# ---- block 1 ----
**Block 1: where the registers sit**

Scale: 4 px per µm. Other sequential cells in the stronger grey, the rest of the logic in the fainter grey.
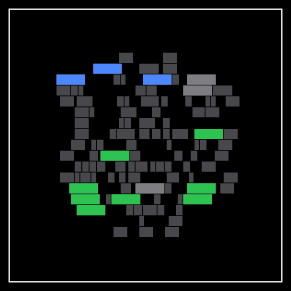
**Block 1: gate families picked out**

Scale: 6 px per µm.
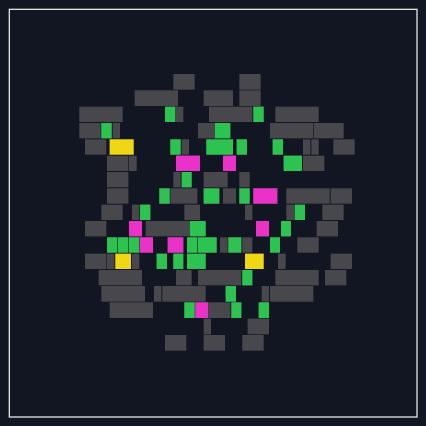
File: config.mk
export PLATFORM = sky130hd
export DESIGN_NAME = irq_encoder_8to3
export DESIGN_NICKNAME = d
export VERILOG_FILES = /design/src/rtl/irq_encoder_8to3.sv
export SDC_FILE = /design/constraint.sdc
export NUM_CORES = 1
export LEC_CHECK = 0
export CORE_MARGIN = 10
export CORE_UTILIZATION = 30
export DETAILED_ROUTE_END_ITERATION = 12
export PLACE_DENSITY = 0.56
export SYNTH_ARGS = -nofsm -noshare
export SYNTH_HDL_FRONTEND = slang
export SYNTH_SLANG_ARGS = --single-unit
File: constraint.sdc
create_clock -name clk -period 2.6 [get_ports clk]
set_input_delay 0.52 -clock clk [delete_from_list [all_inputs] [get_ports clk]]
set_output_delay 0.52 -clock clk [all_outputs]
set_load 0.01 [all_outputs]
File: src/rtl/irq_encoder_8to3.sv
// rtl/irq_encoder_8to3.sv - registered priority encoder with pending store and valid/ready output
// Captures request pulses into a pending set and offers them lowest-index-first.
module irq_encoder_8to3 #(
  parameter int W = 3
) (
  input  logic                clk,
  input  logic                rst,
  input  logic                en,
  input  logic [(1<<W)-1:0]   req,
  output logic [W-1:0]        out_idx,
  output logic                out_valid,
  input  logic                out_ready,
  output logic [(1<<W)-1:0]   pending,
  output logic                overflow
);

  localparam int N = 1 << W;

  typedef enum logic {
    IDLE = 1'b0,
    HOLD = 1'b1
  } state_t;

  state_t         state;
  logic           load;
  logic [N-1:0]   lowest;
  logic [N-1:0]   claim;
  logic [W-1:0]   lowest_idx;

  // Isolate the lowest set bit; the loop runs high-to-low so the last hit wins.
  assign lowest = pending & (~pending + {{(N-1){1'b0}}, 1'b1});

  always_comb begin
    lowest_idx = '0;
    for (int i = N - 1; i >= 0; i--) begin
      if (pending[i]) lowest_idx = i[W-1:0];
    end
  end

  // A new index may be loaded from IDLE or on the accepting edge in HOLD.
  always_comb begin
    load = 1'b0;
    if (en && (pending != '0)) begin
      if (state == IDLE) load = 1'b1;
      else if (out_ready) load = 1'b1;
    end
  end

  assign claim = load ? lowest : '0;

  always_ff @(posedge clk) begin
    if (rst) begin
      pending   <= '0;
      out_idx   <= '0;
      out_valid <= 1'b0;
      overflow  <= 1'b0;
      state     <= IDLE;
    end else begin
      pending  <= (pending & ~claim) | req;
      overflow <= |(req & pending & ~claim);
      case (state)
        IDLE: begin
          if (load) begin
            out_idx   <= lowest_idx;
            out_valid <= 1'b1;
            state     <= HOLD;
          end
        end
        HOLD: begin
          if (out_ready) begin
            if (load) begin
              out_idx <= lowest_idx;
            end else begin
              out_valid <= 1'b0;
              state     <= IDLE;
            end
          end
        end
        default: begin
          out_valid <= 1'b0;
          state     <= IDLE;
        end
      endcase
    end
  end

endmodule
==> reports/results.ini <==
[layout]
seq-cell-share=0.284
area.growth.synth_to_final_pct=44.3
layout.area.top_class=logic gates
largest_register_ffs=8
numSequentialCells=14
core_occupancy_in_the_finished_layout=0.450

[clock_tree]
root_buffer=sky130_fd_sc_hd__clkbuf_4
cts-htree-levels=1

[grt]
initial_antenna_violation_count=0
grtUsageMet3=0.0430
met2_usage=0.135

[pwr]
power.switching_fraction=0.270
power.net_switching_uw=143
logic_pwr_share=0.228
biggest_consumer=registers
power_clock_uw=154
leakage_nw=0.359

[critical_path]
cp-end-kind=output port
worst_path_max_delay_cell=sky130_fd_sc_hd__clkdlybuf4s50_1
path_delay_family=buffers and inverters
reg2reg_to=overflow
critPathLaunchType=flip-flop
slowest_delay_ns=0.62

[min_path]
min_from=out_idx[1]

[final_timing]
final.setup_skew_ns=0.00132
count_of_final_hold_check_violations=0
report.final.slew_viol_count=0
grt_setup_unrepaired=no

[detailed_routing]
maxUsedRoutingLayer=met4
dr_wl_met3_um=196
routed-via-count=695
drt-wirelength-per-cell_um=13.6
drcViolationCount=0
route.detailed.vias_per_inst=5.11
totalWireLength_um=1850
initialDrtViolationCount=18

[yosys]
post_synth_main_logic_family=AND-OR/OR-AND gates
synthCells=82
synth_flop_count=14
nets_at_floorplan=94
ys_cells=82
top_cells_by_count=sky130_fd_sc_hd__a21oi_1, sky130_fd_sc_hd__dfxtp_1, sky130_fd_sc_hd__nor2_1
ys_sh_xor=0
synthMostInstantiatedCell=sky130_fd_sc_hd__a21oi_1
ys_chip_area_um2=683

[die]
standard_cell_row_count=17
fp.dieH_um=67.7

[placement]
detailedPlacementHpwl_um=1450
port_buffers=24

[run_status]
outcome=completed

About 'where the registers sit' of block 1:
green -> `pending`  # flops 8
blue -> `out_idx`  # flops 3
not coloured = 3

About 'gate families picked out' of block 1:
yellow -> non-inverting ao/oa cells  # cells 3
magenta -> and/or cells  # cells 8, where centre
green -> aoi and oai cells  # cells 32, where centre
multi-input logic portion of the cell area: 0.385
dominant logic cell type in the layout: sky130_fd_sc_hd__clkdlybuf4s50_1


# ---- block 2 ----
**Block 2: I/O nets highlighted**

Scale: 2 px per µm.
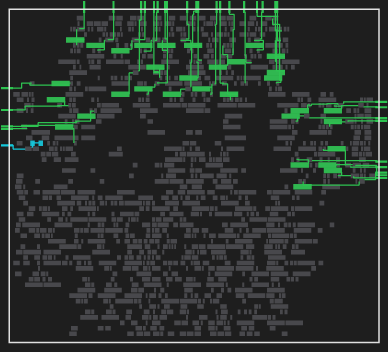
File: config.mk
export PLATFORM = sky130hd
export DESIGN_NAME = alu_issue_stage
export DESIGN_NICKNAME = d
export VERILOG_FILES = /design/src/rtl/alu_issue_stage.sv
export SDC_FILE = /design/constraint.sdc
export NUM_CORES = 1
export LEC_CHECK = 0
export CAP_MARGIN = 15
export CORE_ASPECT_RATIO = 0.9
export CORE_UTILIZATION = 25
export CTS_CLUSTER_SIZE = 8
export DETAILED_ROUTE_END_ITERATION = 8
export GPL_ROUTABILITY_DRIVEN = 0
export PLACE_DENSITY = 0.54
export SYNTH_ARGS = -nofsm -noshare
export SYNTH_HDL_FRONTEND = slang
export SYNTH_SLANG_ARGS = --single-unit
File: constraint.sdc
create_clock -name clk -period 2 [get_ports clk]
set_input_delay 0.4 -clock clk [delete_from_list [all_inputs] [get_ports clk]]
set_output_delay 0.4 -clock clk [all_outputs]
set_load 0.05 [all_outputs]
File: src/rtl/alu_issue_stage.sv
// RV32I decode/issue stage: decodes OP/OP-IMM/LUI/AUIPC into ALU op + operands behind a
// main+skid valid/ready buffer. Define ALU_ISSUE_ILLEGAL_EN to expose the out_illegal flag.
module alu_issue_stage #(
  parameter int unsigned N_BITS   = 32,
  parameter int unsigned ALU_OP_W = 4
) (
  input  logic                clk,
  input  logic                rst_n,
  input  logic                flush,
  input  logic                in_valid,
  output logic                in_ready,
  input  logic [31:0]         in_instr,
  input  logic [N_BITS-1:0]   in_pc,
  input  logic [N_BITS-1:0]   in_rs1_data,
  input  logic [N_BITS-1:0]   in_rs2_data,
  output logic                out_valid,
  input  logic                out_ready,
  output logic [ALU_OP_W-1:0] out_alu_op,
  output logic [N_BITS-1:0]   out_in0,
  output logic [N_BITS-1:0]   out_in1,
  output logic [4:0]          out_rd,
  output logic                out_we
`ifdef ALU_ISSUE_ILLEGAL_EN
  ,
  output logic                out_illegal
`endif
);

  localparam logic [6:0] OpcOp    = 7'b0110011;
  localparam logic [6:0] OpcOpImm = 7'b0010011;
  localparam logic [6:0] OpcLui   = 7'b0110111;
  localparam logic [6:0] OpcAuipc = 7'b0010111;

  typedef struct packed {
`ifdef ALU_ISSUE_ILLEGAL_EN
    logic                illegal;
`endif
    logic                we;
    logic [4:0]          rd;
    logic [ALU_OP_W-1:0] op;
    logic [N_BITS-1:0]   in0;
    logic [N_BITS-1:0]   in1;
  } payload_t;

  // ---------------------------------------------------------------------------
  // Decode
  // ---------------------------------------------------------------------------
  logic [6:0]        opcode;
  logic [2:0]        funct3;
  logic [6:0]        funct7;
  logic [4:0]        rd;
  logic [N_BITS-1:0] imm_i;
  logic [N_BITS-1:0] imm_u;
  logic [N_BITS-1:0] shamt;

  assign opcode = in_instr[6:0];
  assign rd     = in_instr[11:7];
  assign funct3 = in_instr[14:12];
  assign funct7 = in_instr[31:25];
  assign imm_i  = {{(N_BITS-12){in_instr[31]}}, in_instr[31:20]};
  assign imm_u  = N_BITS'({in_instr[31:12], 12'b0});
  assign shamt  = N_BITS'(in_instr[24:20]);

  logic              legal;
  logic [2:0]        dec_aop;
  logic              dec_aux;
  logic [N_BITS-1:0] dec_in0;
  logic [N_BITS-1:0] dec_in1;
  payload_t          dec;

  always_comb begin
    legal   = 1'b0;
    dec_aop = 3'b000;
    dec_aux = 1'b0;
    dec_in0 = '0;
    dec_in1 = '0;
    case (opcode)
      OpcOp: begin
        legal   = (funct7 == 7'h00) ||
                  ((funct7 == 7'h20) && ((funct3 == 3'b000) || (funct3 == 3'b101)));
        dec_aop = funct3;
        dec_aux = ((funct3 == 3'b000) || (funct3 == 3'b101)) && in_instr[30];
        dec_in0 = in_rs1_data;
        dec_in1 = in_rs2_data;
      end
      OpcOpImm: begin
        dec_aop = funct3;
        dec_in0 = in_rs1_data;
        if (funct3 == 3'b001) begin
          legal   = (funct7 == 7'h00);
          dec_in1 = shamt;
        end else if (funct3 == 3'b101) begin
          legal   = (funct7 == 7'h00) || (funct7 == 7'h20);
          dec_aux = in_instr[30];
          dec_in1 = shamt;
        end else begin
          // ADDI must never become SUB even when imm[10] is set
          legal   = 1'b1;
          dec_in1 = imm_i;
        end
      end
      OpcLui: begin
        legal   = 1'b1;
        dec_in1 = imm_u;
      end
      OpcAuipc: begin
        legal   = 1'b1;
        dec_in0 = in_pc;
        dec_in1 = imm_u;
      end
      default: legal = 1'b0;
    endcase
  end

  // Illegal entries issue as a NOP with no register write.
  always_comb begin
    dec = '0;
    if (legal) begin
      dec.op  = ALU_OP_W'({dec_aop, dec_aux});
      dec.in0 = dec_in0;
      dec.in1 = dec_in1;
      dec.rd  = rd;
      dec.we  = (rd != 5'd0);
    end
`ifdef ALU_ISSUE_ILLEGAL_EN
    dec.illegal = !legal;
`endif
  end

  // ---------------------------------------------------------------------------
  // Main + skid buffer
  // ---------------------------------------------------------------------------
  payload_t main_q, main_d;
  payload_t skid_q, skid_d;
  logic     main_valid_q, main_valid_d;
  logic     skid_valid_q, skid_valid_d;
  logic     accept;
  logic     drain;

  assign in_ready = !skid_valid_q;
  assign accept   = in_valid && in_ready;
  assign drain    = main_valid_q && out_ready;

  always_comb begin
    main_d       = main_q;
    skid_d       = skid_q;
    main_valid_d = main_valid_q;
    skid_valid_d = skid_valid_q;
    if (flush) begin
      main_valid_d = 1'b0;
      skid_valid_d = 1'b0;
    end else if (!main_valid_q || drain) begin
      // in_ready is low whenever skid holds data, so skid and accept never collide here
      if (skid_valid_q) begin
        main_d       = skid_q;
        main_valid_d = 1'b1;
        skid_valid_d = 1'b0;
      end else if (accept) begin
        main_d       = dec;
        main_valid_d = 1'b1;
      end else begin
        main_valid_d = 1'b0;
      end
    end else if (accept) begin
      skid_d       = dec;
      skid_valid_d = 1'b1;
    end
  end

  always_ff @(posedge clk or negedge rst_n) begin
    if (!rst_n) begin
      main_q       <= '0;
      skid_q       <= '0;
      main_valid_q <= 1'b0;
      skid_valid_q <= 1'b0;
    end else begin
      main_q       <= main_d;
      skid_q       <= skid_d;
      main_valid_q <= main_valid_d;
      skid_valid_q <= skid_valid_d;
    end
  end

  assign out_valid  = main_valid_q;
  assign out_alu_op = main_q.op;
  assign out_in0    = main_q.in0;
  assign out_in1    = main_q.in1;
  assign out_rd     = main_q.rd;
  assign out_we     = main_q.we;
`ifdef ALU_ISSUE_ILLEGAL_EN
  assign out_illegal = main_q.illegal;
`endif

endmodule

==> reports/results.ini <==
[run_status]
outcome=completed

[die]
die_area_um2=30600
floorplan.core_area_um2=29200

[grt]
grt_pass1_wl_um=41100
met2_usage=0.265

[layout]
fillerInstances=3012
insertedDiodeCount=1
clock_tree_area_fraction=0.0530
seq-cell-share=0.331

[clock_tree]
cts.clk_slew.worst_paths_ns=0.07
root_buffer=sky130_fd_sc_hd__clkbuf_16

[placement]
dp.cells=1450

[yosys]
seq_share_synth=0.503
synthesis.yosys.warnings=0

[final_timing]
fin_ws_ns=0.0322
achievable-frequency_mhz=508
final.setup_skew_ns=0.00789
tightest_pin_transition_ns=0.640

[detailed_routing]
initialDrtViolationCount=435
drt-wirelength-per-cell_um=17.7

[pwr]
power.internal_mw=5.80

[flow_run]
stage_log_warning_count=29

[min_path]
kind_of_path_behind_the_tightest_hold_check=in -> reg

## Picture notes: 'I/O nets highlighted' of block 2
cyan -> `out_ready`  # bits 1, direction input, end cells 2, buffers 1, wire 14.7 µm
green -> `out_in0`  # bits 32, direction output, end cells 32, buffers 32, wire 1150 µm
Top-Level Pins: 209
number of buffers added on ports: 208


# ---- block 3 ----
## src/rtl/srio_nwr_packetizer.sv

```systemverilog
// srio_nwr_packetizer
// Turns the 64-bit frame stream from the UDP-to-SRIO clock-crossing stage into
// HELLO-format NWRITE request packets on the SRIO core's ireq AXI-Stream channel.
// Each frame is cut into segments of at most MAX_PAYLOAD bytes. Every segment is
// sent as one header beat followed by its data beats.
//
// Ports (all in the clk_srio domain):
//   clk_srio, reset_srio_n        clock, asynchronous active-low reset
//   srio_ready_out                read request; the upstream beat arrives one cycle later
//   nwr_req_in, srio_*_in         upstream frame beat (data/valid/first/last/keep/length)
//   base_addr_in                  target byte address, sampled at frame start
//   src_id_in, dest_id_in         device IDs, sampled at frame start
//   ireq_t*                       AXI-Stream request channel to the SRIO core
//   err_len_out                   one-cycle pulse when frame length and beat count disagree
//   busy_out                      FSM is not idle
module srio_nwr_packetizer #(
    parameter int unsigned DATA_WIDTH  = 64,
    parameter int unsigned SKID_DEPTH  = 4,
    parameter int unsigned MAX_PAYLOAD = 256,
    parameter logic [3:0]  TTYPE_NWR   = 4'h4
) (
    input  logic                  clk_srio,
    input  logic                  reset_srio_n,
    output logic                  srio_ready_out,
    input  logic                  nwr_req_in,
    input  logic [15:0]           srio_length_in,
    input  logic [DATA_WIDTH-1:0] srio_data_in,
    input  logic                  srio_valid_in,
    input  logic                  srio_first_in,
    input  logic [7:0]            srio_keep_in,
    input  logic                  srio_last_in,
    input  logic [33:0]           base_addr_in,
    input  logic [15:0]           src_id_in,
    input  logic [15:0]           dest_id_in,
    output logic                  ireq_tvalid,
    input  logic                  ireq_tready,
    output logic [DATA_WIDTH-1:0] ireq_tdata,
    output logic [7:0]            ireq_tkeep,
    output logic                  ireq_tlast,
    output logic [31:0]           ireq_tuser,
    output logic                  err_len_out,
    output logic                  busy_out
);

    localparam int unsigned PtrW = (SKID_DEPTH > 1) ? $clog2(SKID_DEPTH) : 1;
    localparam int unsigned CntW = $clog2(SKID_DEPTH + 1);
    localparam int unsigned OccW = CntW + 1;
    localparam logic [16:0] MaxPay = 17'(MAX_PAYLOAD);

    typedef enum logic [2:0] {StIdle, StHdr, StData, StPad, StDrop} state_e;

    // Keep bytes are informational and nwr_req duplicates first.
    logic unused_inputs;
    assign unused_inputs = ^{srio_keep_in, nwr_req_in};

    // ---------------- skid buffer ----------------
    logic [DATA_WIDTH-1:0] buf_data  [SKID_DEPTH];
    logic [15:0]           buf_len   [SKID_DEPTH];
    logic                  buf_first [SKID_DEPTH];
    logic                  buf_last  [SKID_DEPTH];

    logic [PtrW-1:0] wr_ptr_q, rd_ptr_q;
    logic [CntW-1:0] count_q;
    logic            pending_q;
    logic            pop;
    logic            buf_empty;
    logic [OccW-1:0] occ;

    // Upstream cannot stall, so a request is only issued if the beat it returns
    // is guaranteed a free slot, counting the beat already in flight.
    always_comb begin
        occ            = OccW'(count_q) + OccW'(pending_q);
        srio_ready_out = occ < OccW'(SKID_DEPTH);
    end

    assign buf_empty = (count_q == '0);

    always_ff @(posedge clk_srio) begin
        if (srio_valid_in) begin
            buf_data[wr_ptr_q]  <= srio_data_in;
            buf_len[wr_ptr_q]   <= srio_length_in;
            buf_first[wr_ptr_q] <= srio_first_in;
            buf_last[wr_ptr_q]  <= srio_last_in;
        end
    end

    always_ff @(posedge clk_srio or negedge reset_srio_n) begin
        if (!reset_srio_n) begin
            wr_ptr_q  <= '0;
            rd_ptr_q  <= '0;
            count_q   <= '0;
            pending_q <= 1'b0;
        end else begin
            pending_q <= srio_ready_out;
            if (srio_valid_in) begin
                wr_ptr_q <= (wr_ptr_q == PtrW'(SKID_DEPTH - 1)) ? '0 : wr_ptr_q + PtrW'(1);
            end
            if (pop) begin
                rd_ptr_q <= (rd_ptr_q == PtrW'(SKID_DEPTH - 1)) ? '0 : rd_ptr_q + PtrW'(1);
            end
            case ({srio_valid_in, pop})
                2'b10:   count_q <= count_q + CntW'(1);
                2'b01:   count_q <= count_q - CntW'(1);
                default: count_q <= count_q;
            endcase
        end
    end

    logic [DATA_WIDTH-1:0] head_data;
    logic [15:0]           head_len;
    logic                  head_first, head_last;
    assign head_data  = buf_data[rd_ptr_q];
    assign head_len   = buf_len[rd_ptr_q];
    assign head_first = buf_first[rd_ptr_q];
    assign head_last  = buf_last[rd_ptr_q];

    // ---------------- packetizer FSM ----------------
    state_e      state_q, state_d;
    logic [7:0]  tid_q, tid_d;
    logic [33:0] addr_q, addr_d;
    logic [15:0] rem_q, rem_d;
    logic [31:0] ids_q, ids_d;
    logic [5:0]  beat_q, beat_d;
    logic        frame_start_q, frame_start_d;  // the current head is this frame's first beat
    logic        err_q, err_d;

    logic [16:0] seg_min, seg_bytes;
    logic [7:0]  seg_len_m1;
    logic [5:0]  seg_beats;
    logic        last_beat;
    logic [15:0] rem_next;

    always_comb begin
        seg_min    = ({1'b0, rem_q} > MaxPay) ? MaxPay : {1'b0, rem_q};
        seg_bytes  = (seg_min + 17'd7) & 17'h1FFF8;
        seg_len_m1 = 8'(seg_bytes - 17'd1);
        seg_beats  = 6'(seg_bytes >> 3);
        last_beat  = (beat_q == seg_beats - 6'd1);
        rem_next   = rem_q - 16'(seg_min);
    end

    always_ff @(posedge clk_srio or negedge reset_srio_n) begin
        if (!reset_srio_n) begin
            state_q       <= StIdle;
            tid_q         <= '0;
            addr_q        <= '0;
            rem_q         <= '0;
            ids_q         <= '0;
            beat_q        <= '0;
            frame_start_q <= 1'b0;
            err_q         <= 1'b0;
        end else begin
            state_q       <= state_d;
            tid_q         <= tid_d;
            addr_q        <= addr_d;
            rem_q         <= rem_d;
            ids_q         <= ids_d;
            beat_q        <= beat_d;
            frame_start_q <= frame_start_d;
            err_q         <= err_d;
        end
    end

    always_comb begin
        state_d       = state_q;
        tid_d         = tid_q;
        addr_d        = addr_q;
        rem_d         = rem_q;
        ids_d         = ids_q;
        beat_d        = beat_q;
        frame_start_d = frame_start_q;
        err_d         = 1'b0;
        pop           = 1'b0;
        ireq_tvalid   = 1'b0;
        ireq_tdata    = '0;
        ireq_tlast    = 1'b0;

        unique case (state_q)
            StIdle: begin
                if (!buf_empty) begin
                    if (head_first) begin
                        rem_d         = head_len;
                        addr_d        = base_addr_in;
                        ids_d         = {src_id_in, dest_id_in};
                        beat_d        = '0;
                        frame_start_d = 1'b1;
                        state_d       = (head_len == 16'd0) ? StDrop : StHdr;
                    end else begin
                        pop = 1'b1;  // orphan beat with no frame start
                    end
                end
            end
            StHdr: begin
                ireq_tvalid = 1'b1;
                ireq_tdata  = DATA_WIDTH'({tid_q, 4'h5, TTYPE_NWR, 1'b0, 2'b01, 1'b0,
                                           seg_len_m1, 2'b00, addr_q});
                if (ireq_tready) begin
                    state_d = StData;
                end
            end
            StData: begin
                if (!buf_empty) begin
                    if (head_first && !frame_start_q) begin
                        // Next frame started early: finish this segment with padding
                        // and leave the new first beat for IDLE.
                        state_d = StPad;
                    end else begin
                        ireq_tvalid = 1'b1;
                        ireq_tdata  = head_data;
                        ireq_tlast  = last_beat;
                        if (ireq_tready) begin
                            pop           = 1'b1;
                            frame_start_d = 1'b0;
                            beat_d        = beat_q + 6'd1;
                            if (last_beat) begin
                                beat_d = '0;
                                tid_d  = tid_q + 8'd1;
                                addr_d = addr_q + 34'(MAX_PAYLOAD);
                                rem_d  = rem_next;
                                if (rem_next != 16'd0) begin
                                    // Frame ended on a segment boundary but length says more.
                                    if (head_last) begin
                                        state_d = StIdle;
                                        err_d   = 1'b1;
                                    end else begin
                                        state_d = StHdr;
                                    end
                                end else begin
                                    state_d = head_last ? StIdle : StDrop;
                                end
                            end else if (head_last) begin
                                state_d = StPad;
                            end
                        end
                    end
                end
            end
            StPad: begin
                ireq_tvalid = 1'b1;
                ireq_tlast  = last_beat;
                if (ireq_tready) begin
                    beat_d = beat_q + 6'd1;
                    if (last_beat) begin
                        beat_d  = '0;
                        tid_d   = tid_q + 8'd1;
                        addr_d  = addr_q + 34'(MAX_PAYLOAD);
                        rem_d   = '0;
                        state_d = StIdle;
                        err_d   = 1'b1;
                    end
                end
            end
            StDrop: begin
                if (!buf_empty) begin
                    if (head_first && !frame_start_q) begin
                        state_d = StIdle;
                        err_d   = 1'b1;
                    end else begin
                        pop           = 1'b1;
                        frame_start_d = 1'b0;
                        if (head_last) begin
                            state_d = StIdle;
                            err_d   = 1'b1;
                        end
                    end
                end
            end
            default: state_d = StIdle;
        endcase
    end

    assign ireq_tkeep  = ireq_tvalid ? 8'hFF : 8'h00;
    assign ireq_tuser  = ids_q;
    assign err_len_out = err_q;
    assign busy_out    = (state_q != StIdle);

endmodule

```

## config.mk

```make
export PLATFORM = sky130hd
export DESIGN_NAME = srio_nwr_packetizer
export DESIGN_NICKNAME = d
export VERILOG_FILES = /design/src/rtl/srio_nwr_packetizer.sv
export SDC_FILE = /design/constraint.sdc
export NUM_CORES = 1
export LEC_CHECK = 0
export ABC_AREA = 1
export CORE_ASPECT_RATIO = 1.4
export CORE_MARGIN = 2
export CORE_UTILIZATION = 51
export DETAILED_ROUTE_END_ITERATION = 16
export PLACE_DENSITY = 0.75
export SLEW_MARGIN = 20
export SYNTH_ARGS = -nofsm -noshare
export SYNTH_HDL_FRONTEND = slang
export SYNTH_SLANG_ARGS = --single-unit
export TNS_END_PERCENT = 30
```

## constraint.sdc

```tcl
create_clock -name clk_srio -period 3.3 [get_ports clk_srio]
set_input_delay 0.66 -clock clk_srio [delete_from_list [all_inputs] [get_ports clk_srio]]
set_output_delay 0.66 -clock clk_srio [all_outputs]
set_load 0.005 [all_outputs]
```

**Block 3: gate families picked out**

Scale: 1.5 px per µm.
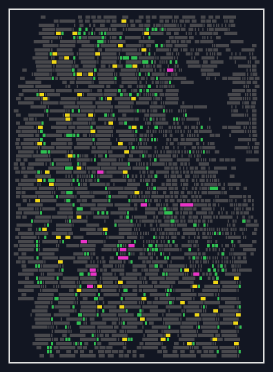
green -> aoi and oai cells  # cells 251, where spread over the die
yellow -> non-inverting ao/oa cells  # cells 66, where spread over the die
magenta -> fa/ha/maj cells  # cells 12
multi-input logic portion of the cell area: 0.256
count of placed standard cells in the final layout, fillers left out: 2659
dominant logic cell type in the layout: sky130_fd_sc_hd__nand2_1

**Block 3: I/O nets highlighted**

Scale: 2 px per µm.
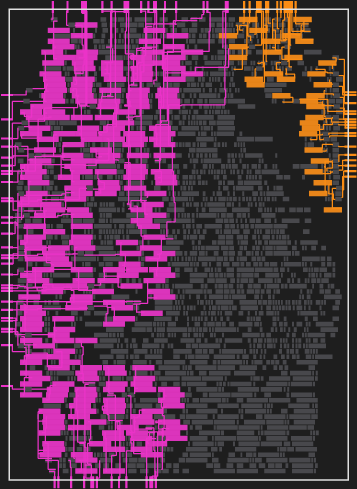
orange -> `ireq_tuser`  # bits 32, direction output, end cells 32, buffers 32, wire 806 µm
magenta -> `srio_data_in`  # bits 64, direction input, end cells 256, buffers 64, wire 3960 µm

**Block 3: signal wires by layer**

Scale: 1.5 px per µm.
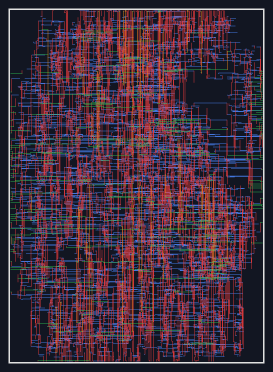
red -> M2  # wire length 27.1 mm
green -> M3  # wire length 3000 µm
blue -> M1  # wire length 20.2 mm
orange -> M4  # wire length 2230 µm
wire length per cell: 19.7 µm
DR vias: 15000
wirelength, routed: 52500 µm

==> reports/results.ini <==
[run_status]
outcome=finished, violations left
failing_checks=setup timing

[detailed_routing]
initialDrtViolationCount=1447
maxUsedRoutingLayer=met4

[critical_path]
r2r_start=rem_q[2]
worst-path-max-fanout=4
critPathLaunchType=flip-flop
cp-end-kind=output port
worst_r2r_path_depth=27
path_buffers=3

[grt]
grt_pass1_wl_um=79800
met2_usage=0.460
largest_net_degree_at_the_start_of_global_routing=133
grt-busiest-layer=met2

[die]
initial_cell_density_of_the_core=0.516
pin_count=270

[final_timing]
grt_setup_unrepaired=yes
fin_ws_ns=-0.315
finalSetupViolations=49
fin_hold_ws_ns=0.149

[layout]
top_regs=buf_data: 256 flops, buf_len: 64 flops, addr_q: 34 flops
area_share_nonclk_buffers=0.143
clock_buffers=55
seq-cell-share=0.502
layout-drive-gt1-share=0.134

[yosys]
top_cells_by_count=sky130_fd_sc_hd__nand2_1, sky130_fd_sc_hd__edfxtp_1, sky130_fd_sc_hd__nor2_1
async_flop_share=0.249
ys_chip_area_um2=19400
yosys-mux-area-fraction=0
postSynthAreaPerCell_um2=10.5
syn_area_um2=19400
synth.distinct_cells=44
synthesis.yosys.warnings=0
ys_top_cells_by_area=sky130_fd_sc_hd__edfxtp_1, sky130_fd_sc_hd__dfrtp_1, sky130_fd_sc_hd__nand2_1

[pwr]
power.switching_fraction=0.394
power.internal_mw=14.5
seq_cell_power_mw=7.95
logic_pwr_share=0.458

[clock_tree]
root_buffer=sky130_fd_sc_hd__clkbuf_16
postCtsHoldBufs=0
cts-htree-levels=2
cts.clk_slew.worst_paths_ns=0.06

[min_path]
kind_of_path_behind_the_tightest_hold_check=in -> async

[placement]
dp.cells=2549
placement.cell_area_um2=22800

[flow_run]
stage_log_warning_count=46


# ---- block 4 ----
**Block 4: gate families picked out**

Scale: 4 px per µm.
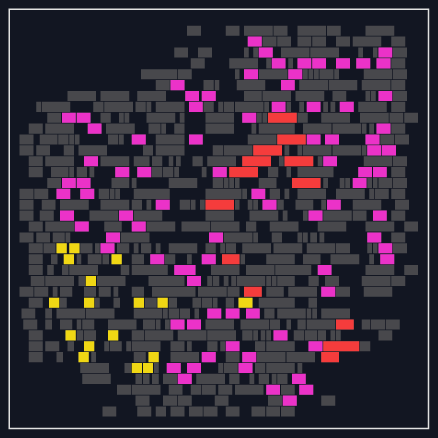
**Block 4: the clock network**

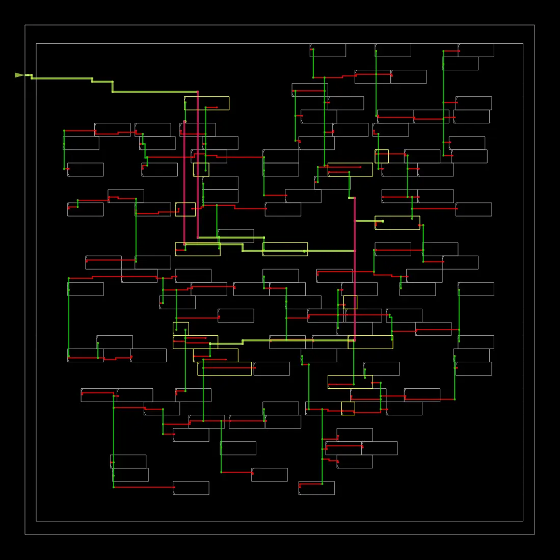
**Block 4: where the registers sit**

Scale: 3 px per µm. Other sequential cells in the stronger grey, the rest of the logic in the fainter grey.
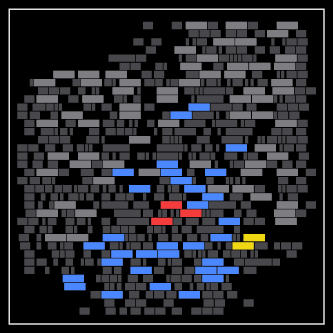
File: config.mk
export PLATFORM = sky130hd
export DESIGN_NAME = ripple_seq_ctrl
export DESIGN_NICKNAME = d
export VERILOG_FILES = /design/src/rtl/ripple_seq_ctrl.sv
export SDC_FILE = /design/constraint.sdc
export NUM_CORES = 1
export LEC_CHECK = 0
export CORE_MARGIN = 2
export CORE_UTILIZATION = 46
export CTS_BUF_LIST = sky130_fd_sc_hd__clkbuf_16
export CTS_CLUSTER_SIZE = 28
export DETAILED_ROUTE_END_ITERATION = 12
export MAX_ROUTING_LAYER = met4
export PLACE_DENSITY = 0.8
export SLEW_MARGIN = 20
export SYNTH_ARGS = -nofsm -noshare
export SYNTH_HDL_FRONTEND = slang
export SYNTH_HIERARCHICAL = 1
export SYNTH_SLANG_ARGS = --single-unit
export TNS_END_PERCENT = 5
File: constraint.sdc
create_clock -name clk -period 4.8 [get_ports clk]
set_clock_uncertainty 0.2 [all_clocks]
set_input_delay 1.2 -clock clk [delete_from_list [all_inputs] [get_ports clk]]
set_output_delay 1.2 -clock clk [all_outputs]
set_load 0.02 [all_outputs]
File: src/rtl/ripple_seq_ctrl.sv
// rtl/ripple_seq_ctrl.sv - byte-serial wide adder around one shared ripple_8 slice
// Optional subtract mode: define RIPPLE_SEQ_SUB_EN to add the sub port.

module ripple_8 (
    input  logic [7:0] in1,
    input  logic [7:0] in2,
    input  logic       cin,
    output logic [7:0] sum,
    output logic       cout
);
    logic [8:0] w_c;

    assign w_c[0] = cin;

    for (genvar i = 0; i < 8; i++) begin : g_fa
        assign sum[i]   = in1[i] ^ in2[i] ^ w_c[i];
        assign w_c[i+1] = (in1[i] & in2[i]) | (w_c[i] & (in1[i] ^ in2[i]));
    end

    assign cout = w_c[8];
endmodule

module ripple_seq_ctrl #(
    parameter int NBYTES = 4
) (
    input  logic                clk,
    input  logic                rst,
    input  logic                start_valid,
    output logic                start_ready,
    input  logic [8*NBYTES-1:0] op_a,
    input  logic [8*NBYTES-1:0] op_b,
    input  logic                cin,
`ifdef RIPPLE_SEQ_SUB_EN
    input  logic                sub,
`endif
    output logic                res_valid,
    input  logic                res_ready,
    output logic [8*NBYTES-1:0] result,
    output logic                cout,
    output logic                busy
);
    localparam int W  = 8 * NBYTES;
    localparam int CW = $clog2(NBYTES + 1);

    typedef enum logic [1:0] {S_IDLE, S_RUN, S_DONE} state_t;

    state_t         r_state;
    state_t         w_next;
    logic [W-1:0]   r_a;
    logic [W-1:0]   r_b;
    logic [W-1:0]   r_result;
    logic           r_carry;
    logic           r_cout;
    logic [CW-1:0]  r_cnt;
    logic           w_last;
    logic [7:0]     w_b_byte;
    logic [7:0]     w_sum;
    logic           w_cout;
    logic           w_init_carry;

`ifdef RIPPLE_SEQ_SUB_EN
    logic r_sub;

    // Subtraction is A + ~B + 1, so the carry chain is seeded with 1.
    assign w_b_byte     = r_b[7:0] ^ {8{r_sub}};
    assign w_init_carry = sub ? 1'b1 : cin;
`else
    assign w_b_byte     = r_b[7:0];
    assign w_init_carry = cin;
`endif

    assign w_last = (r_cnt == CW'(NBYTES - 1));

    ripple_8 u_ripple_8 (
        .in1  (r_a[7:0]),
        .in2  (w_b_byte),
        .cin  (r_carry),
        .sum  (w_sum),
        .cout (w_cout)
    );

    always_ff @(posedge clk) begin
        if (rst) begin
            r_state <= S_IDLE;
        end else begin
            r_state <= w_next;
        end
    end

    always_comb begin
        w_next = r_state;
        case (r_state)
            S_IDLE:  if (start_valid) w_next = S_RUN;
            S_RUN:   if (w_last)      w_next = S_DONE;
            S_DONE:  if (res_ready)   w_next = S_IDLE;
            default: w_next = S_IDLE;
        endcase
    end

    always_comb begin
        start_ready = 1'b0;
        res_valid   = 1'b0;
        busy        = 1'b0;
        case (r_state)
            S_IDLE:  start_ready = 1'b1;
            S_RUN:   busy        = 1'b1;
            S_DONE: begin
                res_valid = 1'b1;
                busy      = 1'b1;
            end
            default: start_ready = 1'b0;
        endcase
    end

    always_ff @(posedge clk) begin
        if (rst) begin
            r_a      <= '0;
            r_b      <= '0;
            r_result <= '0;
            r_carry  <= 1'b0;
            r_cout   <= 1'b0;
            r_cnt    <= '0;
`ifdef RIPPLE_SEQ_SUB_EN
            r_sub    <= 1'b0;
`endif
        end else begin
            case (r_state)
                S_IDLE: begin
                    if (start_valid) begin
                        r_a     <= op_a;
                        r_b     <= op_b;
                        r_carry <= w_init_carry;
                        r_cnt   <= '0;
`ifdef RIPPLE_SEQ_SUB_EN
                        r_sub   <= sub;
`endif
                    end
                end
                S_RUN: begin
                    // Sum bytes enter at the top so byte 0 lands at the bottom after NBYTES shifts.
                    r_result <= {w_sum, r_result[W-1:8]};
                    r_carry  <= w_cout;
                    r_a      <= {8'h00, r_a[W-1:8]};
                    r_b      <= {8'h00, r_b[W-1:8]};
                    r_cnt    <= r_cnt + CW'(1);
                    if (w_last) begin
                        r_cout <= w_cout;
                    end
                end
                default: begin
                end
            endcase
        end
    end

    assign result = r_result;
    assign cout   = r_cout;
endmodule

==> reports/results.ini <==
[final_timing]
fin_ws_ns=0.895
fin_hold_ws_ns=0.253
achievable-frequency_mhz=256
count_of_final_hold_check_violations=0

[critical_path]
critPathLaunchType=flip-flop
reg2reg_to=result[31]
ff2ff_setup_slack_ns=0.90
path_buffers=4
timing.critical_path.arrival_ns=3.98

[pwr]
leakage_nw=2.18
power_clock_uw=739
seq_cell_power_mw=1.12
power.internal_mw=1.87
power.switching_fraction=0.343
clock_power_share=0.260

[detailed_routing]
routed-via-count=3545
totalWireLength_um=10200
final_antenna_net_count=0
met2_wl_um=4850

[yosys]
yosys.area_share.adder=0.0480
synthMostInstantiatedCell=sky130_fd_sc_hd__dfxtp_1
synth_top_cell_by_area=sky130_fd_sc_hd__dfxtp_1
aoi_share=0.157
top_area_frac=0.444

[run_status]
outcome=completed

[placement]
port_buffers=104
gpl.final_weighted_congestion=0.846

[layout]
finalNetCount=628
layout.area.top_class=logic gates
seq-cell-share=0.345
core_occupancy_in_the_finished_layout=0.611
layout-drive-gt1-share=0.0599
layout.cell_area.non_filler_um2=5970

[flow_run]
max_cap_violations=0

[min_path]
min_to=cout

[die]
initial_cell_density_of_the_core=0.475

[grt]
grt_overflow=0
grt_pass1_wl_um=16500
grt-busiest-layer=met2

[clock_tree]
cts.clk_slew.worst_paths_ns=0.07
cts_resized=0
cts.sinks=103

About 'gate families picked out' of block 4:
red -> fa/ha/maj cells  # cells 13
magenta -> mux cells  # cells 84, where spread over the die
yellow -> non-inverting ao/oa cells  # cells 17
count of placed standard cells in the final layout, fillers left out: 684
multi-input logic portion of the cell area: 0.379

About 'the clock network' of block 4:
insertion delay to the later sink of the worst-skew pair: 0.34 ns
clock buffers: 9
sequential cell count: 103

About 'where the registers sit' of block 4:
yellow -> `r_state`  # flops 2
red -> `r_cnt`  # flops 3
blue -> `r_a`  # flops 32
not coloured = 66


# ---- block 5 ----
## src/rtl/fifo_rd_checker_pkg.sv

```systemverilog
// rtl/fifo_rd_checker_pkg.sv - shared FIFO geometry and read-checker state encoding
package definitions;
    localparam int DSIZE = 8;
    localparam int ASIZE = 4;

    typedef enum logic [1:0] {IDLE, BURST, GAP, DONE} rd_chk_state_t;
endpackage

```

## src/rtl/fifo_rd_checker_pattern_gen.sv

```systemverilog
// rtl/fifo_rd_checker_pattern_gen.sv - expected-value register for the incrementing reference sequence
module fifo_rd_pattern_gen #(
    parameter int DSIZE = 8
) (
    input  logic             rclk,
    input  logic             rrst,
    input  logic             clear,
    input  logic             advance,
    output logic [DSIZE-1:0] exp
);
    import definitions::*;

    localparam logic [DSIZE-1:0] EXP_ONE = DSIZE'(1);

    logic [DSIZE-1:0] exp_q;
    logic [DSIZE-1:0] exp_d;

    always_comb begin
        exp_d = exp_q;
        if (clear) begin
            exp_d = '0;
        end else if (advance) begin
            exp_d = exp_q + EXP_ONE;
        end
    end

    always_ff @(posedge rclk) begin
        if (rrst) begin
            exp_q <= '0;
        end else begin
            exp_q <= exp_d;
        end
    end

    assign exp = exp_q;
endmodule

```

## config.mk

```make
export PLATFORM = sky130hd
export DESIGN_NAME = fifo_rd_pattern_gen
export DESIGN_NICKNAME = d
export VERILOG_FILES = /design/src/rtl/fifo_rd_checker_pkg.sv /design/src/rtl/fifo_rd_checker_pattern_gen.sv
export SDC_FILE = /design/constraint.sdc
export NUM_CORES = 1
export LEC_CHECK = 0
export CAP_MARGIN = 5
export CELL_PAD_IN_SITES_DETAIL_PLACEMENT = 0
export CELL_PAD_IN_SITES_GLOBAL_PLACEMENT = 1
export CORE_AREA = 5 5 42 44
export DETAILED_ROUTE_END_ITERATION = 6
export DIE_AREA = 0 0 47 49
export GPL_TIMING_DRIVEN = 0
export PLACE_DENSITY_LB_ADDON = 0.1
export SYNTH_ARGS = -nofsm -noshare
export SYNTH_HDL_FRONTEND = slang
export SYNTH_SLANG_ARGS = --single-unit
```

## constraint.sdc

```tcl
create_clock -name rclk -period 2.05 [get_ports rclk]
set_clock_uncertainty 0.15 [all_clocks]
set_input_delay 0.41 -clock rclk [delete_from_list [all_inputs] [get_ports rclk]]
set_output_delay 0.41 -clock rclk [all_outputs]
set_load 0.01 [all_outputs]
```

**Block 5: gate families picked out**

Scale: 8 px per µm.
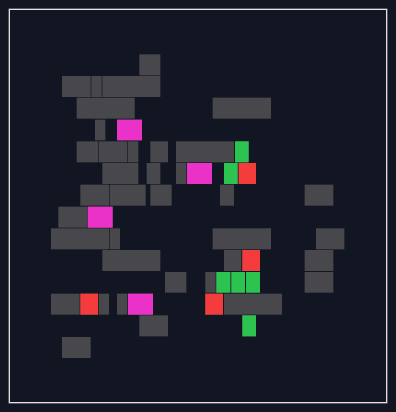
green -> aoi and oai cells  # cells 6
magenta -> xor and xnor cells  # cells 4
red -> and/or cells  # cells 4
dominant logic cell type in the layout: sky130_fd_sc_hd__clkdlybuf4s50_1
multi-input logic portion of the cell area: 0.356

==> reports/results.ini <==
[detailed_routing]
dr_wl_met3_um=54
maxUsedRoutingLayer=met4
route.detailed.vias_per_inst=4.67

[grt]
initial_antenna_violation_count=0
met2_usage=0.104
grt.total_usage=0.0797
grtUsageMet3=0.0258

[placement]
dp.cells=64
worst_slack_after_detailed_placement_ns=0.374

[pwr]
ir_drop_v=0.000225
leakage_nw=0.177
power.switching_fraction=0.204
biggest_consumer=registers

[critical_path]
r2r_start=exp[0]
critPathLaunchType=flip-flop
path_buffers=1
worst_path_max_delay_cell=sky130_fd_sc_hd__clkdlybuf4s50_1
worst_ep_required_time_ns=1.49
reg2reg_to=exp[6]

[yosys]
aoi_share=0.0870
postSynthAreaPerCell_um2=9.09
synth_top_cell_by_area=sky130_fd_sc_hd__dfxtp_1
ys_top_cells_by_area=sky130_fd_sc_hd__dfxtp_1, sky130_fd_sc_hd__xor2_1, sky130_fd_sc_hd__nor2_1
dominantRegCellSynth=sky130_fd_sc_hd__dfxtp_1
synthCells=38
ys_sh_xor=0.101
yosys-mux-area-fraction=0.0290
top_area_frac=0.464

[final_timing]
final.setup.tns_ns=0
final_min_period_over_clock_period=0.892

[clock_tree]
root_buffer=sky130_fd_sc_hd__clkbuf_4
number_of_buffers_created_by_cts=3

[layout]
layout-drive-gt1-share=0.118
layout.cell_area.non_filler_um2=488
area.growth.synth_to_final_pct=41.3
logic_gate_count=28
inverters_excl_clock=0
numSequentialCells=8

[flow_run]
stage_log_warning_count=26

[run_status]
outcome=completed


# ---- block 6 ----
`src/rtl/alu_mc.sv`:
```
`default_nettype none
// ============================================================================
//  Module   : alu_mc
//  Purpose  : Multi-cycle MIPS EX-stage ALU behind a start/done handshake.
//             Logic, arithmetic, shift and compare ops finish in one cycle;
//             MULTU (shift-add) and DIVU (restoring) iterate one bit per
//             cycle and report the wide result on hi/result.
//  Revision : 1.0  initial release
// ============================================================================
module alu_mc #(
  parameter int WIDTH = 32
) (
  input  logic             clock_i,
  input  logic             reset_i,
  input  logic             start_i,
  input  logic [3:0]       control_i,
  input  logic [WIDTH-1:0] a_i,
  input  logic [WIDTH-1:0] b_i,
  output logic             ready_o,
  output logic             done_o,
  output logic [WIDTH-1:0] result_o,
  output logic [WIDTH-1:0] hi_o,
  output logic             zero_o,
  output logic             overflow_o
);

  localparam int SW = $clog2(WIDTH);

  localparam logic [1:0] S_IDLE = 2'd0;
  localparam logic [1:0] S_ITER = 2'd1;
  localparam logic [1:0] S_DONE = 2'd2;

  localparam logic [3:0] OP_AND   = 4'b0000;
  localparam logic [3:0] OP_OR    = 4'b0001;
  localparam logic [3:0] OP_ADD   = 4'b0010;
  localparam logic [3:0] OP_XOR   = 4'b0011;
  localparam logic [3:0] OP_SLL   = 4'b0100;
  localparam logic [3:0] OP_SRL   = 4'b0101;
  localparam logic [3:0] OP_SUB   = 4'b0110;
  localparam logic [3:0] OP_SLT   = 4'b0111;
  localparam logic [3:0] OP_SRA   = 4'b1000;
  localparam logic [3:0] OP_SLTU  = 4'b1001;
  localparam logic [3:0] OP_MULTU = 4'b1010;
  localparam logic [3:0] OP_DIVU  = 4'b1011;
  localparam logic [3:0] OP_NOR   = 4'b1100;

  localparam logic [SW-1:0] CNT_MAX = SW'(WIDTH - 1);
  localparam logic [SW-1:0] CNT_ONE = SW'(1);

  logic [1:0]       state_q, state_d;
  logic [SW-1:0]    cnt_q, cnt_d;
  logic             is_div_q, is_div_d;
  logic [WIDTH-1:0] acc_q, acc_d;     // product high half / partial remainder
  logic [WIDTH-1:0] sh_q, sh_d;       // multiplier bits / dividend->quotient
  logic [WIDTH-1:0] opnd_q, opnd_d;   // multiplicand / divisor
  logic [WIDTH-1:0] result_q, result_d;
  logic [WIDTH-1:0] hi_q, hi_d;
  logic             ovf_q, ovf_d;

  logic [WIDTH-1:0] alu_res, alu_hi;
  logic             alu_ovf, is_multi;
  logic [WIDTH-1:0] add_sum, sub_diff;
  logic [SW-1:0]    shamt;

  logic [WIDTH:0]   mul_sum, div_shift, div_sub;
  logic             div_ge;
  logic [WIDTH-1:0] it_acc, it_sh;

  assign add_sum  = a_i + b_i;
  assign sub_diff = a_i - b_i;
  assign shamt    = a_i[SW-1:0];
  assign is_multi = (control_i == OP_MULTU) ||
                    ((control_i == OP_DIVU) && (b_i != '0));

  // Single-cycle result for the operation presented on the inputs
  always_comb begin
    alu_res = '0;
    alu_hi  = '0;
    alu_ovf = 1'b0;
    case (control_i)
      OP_AND:  alu_res = a_i & b_i;
      OP_OR:   alu_res = a_i | b_i;
      OP_XOR:  alu_res = a_i ^ b_i;
      OP_NOR:  alu_res = ~(a_i | b_i);
      OP_ADD: begin
        alu_res = add_sum;
        alu_ovf = (a_i[WIDTH-1] == b_i[WIDTH-1]) && (add_sum[WIDTH-1] != a_i[WIDTH-1]);
      end
      OP_SUB: begin
        alu_res = sub_diff;
        alu_ovf = (a_i[WIDTH-1] != b_i[WIDTH-1]) && (sub_diff[WIDTH-1] != a_i[WIDTH-1]);
      end
      OP_SLT:  alu_res = {{(WIDTH-1){1'b0}}, ($signed(a_i) < $signed(b_i))};
      OP_SLTU: alu_res = {{(WIDTH-1){1'b0}}, (a_i < b_i)};
      OP_SLL:  alu_res = b_i << shamt;
      OP_SRL:  alu_res = b_i >> shamt;
      OP_SRA:  alu_res = $unsigned($signed(b_i) >>> shamt);
      OP_DIVU: begin
        // Only reached as a single-cycle op when the divisor is zero
        alu_res = '1;
        alu_hi  = a_i;
      end
      default: begin
        alu_res = '0;
        alu_hi  = '0;
      end
    endcase
  end

  // One iteration step of shift-add multiply or restoring divide
  always_comb begin
    mul_sum   = {1'b0, acc_q} + (sh_q[0] ? {1'b0, opnd_q} : {(WIDTH+1){1'b0}});
    div_shift = {acc_q, sh_q[WIDTH-1]};
    div_sub   = div_shift - {1'b0, opnd_q};
    div_ge    = (div_shift >= {1'b0, opnd_q});
    if (is_div_q) begin
      it_acc = div_ge ? div_sub[WIDTH-1:0] : div_shift[WIDTH-1:0];
      it_sh  = {sh_q[WIDTH-2:0], div_ge};
    end else begin
      it_acc = mul_sum[WIDTH:1];
      it_sh  = {mul_sum[0], sh_q[WIDTH-1:1]};
    end
  end

  // Control FSM and datapath next-state
  always_comb begin
    state_d  = state_q;
    cnt_d    = cnt_q;
    is_div_d = is_div_q;
    acc_d    = acc_q;
    sh_d     = sh_q;
    opnd_d   = opnd_q;
    result_d = result_q;
    hi_d     = hi_q;
    ovf_d    = ovf_q;
    case (state_q)
      S_ITER: begin
        acc_d = it_acc;
        sh_d  = it_sh;
        if (cnt_q == '0) begin
          state_d  = S_DONE;
          result_d = it_sh;
          hi_d     = it_acc;
          ovf_d    = 1'b0;
        end else begin
          cnt_d = cnt_q - CNT_ONE;
        end
      end
      default: begin
        if (start_i) begin
          if (is_multi) begin
            state_d  = S_ITER;
            cnt_d    = CNT_MAX;
            is_div_d = (control_i == OP_DIVU);
            acc_d    = '0;
            sh_d     = a_i;
            opnd_d   = b_i;
          end else begin
            state_d  = S_DONE;
            result_d = alu_res;
            hi_d     = alu_hi;
            ovf_d    = alu_ovf;
          end
        end else begin
          state_d = S_IDLE;
        end
      end
    endcase
  end

  // State and output registers
  always_ff @(posedge clock_i) begin
    if (reset_i) begin
      state_q  <= S_IDLE;
      cnt_q    <= '0;
      is_div_q <= 1'b0;
      acc_q    <= '0;
      sh_q     <= '0;
      opnd_q   <= '0;
      result_q <= '0;
      hi_q     <= '0;
      ovf_q    <= 1'b0;
    end else begin
      state_q  <= state_d;
      cnt_q    <= cnt_d;
      is_div_q <= is_div_d;
      acc_q    <= acc_d;
      sh_q     <= sh_d;
      opnd_q   <= opnd_d;
      result_q <= result_d;
      hi_q     <= hi_d;
      ovf_q    <= ovf_d;
    end
  end

  assign ready_o    = (state_q != S_ITER);
  assign done_o     = (state_q == S_DONE);
  assign result_o   = result_q;
  assign hi_o       = hi_q;
  assign zero_o     = (result_q == '0);
  assign overflow_o = ovf_q;

endmodule
`default_nettype wire

```
`config.mk`:
```
export PLATFORM = sky130hd
export DESIGN_NAME = alu_mc
export DESIGN_NICKNAME = d
export VERILOG_FILES = /design/src/rtl/alu_mc.sv
export SDC_FILE = /design/constraint.sdc
export NUM_CORES = 1
export LEC_CHECK = 0
export CAP_MARGIN = 10
export CORE_ASPECT_RATIO = 1.1
export CORE_MARGIN = 2
export CORE_UTILIZATION = 45
export CTS_BUF_LIST = sky130_fd_sc_hd__clkbuf_16
export CTS_CLUSTER_DIAMETER = 200
export CTS_CLUSTER_SIZE = 16
export DETAILED_ROUTE_END_ITERATION = 8
export GPL_TIMING_DRIVEN = 0
export PLACE_DENSITY = 0.64
export REMOVE_ABC_BUFFERS = 1
export SYNTH_ARGS = -nofsm -noshare
export SYNTH_HDL_FRONTEND = slang
export SYNTH_SLANG_ARGS = --single-unit
```
`constraint.sdc`:
```
create_clock -name clock_i -period 4.9 [get_ports clock_i]
set_input_delay 0.98 -clock clock_i [delete_from_list [all_inputs] [get_ports clock_i]]
set_output_delay 0.98 -clock clock_i [all_outputs]
set_load 0.01 [all_outputs]
```
==> reports/results.ini <==
[min_path]
whs_path_depth=2
min_from=opnd_q[18]

[yosys]
synth-simple-area-share=0.216
top_cells_by_count=sky130_fd_sc_hd__a21oi_1, sky130_fd_sc_hd__nor2_1, sky130_fd_sc_hd__nand2_1
seq_share_synth=0.169

[layout]
nNonClkBuffers=170
area.growth.synth_to_final_pct=12.9
layout_top_cell=sky130_fd_sc_hd__a21oi_1
mi_logic_area_um2=15400
count_of_placed_standard_cells_in_the_final_layout_fillers_left_out=3420
insertedDiodeCount=1

[pwr]
power.density_nw_per_um2=211
logic_pwr_share=0.396

[final_timing]
timing.final.crit_period_ns=4.90
grt_setup_unrepaired=yes
fin_hold_ws_ns=0.466
finalSetupViolations=0

[detailed_routing]
wl_on_met1_um=37100

[flow_run]
max_cap_violations=0

[clock_tree]
cts.sinks=169

[grt]
grtUsageMet3=0.0373

[run_status]
outcome=completed

[critical_path]
worst_path_max_delay_cell=sky130_fd_sc_hd__clkdlybuf4s50_1

**Block 6: gate families picked out**

Scale: 1.5 px per µm.
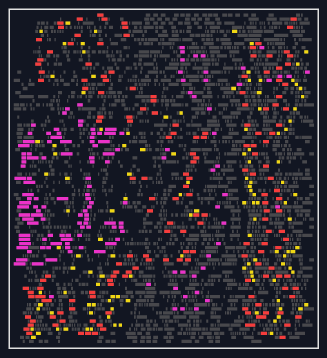
magenta -> mux cells  # cells 143
yellow -> non-inverting ao/oa cells  # cells 122, where spread over the die
red -> fa/ha/maj cells  # cells 169, where spread over the die

**Block 6: signal wires by layer**

Scale: 1.5 px per µm.
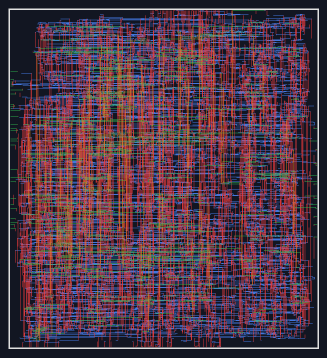
green -> M3  # wire length 6760 µm
red -> M2  # wire length 41.2 mm
orange -> M4  # wire length 4830 µm
blue -> M1  # wire length 37.1 mm


# ---- block 7 ----
**Block 7: signal wires by layer**

Scale: 6 px per µm.
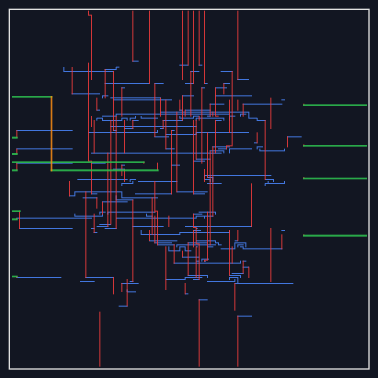
$ cat config.mk
export PLATFORM = sky130hd
export DESIGN_NAME = cdc_hs_tx
export DESIGN_NICKNAME = d
export VERILOG_FILES = /design/src/rtl/cdc_pkg.sv /design/src/rtl/cdc_hs_tx_sync_bit.sv /design/src/rtl/cdc_hs_tx.sv
export SDC_FILE = /design/constraint.sdc
export NUM_CORES = 1
export LEC_CHECK = 0
export ABC_AREA = 1
export CAP_MARGIN = 10
export CELL_PAD_IN_SITES_DETAIL_PLACEMENT = 0
export CELL_PAD_IN_SITES_GLOBAL_PLACEMENT = 1
export CORE_MARGIN = 8
export CORE_UTILIZATION = 30
export CTS_BUF_LIST = sky130_fd_sc_hd__clkbuf_8
export DETAILED_ROUTE_END_ITERATION = 16
export GPL_ROUTABILITY_DRIVEN = 0
export PLACE_DENSITY_LB_ADDON = 0.12
export RECOVER_POWER = 100
export SKIP_CTS_REPAIR_TIMING = 1
export SYNTH_ARGS = -nofsm -noshare
export SYNTH_HDL_FRONTEND = slang
export SYNTH_SLANG_ARGS = --single-unit
$ cat constraint.sdc
create_clock -name clk_a -period 2.3 [get_ports clk_a]
set_input_delay 0.23 -clock clk_a [delete_from_list [all_inputs] [get_ports clk_a]]
set_output_delay 0.23 -clock clk_a [all_outputs]
set_load 0.03 [all_outputs]
$ cat src/rtl/cdc_pkg.sv
// Shared types and constants for the four-phase req/ack CDC handshake pair.
package cdc_pkg;

  localparam int CDC_MIN_SYNC_STAGES = 2;

  typedef enum logic [1:0] {
    IDLE = 2'd0,
    REQ  = 2'd1,
    DROP = 2'd2
  } cdc_hs_state_e;

endpackage

$ cat src/rtl/cdc_hs_tx_sync_bit.sv
// Generic N-stage single-bit synchronizer, async active-low reset, flops reset to 0.
module sync_bit
  import cdc_pkg::*;
#(
  parameter int STAGES = 2
) (
  input  logic clk,
  input  logic rst_n,
  input  logic d,
  output logic q
);

  if (STAGES < CDC_MIN_SYNC_STAGES) begin : g_bad_stages
    $error("sync_bit: STAGES below CDC_MIN_SYNC_STAGES");
  end

  (* ASYNC_REG = "TRUE" *) logic [STAGES-1:0] sync_q;
  logic [STAGES-1:0] sync_d;

  always_comb sync_d = {sync_q[STAGES-2:0], d};

  always_ff @(posedge clk or negedge rst_n) begin
    if (!rst_n) sync_q <= '0;
    else        sync_q <= sync_d;
  end

  assign q = sync_q[STAGES-1];

endmodule

$ cat src/rtl/cdc_hs_tx.sv
// Source side of a four-phase req/ack word transfer into another clock domain.
// Optional sticky ack-timeout flag built when CDC_HS_TX_TIMEOUT_EN is defined.
//
// state | meaning
// IDLE  | req_o low, waiting for a word (and for a stale ack to clear)
// REQ   | req_o high, data_o held, waiting for synchronized ack to rise
// DROP  | req_o low, waiting for synchronized ack to fall
module cdc_hs_tx
  import cdc_pkg::*;
#(
  parameter int DATA_W      = 8,
  parameter int SYNC_STAGES = 2,
  parameter int TIMEOUT_CYC = 1024
) (
  input  logic              clk_a,
  input  logic              rst_a_n,
  input  logic              in_valid,
  output logic              in_ready,
  input  logic [DATA_W-1:0] in_data,
  output logic              req_o,
  output logic [DATA_W-1:0] data_o,
  input  logic              ack_i,
  output logic              busy,
  output logic              timeout_err
);

  if (SYNC_STAGES < CDC_MIN_SYNC_STAGES) begin : g_bad_sync
    $error("cdc_hs_tx: SYNC_STAGES below CDC_MIN_SYNC_STAGES");
  end
  if (TIMEOUT_CYC < 2) begin : g_bad_timeout
    $error("cdc_hs_tx: TIMEOUT_CYC must be at least 2");
  end

  logic ack_s;

  sync_bit #(.STAGES(SYNC_STAGES)) u_ack_sync (
    .clk   (clk_a),
    .rst_n (rst_a_n),
    .d     (ack_i),
    .q     (ack_s)
  );

  cdc_hs_state_e     state_q, state_d;
  logic              req_q, req_d;
  logic              busy_q, busy_d;
  logic [DATA_W-1:0] data_q, data_d;

  assign in_ready = (state_q == IDLE) && !ack_s;

  always_comb begin
    state_d = state_q;
    req_d   = req_q;
    busy_d  = busy_q;
    data_d  = data_q;
    case (state_q)
      IDLE: if (in_valid && in_ready) begin
        state_d = REQ;
        req_d   = 1'b1;
        busy_d  = 1'b1;
        data_d  = in_data;
      end
      REQ: if (ack_s) begin
        state_d = DROP;
        req_d   = 1'b0;
      end
      DROP: if (!ack_s) begin
        state_d = IDLE;
        busy_d  = 1'b0;
      end
      default: begin
        state_d = IDLE;
        req_d   = 1'b0;
        busy_d  = 1'b0;
      end
    endcase
  end

  always_ff @(posedge clk_a or negedge rst_a_n) begin
    if (!rst_a_n) begin
      state_q <= IDLE;
      req_q   <= 1'b0;
      busy_q  <= 1'b0;
      data_q  <= '0;
    end else begin
      state_q <= state_d;
      req_q   <= req_d;
      busy_q  <= busy_d;
      data_q  <= data_d;
    end
  end

  assign req_o  = req_q;
  assign busy   = busy_q;
  assign data_o = data_q;

`ifdef CDC_HS_TX_TIMEOUT_EN
  localparam int CNT_W = $clog2(TIMEOUT_CYC) + 1;

  logic [CNT_W-1:0] cnt_q, cnt_d;
  logic             tmo_q, tmo_d;
  logic             wait_entry;

  // Observe only: the FSM keeps waiting regardless of the flag.
  assign wait_entry = (state_d != state_q) && (state_d != IDLE);

  always_comb begin
    cnt_d = cnt_q;
    tmo_d = tmo_q;
    if (wait_entry)            cnt_d = '0;
    else if (state_q != IDLE)  cnt_d = cnt_q + CNT_W'(1);
    if ((state_q != IDLE) && (cnt_q == CNT_W'(TIMEOUT_CYC - 1))) tmo_d = 1'b1;
  end

  always_ff @(posedge clk_a or negedge rst_a_n) begin
    if (!rst_a_n) begin
      cnt_q <= '0;
      tmo_q <= 1'b0;
    end else begin
      cnt_q <= cnt_d;
      tmo_q <= tmo_d;
    end
  end

  assign timeout_err = tmo_q;
`else
  assign timeout_err = 1'b0;
`endif

endmodule

==> reports/results.ini <==
[run_status]
outcome=completed

[critical_path]
cell_chain_of_the_critical_path=nor3_1 > dlygate4sd3_1
worst_path_max_delay_cell=sky130_fd_sc_hd__dlygate4sd3_1
path_delay_family=buffers and inverters
ff2ff_setup_slack_ns=0.88
setup.worst_path.end=in_ready

[pwr]
power.density_nw_per_um2=1070
power_clock_uw=237
relative_contribution_of_sequential_cells_to_total_power=0.378
clock_power_share=0.261

[final_timing]
final.setup.tns_ns=0
final.setup_skew_ns=0.000425
report.final.slew_viol_count=0
achievable-frequency_mhz=538
fin_hold_ws_ns=0.351

[die]
die_area_um2=3560

[yosys]
async_flop_share=1.00
ys_sh_xor=0
nets_at_floorplan=71
synthCells=59
seq_share_synth=0.611
top_area_frac=0.611

[grt]
met2_usage=0.120
grtUsageMet3=0.0323
grt.met1_usage=0.0932
grt_pass1_wl_um=2060
grt-busiest-layer=met2

[detailed_routing]
routed-via-count=465
detailedRoute.firstPassIterationCount=4
initialDrtViolationCount=2

[min_path]
whs_path_depth=0

[flow_run]
stage_log_warning_count=26

[layout]
layout.cell_area.non_filler_um2=848
area_share_nonclk_buffers=0.260
sequential_cell_area_um2=350

[clock_tree]
tritoncts=done
cts.clk_slew.worst_paths_ns=0.06

## Picture notes: 'signal wires by layer' of block 7
orange -> M4  # wire length 12.2 µm
green -> M3  # wire length 92.0 µm
blue -> M1  # wire length 576 µm
red -> M2  # wire length 588 µm


# ---- block 8 ----
===== config.mk =====
export PLATFORM = sky130hd
export DESIGN_NAME = btn_pulse_frontend
export DESIGN_NICKNAME = d
export VERILOG_FILES = /design/src/rtl/btn_pulse_frontend.sv
export SDC_FILE = /design/constraint.sdc
export NUM_CORES = 1
export LEC_CHECK = 0
export CAP_MARGIN = 20
export CORE_ASPECT_RATIO = 1.75
export CORE_MARGIN = 2
export CORE_UTILIZATION = 55
export DETAILED_ROUTE_END_ITERATION = 10
export GPL_ROUTABILITY_DRIVEN = 0
export GPL_TIMING_DRIVEN = 0
export MAX_ROUTING_LAYER = met4
export PLACE_DENSITY_LB_ADDON = 0.08
export SYNTH_ARGS = -nofsm -noshare
export SYNTH_HDL_FRONTEND = slang
export SYNTH_SLANG_ARGS = --single-unit

===== constraint.sdc =====
create_clock -name clk -period 2.75 [get_ports clk]
set_clock_uncertainty 0.05 [all_clocks]
set_input_delay 0.275 -clock clk [delete_from_list [all_inputs] [get_ports clk]]
set_output_delay 0.275 -clock clk [all_outputs]
set_load 0.005 [all_outputs]

===== src/rtl/btn_pulse_frontend.sv =====
// Turns raw push-buttons into clean one-cycle command pulses, with optional hold-to-repeat.
// Pulse and held appear DEBOUNCE_CYCLES+2 edges after the raw level change.
module btn_pulse_frontend #(
  parameter int                 NUM_BTN         = 4,
  parameter int                 DEBOUNCE_CYCLES = 16,
  parameter int                 REPEAT_DELAY    = 64,
  parameter int                 REPEAT_RATE     = 16,
  parameter logic [NUM_BTN-1:0] REPEAT_MASK     = 4'b0010
) (
  input  logic               clk,
  input  logic               reset,
  input  logic [NUM_BTN-1:0] btn_raw,
  output logic [NUM_BTN-1:0] pulse,
  output logic [NUM_BTN-1:0] held,
  output logic               any_pulse
);

  localparam int MAX_AB = (DEBOUNCE_CYCLES > REPEAT_DELAY) ? DEBOUNCE_CYCLES : REPEAT_DELAY;
  localparam int MAX_C  = (MAX_AB > REPEAT_RATE) ? MAX_AB : REPEAT_RATE;
  localparam int CW     = $clog2(MAX_C + 1);

  localparam logic [CW-1:0] DEB_LAST = CW'(DEBOUNCE_CYCLES - 1);
  localparam logic [CW-1:0] RD_LAST  = CW'(REPEAT_DELAY - 1);
  localparam logic [CW-1:0] RR_LAST  = CW'(REPEAT_RATE - 1);
  localparam logic [CW-1:0] CNT_ONE  = CW'(1);
  localparam logic [CW-1:0] CNT_MAX  = {CW{1'b1}};

  typedef enum logic [2:0] {
    ST_IDLE,
    ST_DEB_PRESS,
    ST_PRESSED,
    ST_REPEAT,
    ST_DEB_RELEASE
  } state_t;

  logic [NUM_BTN-1:0] r_sync1;
  logic [NUM_BTN-1:0] r_sync2;
  logic [NUM_BTN-1:0] w_fire_q;
  logic [NUM_BTN-1:0] w_held_st;
  logic [NUM_BTN-1:0] r_pulse;
  logic [NUM_BTN-1:0] r_held;
  logic               r_any;

  always_ff @(posedge clk or posedge reset) begin
    if (reset) begin
      r_sync1 <= '0;
      r_sync2 <= '0;
    end else begin
      r_sync1 <= btn_raw;
      r_sync2 <= r_sync1;
    end
  end

  for (genvar i = 0; i < NUM_BTN; i++) begin : g_chan
    state_t        r_state;
    state_t        w_state_nxt;
    logic [CW-1:0] r_cnt;
    logic [CW-1:0] w_cnt_nxt;
    logic          w_fire;
    logic          r_fire;
    logic          w_s;

    assign w_s = r_sync2[i];

    always_ff @(posedge clk or posedge reset) begin
      if (reset) begin
        r_state <= ST_IDLE;
        r_cnt   <= '0;
        r_fire  <= 1'b0;
      end else begin
        r_state <= w_state_nxt;
        r_cnt   <= w_cnt_nxt;
        r_fire  <= w_fire;
      end
    end

    always_comb begin
      w_state_nxt = r_state;
      w_cnt_nxt   = r_cnt;
      w_fire      = 1'b0;
      case (r_state)
        ST_IDLE: begin
          if (w_s) begin
            w_state_nxt = ST_DEB_PRESS;
            w_cnt_nxt   = CNT_ONE;
          end
        end
        ST_DEB_PRESS: begin
          if (!w_s) begin
            w_state_nxt = ST_IDLE;
            w_cnt_nxt   = '0;
          end else if (r_cnt == DEB_LAST) begin
            w_state_nxt = ST_PRESSED;
            w_cnt_nxt   = '0;
            w_fire      = 1'b1;
          end else begin
            w_cnt_nxt = r_cnt + 1'b1;
          end
        end
        ST_PRESSED: begin
          if (!w_s) begin
            w_state_nxt = ST_DEB_RELEASE;
            w_cnt_nxt   = CNT_ONE;
          end else if (REPEAT_MASK[i] && (r_cnt == RD_LAST)) begin
            w_state_nxt = ST_REPEAT;
            w_cnt_nxt   = '0;
            w_fire      = 1'b1;
          end else if (r_cnt != CNT_MAX) begin
            // Saturating so a long non-repeating hold never wraps.
            w_cnt_nxt = r_cnt + 1'b1;
          end
        end
        ST_REPEAT: begin
          if (!w_s) begin
            w_state_nxt = ST_DEB_RELEASE;
            w_cnt_nxt   = CNT_ONE;
          end else if (r_cnt == RR_LAST) begin
            w_cnt_nxt = '0;
            w_fire    = 1'b1;
          end else begin
            w_cnt_nxt = r_cnt + 1'b1;
          end
        end
        ST_DEB_RELEASE: begin
          // A bounce back to pressed resumes the hold and restarts the repeat delay.
          if (w_s) begin
            w_state_nxt = ST_PRESSED;
            w_cnt_nxt   = '0;
          end else if (r_cnt == DEB_LAST) begin
            w_state_nxt = ST_IDLE;
            w_cnt_nxt   = '0;
          end else begin
            w_cnt_nxt = r_cnt + 1'b1;
          end
        end
        default: begin
          w_state_nxt = ST_IDLE;
          w_cnt_nxt   = '0;
        end
      endcase
    end

    assign w_fire_q[i]  = r_fire;
    assign w_held_st[i] = (r_state == ST_PRESSED) || (r_state == ST_REPEAT) ||
                          (r_state == ST_DEB_RELEASE);
  end

  always_ff @(posedge clk or posedge reset) begin
    if (reset) begin
      r_pulse <= '0;
      r_held  <= '0;
      r_any   <= 1'b0;
    end else begin
      r_pulse <= w_fire_q;
      r_held  <= w_held_st;
      r_any   <= |w_fire_q;
    end
  end

  assign pulse     = r_pulse;
  assign held      = r_held;
  assign any_pulse = r_any;

endmodule


==> reports/results.ini <==
[run_status]
outcome=completed

[yosys]
yosys.area_share.adder=0.0153
async_flop_share=1.00
seq_share_synth=0.468
synthMostInstantiatedCell=sky130_fd_sc_hd__dfrtp_1

[clock_tree]
cts-htree-levels=3
cts.clk_slew.worst_paths_ns=0.07

[grt]
first_global_vias=2583
grt_overflow=0

[layout]
seq-cell-share=0.411
comb_area_frac=0.439

[final_timing]
grt_setup_unrepaired=no
report.final.slew_viol_count=0
tightest_pin_transition_ns=0.580

[die]
initial_cell_density_of_the_core=0.564

[critical_path]
reg2reg_to=g_chan[0].r_cnt[6]

[detailed_routing]
wl_on_met1_um=2520
route.detailed.vias_per_inst=5.84

**Block 8: the clock network**

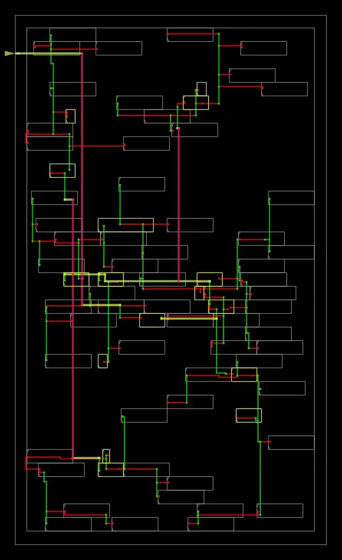
sequential cell count: 61
clock tree sinks: 61
number of buffers created by CTS: 9
clock buffers: 11
power in the clock group: 773 µW

**Block 8: signal wires by layer**

Scale: 4 px per µm.
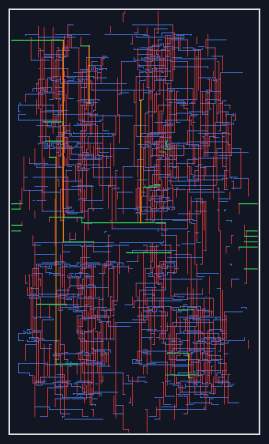
green -> M3  # wire length 145 µm
orange -> M4  # wire length 152 µm
red -> M2  # wire length 3440 µm
blue -> M1  # wire length 2520 µm

**Block 8: gate families picked out**

Scale: 4 px per µm.
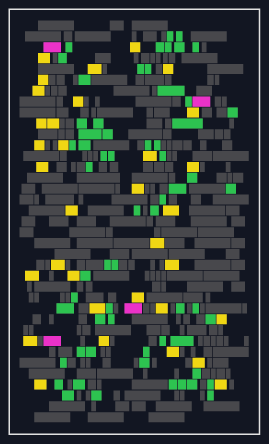
yellow -> non-inverting ao/oa cells  # cells 33, where spread over the die
green -> aoi and oai cells  # cells 61
magenta -> fa/ha/maj cells  # cells 4


# ---- block 9 ----
**Block 9: gate families picked out**

Scale: 3 px per µm.
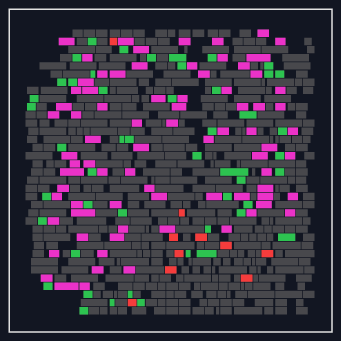
File: config.mk
export PLATFORM = sky130hd
export DESIGN_NAME = alu_result_stage
export DESIGN_NICKNAME = d
export VERILOG_FILES = /design/src/rtl/alu_stage_pkg.sv /design/src/rtl/result_flags.sv /design/src/rtl/alu_result_stage.sv
export SDC_FILE = /design/constraint.sdc
export NUM_CORES = 1
export LEC_CHECK = 0
export CAP_MARGIN = 10
export CORE_MARGIN = 5
export CORE_UTILIZATION = 45
export CTS_CLUSTER_DIAMETER = 200
export DETAILED_ROUTE_END_ITERATION = 6
export GPL_TIMING_DRIVEN = 0
export PLACE_DENSITY = 0.87
export SETUP_SLACK_MARGIN = 0.2
export SLEW_MARGIN = 20
export SYNTH_ARGS = -nofsm -noshare
export SYNTH_HDL_FRONTEND = slang
export SYNTH_SLANG_ARGS = --single-unit
File: constraint.sdc
create_clock -name clk -period 1.5 [get_ports clk]
set_clock_uncertainty 0.05 [all_clocks]
set_input_delay 0.45 -clock clk [delete_from_list [all_inputs] [get_ports clk]]
set_output_delay 0.45 -clock clk [all_outputs]
set_load 0.02 [all_outputs]
File: src/rtl/alu_stage_pkg.sv
// Shared types and default sizes for the ALU result stage and its testbench.
package alu_stage_pkg;

    localparam int DEF_WIDTH = 32;
    localparam int DEF_RA_W  = 5;
    localparam int DEF_CNT_W = 16;

    // Occupancy of the two-entry skid buffer.
    typedef enum logic [1:0] {
        EMPTY = 2'd0,
        ONE   = 2'd1,
        FULL  = 2'd2
    } state_t;

endpackage

File: src/rtl/result_flags.sv
// Zero and sign flags of a WIDTH-bit value, purely combinational.
import alu_stage_pkg::*;

module result_flags #(
    parameter int WIDTH = DEF_WIDTH
) (
    input  logic [WIDTH-1:0] value,
    output logic             zero,
    output logic             neg
);

    assign zero = (value == '0);
    assign neg  = value[WIDTH-1];

endmodule

File: src/rtl/alu_result_stage.sv
// Two-entry skid buffer between the ALU and register-file writeback, with
// push-time flags and a saturating retire counter.
import alu_stage_pkg::*;

module alu_result_stage #(
    parameter int WIDTH = DEF_WIDTH,
    parameter int RA_W  = DEF_RA_W,
    parameter int CNT_W = DEF_CNT_W
) (
    input  logic             clk,
    input  logic             rst_n,
    input  logic             flush,
    input  logic             in_valid,
    output logic             in_ready,
    input  logic [WIDTH-1:0] in_result,
    input  logic [RA_W-1:0]  in_rd,
    input  logic             in_we,
    output logic             out_valid,
    input  logic             out_ready,
    output logic [WIDTH-1:0] out_result,
    output logic [RA_W-1:0]  out_rd,
    output logic             out_we,
    output logic             out_zero,
    output logic             out_neg,
    output logic [CNT_W-1:0] retire_cnt,
    output state_t           dbg_state
);

    state_t state, state_nx;

    logic push, pop;
    logic load_main, move_skid, load_skid, count_pop;
    logic flag_zero, flag_neg, we_eff;

    logic [WIDTH-1:0] main_result, skid_result;
    logic [RA_W-1:0]  main_rd, skid_rd;
    logic             main_we, skid_we;
    logic             main_zero, skid_zero;
    logic             main_neg, skid_neg;

    result_flags #(.WIDTH(WIDTH)) u_flags (
        .value (in_result),
        .zero  (flag_zero),
        .neg   (flag_neg)
    );

    // Writes to r0 are dropped at entry so the held enable is already final.
    assign we_eff = in_we && (in_rd != '0);

    // Ready depends on occupancy only, breaking any path from out_ready.
    assign in_ready  = (state != FULL);
    assign out_valid = (state != EMPTY);
    assign push      = in_valid && in_ready;
    assign pop       = out_valid && out_ready;
    assign count_pop = pop && !flush;

    always_comb begin
        state_nx  = state;
        load_main = 1'b0;
        move_skid = 1'b0;
        load_skid = 1'b0;
        if (flush) begin
            state_nx = EMPTY;
        end else begin
            unique case (state)
                EMPTY: begin
                    if (push) begin
                        state_nx  = ONE;
                        load_main = 1'b1;
                    end
                end
                ONE: begin
                    if (push && pop) begin
                        load_main = 1'b1;
                    end else if (push) begin
                        state_nx  = FULL;
                        load_skid = 1'b1;
                    end else if (pop) begin
                        state_nx  = EMPTY;
                    end
                end
                FULL: begin
                    if (pop) begin
                        state_nx  = ONE;
                        move_skid = 1'b1;
                    end
                end
                default: state_nx = EMPTY;
            endcase
        end
    end

    always_ff @(posedge clk or negedge rst_n) begin
        if (!rst_n) begin
            state <= EMPTY;
        end else begin
            state <= state_nx;
        end
    end

    always_ff @(posedge clk or negedge rst_n) begin
        if (!rst_n) begin
            main_result <= '0;
            main_rd     <= '0;
            main_we     <= 1'b0;
            main_zero   <= 1'b0;
            main_neg    <= 1'b0;
        end else if (load_main) begin
            main_result <= in_result;
            main_rd     <= in_rd;
            main_we     <= we_eff;
            main_zero   <= flag_zero;
            main_neg    <= flag_neg;
        end else if (move_skid) begin
            main_result <= skid_result;
            main_rd     <= skid_rd;
            main_we     <= skid_we;
            main_zero   <= skid_zero;
            main_neg    <= skid_neg;
        end
    end

    always_ff @(posedge clk or negedge rst_n) begin
        if (!rst_n) begin
            skid_result <= '0;
            skid_rd     <= '0;
            skid_we     <= 1'b0;
            skid_zero   <= 1'b0;
            skid_neg    <= 1'b0;
        end else if (load_skid) begin
            skid_result <= in_result;
            skid_rd     <= in_rd;
            skid_we     <= we_eff;
            skid_zero   <= flag_zero;
            skid_neg    <= flag_neg;
        end
    end

    always_ff @(posedge clk or negedge rst_n) begin
        if (!rst_n) begin
            retire_cnt <= '0;
        end else if (count_pop && (retire_cnt != '1)) begin
            retire_cnt <= retire_cnt + 1'b1;
        end
    end

    // Reset clears the main register, so the outputs read zero while in reset.
    assign out_result = main_result;
    assign out_rd     = main_rd;
    assign out_we     = main_we;
    assign out_zero   = main_zero;
    assign out_neg    = main_neg;
    assign dbg_state  = state;

endmodule

==> reports/results.ini <==
[run_status]
outcome=finished, violations left
failing_checks=setup timing

[grt]
first_global_vias=4001
grt.total_usage=0.229
grt-busiest-layer=met2
grt_pass1_wl_um=20600
met2_usage=0.399
initial_antenna_violation_count=0

[detailed_routing]
routed-via-count=3734
final_antenna_net_count=0
dr_wl_met3_um=598
drcViolationCount=0
wl_on_met1_um=5890
route.detailed.vias_per_inst=5.52

[clock_tree]
cts-htree-levels=3
tritoncts=done
cts.sinks=96
clkLatencyLatePin_ns=0.36
cts.clk_slew.worst_paths_ns=0.09

[flow_run]
stage_log_warning_count=29

[yosys]
synthesis.yosys.warnings=0
synth-simple-area-share=0.114
syn_area_um2=4240
synth.distinct_cells=39
dominantRegCellSynth=sky130_fd_sc_hd__dfrtp_1
seq_share_synth=0.567
synthCells=352
post_synth_main_logic_family=multiplexers
top_cells_by_count=sky130_fd_sc_hd__dfrtp_1, sky130_fd_sc_hd__nor2_1, sky130_fd_sc_hd__a21oi_1
top_area_frac=0.567
ys_top_cells_by_area=sky130_fd_sc_hd__dfrtp_1, sky130_fd_sc_hd__mux2_2, sky130_fd_sc_hd__mux2i_1
async_flop_share=1.00

[pwr]
relative_contribution_of_sequential_cells_to_total_power=0.431
biggest_consumer=registers
ir_drop_v=0.000763
power.switching_fraction=0.321
clock_power_share=0.217

[final_timing]
fin_ws_ns=-0.237
achievable-frequency_mhz=576
max_slew_margin=0.741
finalSetupViolations=106

[layout]
area_share_nonclk_buffers=0.316
fillerInstances=456
seq-cell-share=0.317
sequential_cell_area_um2=2420
logic_gate_count=239

[min_path]
min_from=out_ready

[die]
standard_cell_row_count=35
initial_cell_density_of_the_core=0.461

[critical_path]
cp-end-kind=flip-flop
worst_path_max_delay_cell=sky130_fd_sc_hd__dfrtp_2
path_buffers=3
cell_chain_of_the_critical_path=buf_6 > nor2b_4 > and2b_2 > nand2b_4 > buf_12 > buf_12 > mux2_4
slowest_delay_ns=0.45
setup.worst_path.class=reg -> reg
crit_path_frequent_cell=sky130_fd_sc_hd__buf_12
reg2reg_to=skid_result[31]

[placement]
worst_slack_after_detailed_placement_ns=-0.755
port_buffers=102

About 'gate families picked out' of block 9:
red -> and/or cells  # cells 10, where south
green -> aoi and oai cells  # cells 48, where spread over the die
magenta -> mux cells  # cells 78
dominant logic cell type in the layout: sky130_fd_sc_hd__dfrtp_1
count of placed standard cells in the final layout, fillers left out: 676
multi-input logic portion of the cell area: 0.320


# ---- block 10 ----
**Block 10: the clock network**

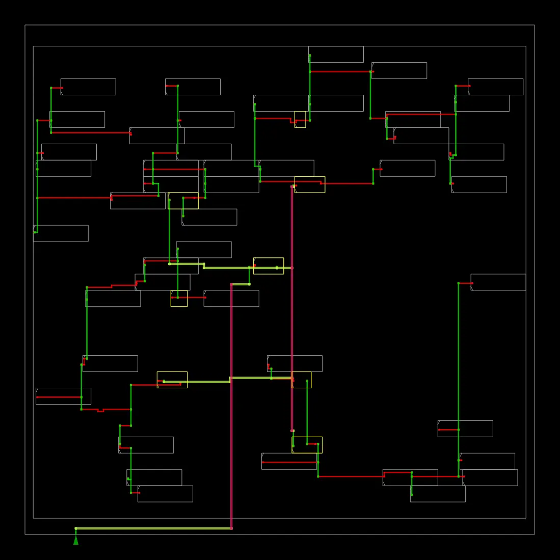
<file path="src/rtl/adsr_pkg.sv">
// ==========================================================================
// Module : adsr_pkg
// Brief  : ADSR phase encoding and step type shared by generator and detector.
// Rev    : 1.0  initial release
// ==========================================================================
`default_nettype none

package adsr_pkg;

  typedef logic [2:0] phase_t;

  localparam phase_t PH_IDLE    = 3'd0;
  localparam phase_t PH_ATTACK  = 3'd1;
  localparam phase_t PH_DECAY   = 3'd2;
  localparam phase_t PH_SUSTAIN = 3'd3;
  localparam phase_t PH_RELEASE = 3'd4;

  typedef enum logic [1:0] {
    STEP_FLAT = 2'd0,
    STEP_RISE = 2'd1,
    STEP_FALL = 2'd2
  } step_t;

  // Inverts the generator's (255*a)>>8 = a-1 truncation for a in 1..255.
  function automatic logic [7:0] compensate(input logic [7:0] pk);
    if (pk == 8'd0)
      return 8'd0;
    else if (pk == 8'hFF)
      return 8'hFF;
    else
      return pk + 8'd1;
  endfunction

endpackage

`default_nettype wire

</file>
<file path="src/rtl/adsr_envelope_detector_if.sv">
// ==========================================================================
// Module : adsr_envelope_detector_if
// Brief  : Sample stream in, envelope/phase results out.
// Rev    : 1.0  initial release
// ==========================================================================
`default_nettype none

interface adsr_envelope_detector_if;
  import adsr_pkg::*;

  logic [7:0] sample;
  logic       sample_valid;
  logic [7:0] envelope;
  logic       env_valid;
  phase_t     phase;
  logic [7:0] peak_hold;
  logic [7:0] sustain_level;

  modport master (
    output sample, sample_valid,
    input  envelope, env_valid, phase, peak_hold, sustain_level
  );

  modport slave (
    input  sample, sample_valid,
    output envelope, env_valid, phase, peak_hold, sustain_level
  );

endinterface

`default_nettype wire

</file>
<file path="src/rtl/window_peak_tracker.sv">
// ==========================================================================
// Module : window_peak_tracker
// Brief  : Counts valid samples per window and tracks the window maximum.
// Rev    : 1.0  initial release
// ==========================================================================
`default_nettype none

module window_peak_tracker #(
  parameter int WIN_LOG2 = 9
) (
  input  wire logic       clk,
  input  wire logic       rst_n,
  input  wire logic [7:0] i_sample,
  input  wire logic       i_valid,
  output logic      [7:0] o_pk,
  output logic            o_close
);

  logic [WIN_LOG2-1:0] r_cnt;
  logic [7:0]          r_acc;
  logic [7:0]          w_max;

  assign w_max   = (i_sample > r_acc) ? i_sample : r_acc;
  // Close and peak are combinational so the consumer registers on the same edge.
  assign o_close = i_valid && (r_cnt == '1);
  assign o_pk    = w_max;

  always_ff @(posedge clk or negedge rst_n) begin
    if (!rst_n) begin
      r_cnt <= '0;
      r_acc <= 8'd0;
    end else if (i_valid) begin
      r_cnt <= r_cnt + 1'b1;
      r_acc <= o_close ? 8'd0 : w_max;
    end
  end

endmodule

`default_nettype wire

</file>
<file path="src/rtl/adsr_envelope_detector.sv">
// ==========================================================================
// Module : adsr_envelope_detector
// Brief  : Recovers per-window envelope and classifies it into ADSR phases.
// Rev    : 1.0  initial release
// ==========================================================================
`default_nettype none

module adsr_envelope_detector
  import adsr_pkg::*;
#(
  parameter int WIN_LOG2   = 9,
  parameter int THRESH     = 2,
  parameter int FLOOR      = 1,
  parameter int COMPENSATE = 1
) (
  input wire logic                  clk,
  input wire logic                  rst_n,
  adsr_envelope_detector_if.slave   bus
);

  localparam logic signed [9:0] c_thresh = 10'(THRESH);
  localparam logic signed [9:0] c_floor  = 10'(FLOOR);

  logic [7:0]        w_pk;
  logic              w_close;
  logic [7:0]        w_new;
  logic signed [9:0] w_new_s;
  logic signed [9:0] w_prev_s;
  step_t             w_step;
  phase_t            w_phase_nxt;
  logic [7:0]        w_peak_nxt;
  logic [7:0]        w_sus_nxt;

  phase_t            r_phase;
  logic [7:0]        r_env;
  logic              r_env_valid;
  logic [7:0]        r_peak;
  logic [7:0]        r_sus;

  window_peak_tracker #(.WIN_LOG2(WIN_LOG2)) u_tracker (
    .clk      (clk),
    .rst_n    (rst_n),
    .i_sample (bus.sample),
    .i_valid  (bus.sample_valid),
    .o_pk     (w_pk),
    .o_close  (w_close)
  );

  assign w_new    = (COMPENSATE != 0) ? compensate(w_pk) : w_pk;
  assign w_new_s  = $signed({2'b00, w_new});
  assign w_prev_s = $signed({2'b00, r_env});

  always_comb begin
    w_step = STEP_FLAT;
    if (w_new_s > w_prev_s + c_thresh)
      w_step = STEP_RISE;
    else if (w_new_s + c_thresh < w_prev_s)
      w_step = STEP_FALL;
  end

  always_ff @(posedge clk or negedge rst_n) begin
    if (!rst_n)
      r_phase <= PH_IDLE;
    else if (w_close)
      r_phase <= w_phase_nxt;
  end

  always_comb begin
    w_phase_nxt = r_phase;
    if (w_new_s <= c_floor) begin
      w_phase_nxt = PH_IDLE;
    end else begin
      case (r_phase)
        PH_IDLE:    w_phase_nxt = PH_ATTACK;
        PH_ATTACK:  if (w_step == STEP_FALL)      w_phase_nxt = PH_DECAY;
                    else if (w_step == STEP_FLAT) w_phase_nxt = PH_SUSTAIN;
        PH_DECAY:   if (w_step == STEP_FLAT)      w_phase_nxt = PH_SUSTAIN;
                    else if (w_step == STEP_RISE) w_phase_nxt = PH_ATTACK;
        PH_SUSTAIN: if (w_step == STEP_FALL)      w_phase_nxt = PH_RELEASE;
                    else if (w_step == STEP_RISE) w_phase_nxt = PH_ATTACK;
        PH_RELEASE: if (w_step == STEP_RISE)      w_phase_nxt = PH_ATTACK;
        default:    w_phase_nxt = PH_IDLE;
      endcase
    end
  end

  always_comb begin
    w_peak_nxt = r_peak;
    w_sus_nxt  = r_sus;
    if (w_phase_nxt == PH_ATTACK) begin
      if (r_phase != PH_ATTACK)
        w_peak_nxt = w_new;
      else if (w_new > r_peak)
        w_peak_nxt = w_new;
    end
    if (w_phase_nxt == PH_SUSTAIN && r_phase != PH_SUSTAIN)
      w_sus_nxt = w_new;
  end

  always_ff @(posedge clk or negedge rst_n) begin
    if (!rst_n) begin
      r_env       <= 8'd0;
      r_env_valid <= 1'b0;
      r_peak      <= 8'd0;
      r_sus       <= 8'd0;
    end else begin
      r_env_valid <= w_close;
      if (w_close) begin
        r_env  <= w_new;
        r_peak <= w_peak_nxt;
        r_sus  <= w_sus_nxt;
      end
    end
  end

  assign bus.envelope      = r_env;
  assign bus.env_valid     = r_env_valid;
  assign bus.phase         = r_phase;
  assign bus.peak_hold     = r_peak;
  assign bus.sustain_level = r_sus;

endmodule

`default_nettype wire

</file>
<file path="src/flat_wrapper.sv">
// flat-port wrapper written by rule: the top's interface ports become plain ports
module adsr_envelope_detector_flat import adsr_pkg::*;
#(
  parameter int WIN_LOG2   = 9,
  parameter int THRESH     = 2,
  parameter int FLOOR      = 1,
  parameter int COMPENSATE = 1
)
  (clk, rst_n, bus_sample, bus_sample_valid, bus_envelope, bus_env_valid, bus_phase, bus_peak_hold, bus_sustain_level);
  adsr_envelope_detector_if bus_i ();
  input wire logic clk;
  input wire logic rst_n;
  input wire logic [$bits(bus_i.sample)-1:0] bus_sample;
  input wire logic [$bits(bus_i.sample_valid)-1:0] bus_sample_valid;
  output wire logic [$bits(bus_i.envelope)-1:0] bus_envelope;
  output wire logic [$bits(bus_i.env_valid)-1:0] bus_env_valid;
  output wire logic [$bits(bus_i.phase)-1:0] bus_phase;
  output wire logic [$bits(bus_i.peak_hold)-1:0] bus_peak_hold;
  output wire logic [$bits(bus_i.sustain_level)-1:0] bus_sustain_level;
  assign bus_i.sample = bus_sample;
  assign bus_i.sample_valid = bus_sample_valid;
  assign bus_envelope = bus_i.envelope;
  assign bus_env_valid = bus_i.env_valid;
  assign bus_phase = bus_i.phase;
  assign bus_peak_hold = bus_i.peak_hold;
  assign bus_sustain_level = bus_i.sustain_level;
  adsr_envelope_detector #(.WIN_LOG2(WIN_LOG2), .THRESH(THRESH), .FLOOR(FLOOR), .COMPENSATE(COMPENSATE)) u_core (.clk(clk), .rst_n(rst_n), .bus(bus_i));
endmodule
</file>
<file path="config.mk">
export PLATFORM = sky130hd
export DESIGN_NAME = adsr_envelope_detector_flat
export DESIGN_NICKNAME = d
export VERILOG_FILES = /design/src/rtl/adsr_pkg.sv /design/src/rtl/adsr_envelope_detector_if.sv /design/src/rtl/window_peak_tracker.sv /design/src/rtl/adsr_envelope_detector.sv /design/src/flat_wrapper.sv
export SDC_FILE = /design/constraint.sdc
export NUM_CORES = 1
export LEC_CHECK = 0
export ABC_AREA = 1
export ABC_CLOCK_PERIOD_IN_PS = 7500
export CORE_UTILIZATION = 50
export DETAILED_ROUTE_END_ITERATION = 8
export PLACE_DENSITY = 0.74
export SYNTH_ARGS = -nofsm -noshare
export SYNTH_HDL_FRONTEND = slang
export SYNTH_SLANG_ARGS = --single-unit
</file>
<file path="constraint.sdc">
create_clock -name clk -period 7.5 [get_ports clk]
set_clock_uncertainty 0.05 [all_clocks]
set_input_delay 0.75 -clock clk [delete_from_list [all_inputs] [get_ports clk]]
set_output_delay 0.75 -clock clk [all_outputs]
set_load 0.02 [all_outputs]
</file>
==> reports/results.ini <==
[run_status]
outcome=completed

[pwr]
clock_power_share=0.119
ir_drop_v=0.000188
biggest_consumer=combinational logic
design_power_total_mw=1.32
power.net_switching_uw=685

[clock_tree]
number_of_buffers_created_by_cts=5
clk_path_buf_depth=2
postCtsHoldBufs=0
cts.sinks=45

[final_timing]
final_min_period_over_clock_period=0.742
report.final.slew_viol_count=0
fin_ws_ns=1.94
count_of_final_hold_check_violations=0
finalSetupViolations=0

[yosys]
top_cells_by_count=sky130_fd_sc_hd__nand2_1, sky130_fd_sc_hd__inv_1, sky130_fd_sc_hd__dfrtp_1
synthCells=445
synthesis.yosys.warnings=0
async_flop_share=1.00
post_synth_main_logic_family=simple AND/OR/NAND/NOR gates
nets_at_floorplan=491
yosys.area_share.adder=0.127
syn_area_um2=3460

[layout]
area.growth.synth_to_final_pct=15.5
layout_top_cells_excl_fill_tap=sky130_fd_sc_hd__nand2_1, sky130_fd_sc_hd__inv_1, sky130_fd_sc_hd__dfrtp_1
clock_buffers=5
clock_tree_area_fraction=0.0226
logic_gate_count=325
layout.cell_area.non_filler_um2=3990

[die]
fp.dieH_um=85.2
initial_cell_density_of_the_core=0.532
floorplan.core_area_um2=6490
pin_count=39

[grt]
grt.met1_usage=0.279
largest_net_degree_at_the_start_of_global_routing=46

[detailed_routing]
wl_on_met1_um=3370
final_antenna_net_count=0
initialDrtViolationCount=165

[critical_path]
timing.critical_path.depth=32
crit_path_frequent_cell=sky130_fd_sc_hd__nand2_1
path_buffers=2
worst_r2r_path_depth=32

[placement]
gpl.final_weighted_congestion=0.906

## Picture notes: 'the clock network' of block 10
insertion delay to the later sink of the worst-skew pair: 0.31 ns
sequential cell count: 45


# ---- block 11 ----
**Block 11: gate families picked out**

Scale: 1.5 px per µm.
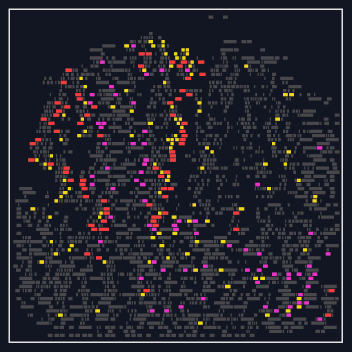
`src/rtl/muldiv_unit.sv`:
```
// Iterative RV32M multiply/divide unit: shift-add multiply and restoring divide,
// one iteration per cycle, with a registered result and a single-cycle valid pulse.
package muldiv_pkg;
  localparam int data_size = 32;

  localparam logic [2:0] mul_func    = 3'b000;
  localparam logic [2:0] mulh_func   = 3'b001;
  localparam logic [2:0] mulhsu_func = 3'b010;
  localparam logic [2:0] mulhu_func  = 3'b011;
  localparam logic [2:0] div_func    = 3'b100;
  localparam logic [2:0] divu_func   = 3'b101;
  localparam logic [2:0] rem_func    = 3'b110;
  localparam logic [2:0] remu_func   = 3'b111;
endpackage

module muldiv_unit
  import muldiv_pkg::*;
#(
  parameter int DATA_SIZE = data_size
) (
  input  logic                 clk,
  input  logic                 rst,
  input  logic                 start_i,
  input  logic [2:0]           func_i,
  input  logic [DATA_SIZE-1:0] op_a_i,
  input  logic [DATA_SIZE-1:0] op_b_i,
  input  logic                 flush_i,
  output logic                 busy_o,
  output logic                 valid_o,
  output logic [DATA_SIZE-1:0] result_o
);

  localparam int CW = $clog2(DATA_SIZE);
  localparam int AW = 2 * DATA_SIZE;
  localparam logic [DATA_SIZE-1:0] MIN_VAL = {1'b1, {(DATA_SIZE-1){1'b0}}};
  localparam logic [CW-1:0] LAST_CNT = CW'(DATA_SIZE - 1);

  typedef enum logic [2:0] {IDLE, PREP, CALC, FIN, DONE} state_t;

  state_t               state_q, state_d;
  logic [2:0]           func_q, func_d;
  logic [DATA_SIZE-1:0] op_a_q, op_a_d;
  logic [DATA_SIZE-1:0] op_b_q, op_b_d;
  logic [AW-1:0]        acc_q, acc_d;
  logic [CW-1:0]        cnt_q, cnt_d;
  logic                 neg_a_q, neg_a_d;
  logic                 neg_b_q, neg_b_d;
  logic [DATA_SIZE-1:0] result_q, result_d;

  logic                 is_div, signed_a, signed_b, a_neg, b_neg;
  logic                 div_zero, overflow;
  logic [DATA_SIZE-1:0] abs_a, abs_b;
  logic [DATA_SIZE:0]   add_hi;
  logic [AW-1:0]        mul_next;
  logic [DATA_SIZE:0]   rem_sh;
  logic [DATA_SIZE-1:0] diff;
  logic                 fits;
  logic [AW-1:0]        div_next;
  logic [AW-1:0]        prod;
  logic [DATA_SIZE-1:0] quot_s, rem_s;

  // Operand decode and magnitudes; op_a_q/op_b_q hold raw operands until PREP.
  always_comb begin
    is_div   = func_q[2];
    signed_a = func_q inside {mul_func, mulh_func, mulhsu_func, div_func, rem_func};
    signed_b = func_q inside {mul_func, mulh_func, div_func, rem_func};
    a_neg    = signed_a & op_a_q[DATA_SIZE-1];
    b_neg    = signed_b & op_b_q[DATA_SIZE-1];
    abs_a    = a_neg ? (~op_a_q + 1'b1) : op_a_q;
    abs_b    = b_neg ? (~op_b_q + 1'b1) : op_b_q;
    div_zero = is_div & (op_b_q == '0);
    overflow = is_div & signed_b & (op_a_q == MIN_VAL) & (op_b_q == '1);
  end

  // Multiply keeps the multiplier in the low half and shifts the product in from the top.
  always_comb begin
    add_hi   = acc_q[0] ? ({1'b0, acc_q[AW-1:DATA_SIZE]} + {1'b0, op_a_q})
                        : {1'b0, acc_q[AW-1:DATA_SIZE]};
    mul_next = {add_hi, acc_q[DATA_SIZE-1:1]};
  end

  // Divide keeps {remainder, dividend/quotient}; quotient bits enter at the bottom.
  always_comb begin
    rem_sh   = {acc_q[AW-1:DATA_SIZE], acc_q[DATA_SIZE-1]};
    fits     = rem_sh >= {1'b0, op_b_q};
    diff     = rem_sh[DATA_SIZE-1:0] - op_b_q;
    div_next = {(fits ? diff : rem_sh[DATA_SIZE-1:0]), acc_q[DATA_SIZE-2:0], fits};
  end

  always_comb begin
    prod   = (neg_a_q ^ neg_b_q) ? (~acc_q + 1'b1) : acc_q;
    quot_s = (neg_a_q ^ neg_b_q) ? (~acc_q[DATA_SIZE-1:0] + 1'b1) : acc_q[DATA_SIZE-1:0];
    rem_s  = neg_a_q ? (~acc_q[AW-1:DATA_SIZE] + 1'b1) : acc_q[AW-1:DATA_SIZE];
  end

  always_comb begin
    state_d  = state_q;
    func_d   = func_q;
    op_a_d   = op_a_q;
    op_b_d   = op_b_q;
    acc_d    = acc_q;
    cnt_d    = cnt_q;
    neg_a_d  = neg_a_q;
    neg_b_d  = neg_b_q;
    result_d = result_q;

    case (state_q)
      IDLE: begin
        if (start_i) begin
          func_d  = func_i;
          op_a_d  = op_a_i;
          op_b_d  = op_b_i;
          state_d = PREP;
        end
      end
      PREP: begin
        neg_a_d = a_neg;
        neg_b_d = b_neg;
        cnt_d   = '0;
        op_a_d  = abs_a;
        op_b_d  = abs_b;
        acc_d   = is_div ? {{DATA_SIZE{1'b0}}, abs_a} : {{DATA_SIZE{1'b0}}, abs_b};
        if (div_zero) begin
          result_d = func_q[1] ? op_a_q : '1;
          state_d  = DONE;
        end else if (overflow) begin
          result_d = func_q[1] ? '0 : MIN_VAL;
          state_d  = DONE;
        end else begin
          state_d  = CALC;
        end
      end
      CALC: begin
        acc_d = is_div ? div_next : mul_next;
        if (cnt_q == LAST_CNT) begin
          state_d = FIN;
        end else begin
          cnt_d = cnt_q + CW'(1);
        end
      end
      FIN: begin
        case (func_q)
          mul_func:                            result_d = prod[DATA_SIZE-1:0];
          mulh_func, mulhsu_func, mulhu_func:  result_d = prod[AW-1:DATA_SIZE];
          div_func, divu_func:                 result_d = quot_s;
          default:                             result_d = rem_s;
        endcase
        state_d = DONE;
      end
      DONE: state_d = IDLE;
      default: state_d = IDLE;
    endcase

    // Abort wins over everything, including a pending start and the final result write.
    if (flush_i) begin
      state_d  = IDLE;
      result_d = result_q;
    end
  end

  always_ff @(posedge clk or posedge rst) begin
    if (rst) begin
      state_q  <= IDLE;
      func_q   <= '0;
      op_a_q   <= '0;
      op_b_q   <= '0;
      acc_q    <= '0;
      cnt_q    <= '0;
      neg_a_q  <= 1'b0;
      neg_b_q  <= 1'b0;
      result_q <= '0;
    end else begin
      state_q  <= state_d;
      func_q   <= func_d;
      op_a_q   <= op_a_d;
      op_b_q   <= op_b_d;
      acc_q    <= acc_d;
      cnt_q    <= cnt_d;
      neg_a_q  <= neg_a_d;
      neg_b_q  <= neg_b_d;
      result_q <= result_d;
    end
  end

  assign busy_o   = (state_q != IDLE);
  assign valid_o  = (state_q == DONE);
  assign result_o = result_q;

endmodule

```
`config.mk`:
```
export PLATFORM = sky130hd
export DESIGN_NAME = muldiv_unit
export DESIGN_NICKNAME = d
export VERILOG_FILES = /design/src/rtl/muldiv_unit.sv
export SDC_FILE = /design/constraint.sdc
export NUM_CORES = 1
export LEC_CHECK = 0
export CAP_MARGIN = 15
export CORE_UTILIZATION = 35
export CTS_BUF_LIST = sky130_fd_sc_hd__clkbuf_8
export DETAILED_ROUTE_END_ITERATION = 8
export PLACE_DENSITY_LB_ADDON = 0.25
export SLEW_MARGIN = 30
export SYNTH_ARGS = -nofsm -noshare
export SYNTH_HDL_FRONTEND = slang
export SYNTH_SLANG_ARGS = --single-unit
```
`constraint.sdc`:
```
create_clock -name clk -period 9.7 [get_ports clk]
set_input_delay 0.97 -clock clk [delete_from_list [all_inputs] [get_ports clk]]
set_output_delay 0.97 -clock clk [all_outputs]
set_load 0.005 [all_outputs]
```
==> reports/results.ini <==
[run_status]
outcome=completed

[detailed_routing]
met2_wl_um=32300
wl_on_met1_um=33100

[final_timing]
achievable-frequency_mhz=219
final.setup_skew_ns=0.0329

[critical_path]
slowest_delay_ns=0.67
timing.critical_path.depth=10
crit_path_frequent_cell=sky130_fd_sc_hd__a2111oi_1
critPathLaunchType=flip-flop
cp-end-kind=flip-flop

[flow_run]
max_cap_violations=0
stage_log_warning_count=27

[clock_tree]
postCtsHoldBufs=0
cts-htree-levels=4
root_buffer=sky130_fd_sc_hd__clkbuf_8

[grt]
grt-busiest-layer=met2
largest_net_degree_at_the_start_of_global_routing=73
grt.total_usage=0.305

[yosys]
synth-simple-area-share=0.203
post_synth_main_logic_family=AND-OR/OR-AND gates
ys_top_cells_by_area=sky130_fd_sc_hd__dfrtp_1, sky130_fd_sc_hd__xnor2_1, sky130_fd_sc_hd__a21oi_1
dominantRegCellSynth=sky130_fd_sc_hd__dfrtp_1
postSynthAreaPerCell_um2=7.54
nets_at_floorplan=2370

[pwr]
power_clock_uw=608
power.density_nw_per_um2=343

[die]
die_area_um2=48900
initial_cell_density_of_the_core=0.358
die.size.x_um=221

[layout]
seq-cell-share=0.232
area.growth.synth_to_final_pct=11.2
area_share_nonclk_buffers=0.0715
layout-drive-gt1-share=0.0537

[placement]
placement.cell_area_um2=18200

About 'gate families picked out' of block 11:
red -> fa/ha/maj cells  # cells 73
yellow -> non-inverting ao/oa cells  # cells 112, where spread over the die
magenta -> mux cells  # cells 72, where spread over the die


# ---- block 12 ----
**Block 12: the clock network**

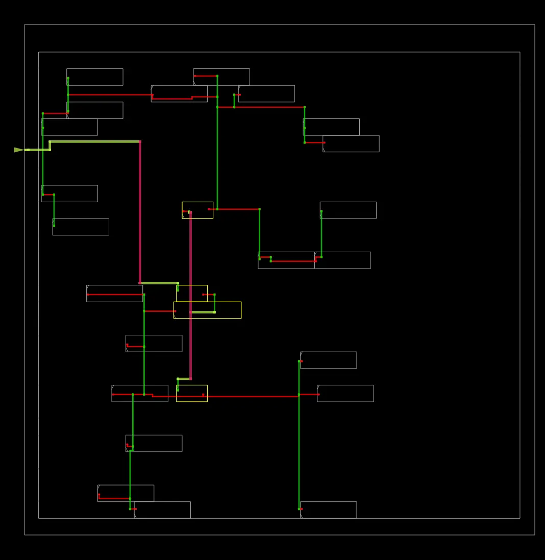
**Block 12: signal wires by layer**

Scale: 4 px per µm.
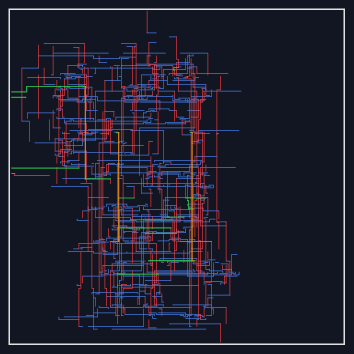
<file path="config.mk">
export PLATFORM = sky130hd
export DESIGN_NAME = trng_health_apt
export DESIGN_NICKNAME = d
export VERILOG_FILES = /design/src/rtl/trng_health_pkg.sv /design/src/rtl/trng_health_apt.sv
export SDC_FILE = /design/constraint.sdc
export NUM_CORES = 1
export LEC_CHECK = 0
export ABC_AREA = 1
export CORE_MARGIN = 2
export CORE_UTILIZATION = 25
export DETAILED_ROUTE_END_ITERATION = 16
export GPL_TIMING_DRIVEN = 0
export PLACE_DENSITY = 0.48
export SYNTH_ARGS = -nofsm -noshare
export SYNTH_HDL_FRONTEND = slang
export SYNTH_SLANG_ARGS = --single-unit
</file>
<file path="constraint.sdc">
create_clock -name clk_i -period 4.25 [get_ports clk_i]
set_input_delay 0.85 -clock clk_i [delete_from_list [all_inputs] [get_ports clk_i]]
set_output_delay 0.85 -clock clk_i [all_outputs]
set_load 0.02 [all_outputs]
</file>
<file path="src/rtl/trng_health_pkg.sv">
// trng_health_pkg: shared state type, default cutoffs and counter-width helper for the TRNG health test.
package trng_health_pkg;

    typedef enum logic [1:0] {IDLE, STARTUP, RUN, ALARM} health_state_e;

    localparam int RCT_CUTOFF_DEF   = 41;
    localparam int APT_WINDOW_DEF   = 1024;
    localparam int APT_CUTOFF_DEF   = 589;
    localparam int STARTUP_BITS_DEF = 1024;
    localparam int FAIL_CNT_W       = 8;

    function automatic int cnt_w(input int v);
        return $clog2(v + 1);
    endfunction

endpackage

</file>
<file path="src/rtl/trng_health_apt.sv">
// trng_health_apt: adaptive proportion test over fixed windows, combinational fail strobe on the sampling cycle.
module trng_health_apt
    import trng_health_pkg::*;
#(
    parameter int APT_WINDOW = APT_WINDOW_DEF,
    parameter int APT_CUTOFF = APT_CUTOFF_DEF
) (
    input  logic clk_i,
    input  logic rst_ni,
    input  logic clear,
    input  logic sample,
    input  logic sample_bit,
    output logic fail
);

    localparam int WW = cnt_w(APT_WINDOW);
    localparam int MW = cnt_w(APT_CUTOFF);
    localparam logic [WW-1:0] WIN = WW'(APT_WINDOW);
    localparam logic [MW-1:0] CUT = MW'(APT_CUTOFF);

    logic [WW-1:0] win_cnt;
    logic [MW-1:0] match_cnt, match_nxt;
    logic          ref_bit, new_win, hit;

    always_comb begin
        new_win   = win_cnt == '0 || win_cnt == WIN;
        hit       = new_win || sample_bit == ref_bit;
        match_nxt = new_win ? MW'(1) : (hit && match_cnt != CUT) ? match_cnt + MW'(1) : match_cnt;
        fail      = sample && hit && match_nxt == CUT;
    end

    always_ff @(posedge clk_i or negedge rst_ni) begin
        if (!rst_ni) begin
            win_cnt   <= '0;
            match_cnt <= '0;
            ref_bit   <= 1'b0;
        end else if (clear) begin
            win_cnt   <= '0;
            match_cnt <= '0;
            ref_bit   <= 1'b0;
        end else if (sample) begin
            win_cnt   <= new_win ? WW'(1) : win_cnt + WW'(1);
            match_cnt <= match_nxt;
            if (new_win) ref_bit <= sample_bit;
        end
    end

endmodule

</file>
==> reports/results.ini <==
[yosys]
postSynthAreaPerCell_um2=7.10
ys_sh_xor=0.0278
top_cells_by_count=sky130_fd_sc_hd__nand2_1, sky130_fd_sc_hd__inv_1, sky130_fd_sc_hd__nor2_1
yosys.area_share.adder=0.0318
synthesis.yosys.warnings=0
enable_flop_cells=0
ys_cells=222

[critical_path]
path_buffers=3
cell_chain_of_the_critical_path=clkdlybuf4s50_1 > inv_1 > nand2_1 > nand2_1 > o21bai_4 > nand2_4 > nand2_1 > nand2_1 > nand2_1 > nor2_1 > nand3_1 > nor2_1 > clkdlybuf4s50_1
cp-end-kind=output port
path_delay_family=buffers and inverters
setup.worst_path.class=in -> out

[placement]
placement.cell_area_um2=1720
port_buffers=5
gpl.final_weighted_congestion=0.808

[final_timing]
final.setup.tns_ns=0
report.final.slew_viol_count=0
grt_setup_unrepaired=no
final_min_period_over_clock_period=0.923
max_slew_margin=0.337

[pwr]
power.density_nw_per_um2=363
clock_power_share=0.310
ir_drop_v=0.000145

[layout]
count_of_placed_standard_cells_in_the_final_layout_fillers_left_out=306
max_flop_register=win_cnt
logic_gate_count=165
largest_register_ffs=11
layout-drive-gt1-share=0.130
layout_top_cells_excl_fill_tap=sky130_fd_sc_hd__nand2_1, sky130_fd_sc_hd__inv_1, sky130_fd_sc_hd__nor2_1
mi_logic_area_um2=888
seq-cell-share=0.307
top_regs=win_cnt: 11 flops, match_cnt: 10 flops, ref_bit: 1 flops
core_occupancy_in_the_finished_layout=0.299
clock_tree_area_fraction=0.0398
comb_area_frac=0.496
nNonClkBuffers=7

[clock_tree]
cts_resized=0
cts.clk_slew.worst_paths_ns=0.09
tritoncts=done
cts-htree-levels=1
clk_path_buf_depth=2
cts_setup_buffers=0

[die]
pin_count=6
fp.dieH_um=83.4

[grt]
grt_pass1_wl_um=6780
grt-busiest-layer=met2
first_global_vias=1479

[run_status]
outcome=completed

[min_path]
min_to=ref_bit
min_from=ref_bit

About 'the clock network' of block 12:
clock tree sinks: 22
power in the clock group: 201 µW
clock buffers: 3
sequential cell count: 22
Final Skew: 0.00519 ns

About 'signal wires by layer' of block 12:
orange -> M4  # wire length 82.3 µm
green -> M3  # wire length 128 µm
red -> M2  # wire length 1650 µm
blue -> M1  # wire length 1850 µm



==> notes/layouts.md <==
Pictures saved along the way, in no particular order.

Signal wires by layer.
(a)
Scale: 8 px per µm.
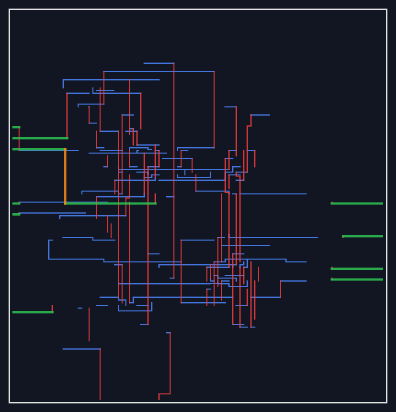
(b)
Scale: 3 px per µm.
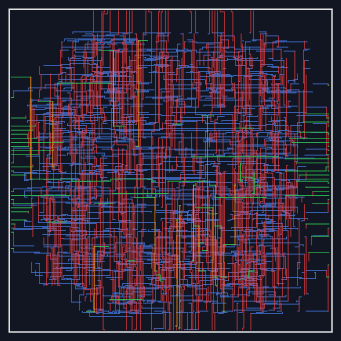
(c)
Scale: 6 px per µm.
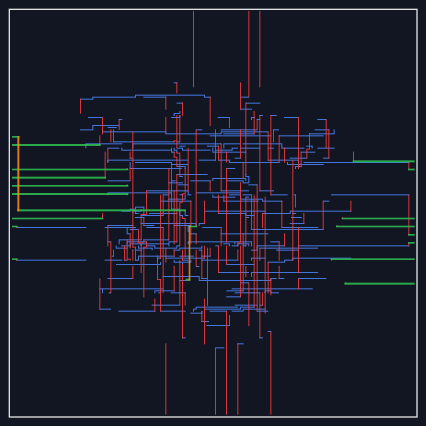
(d)
Scale: 4 px per µm.
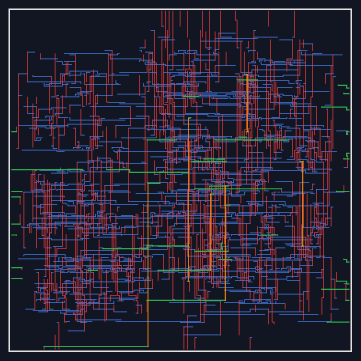
(e)
Scale: 1.5 px per µm.
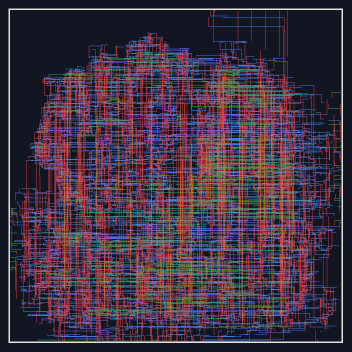
(f)
Scale: 2 px per µm.
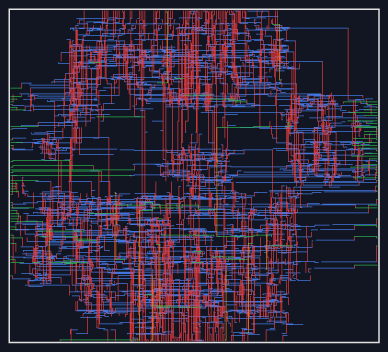
(c) -> block 1
(e) -> block 11
(a) -> block 5
(d) -> block 10
(f) -> block 2
(b) -> block 9
The one with the smallest die is (a).
The one with the largest die is (e).

Key to (f):
green -> M3  # wire length 1120 µm
orange -> M4  # wire length 394 µm
blue -> M1  # wire length 12700 µm
red -> M2  # wire length 12200 µm


## Gallery

I/O nets highlighted.
panel A
Scale: 6 px per µm.
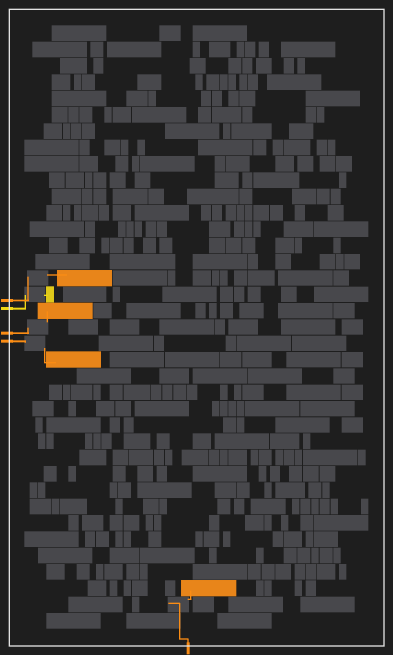
panel B
Scale: 2 px per µm.
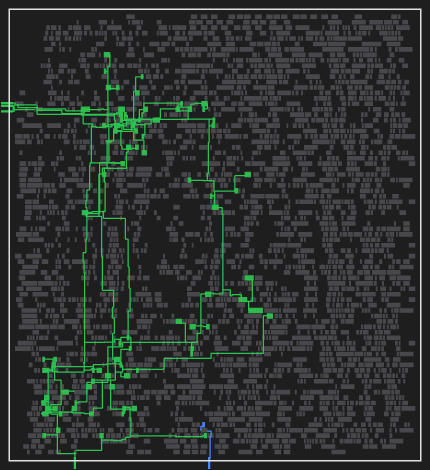
panel C
Scale: 10 px per µm.
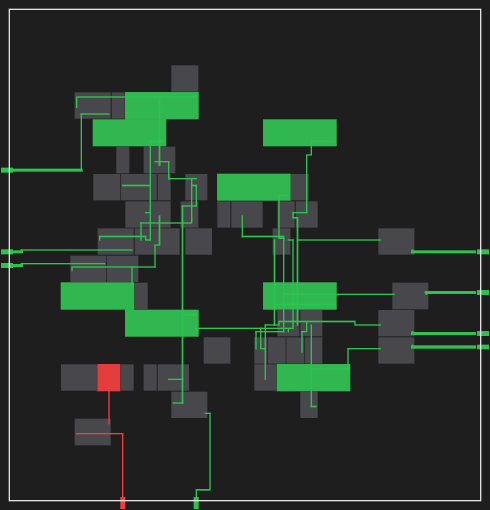
panel D
Scale: 6 px per µm.
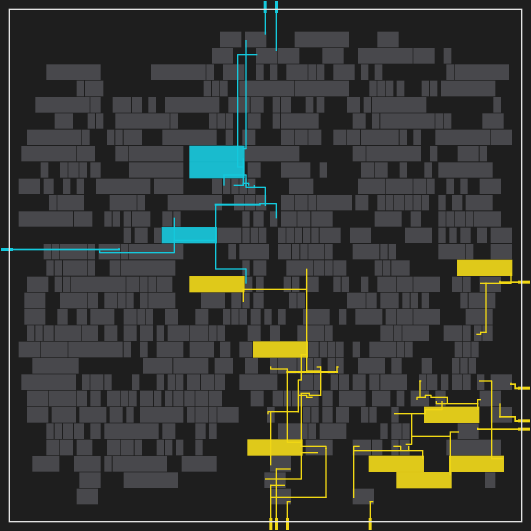
panel E
Scale: 8 px per µm.
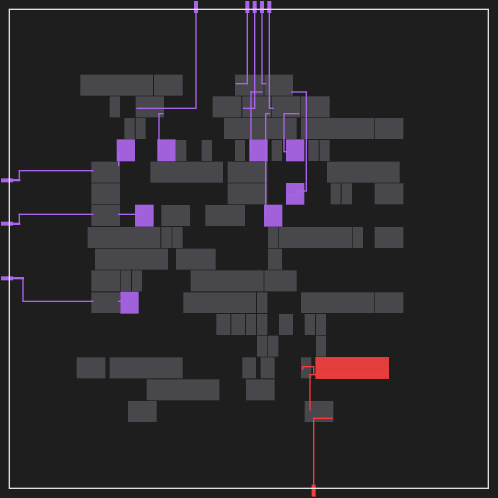
panel F
Scale: 6 px per µm.
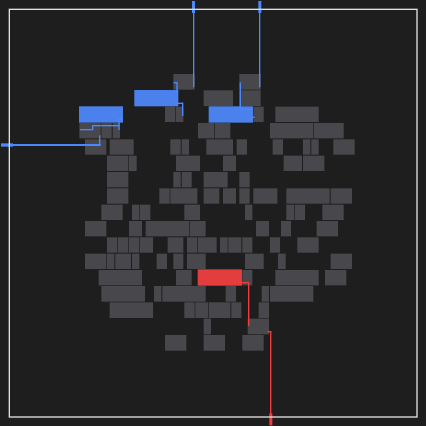
The one with the fewest cells is panel C.
The one with the most cells is panel B.
| picture | from |
|---|---|
| panel F | block 1 |
| panel B | block 6 |
| panel E | block 7 |
| panel D | block 10 |
| panel C | block 5 |
| panel A | block 8 |

Power and IR drop assume default switching activity.
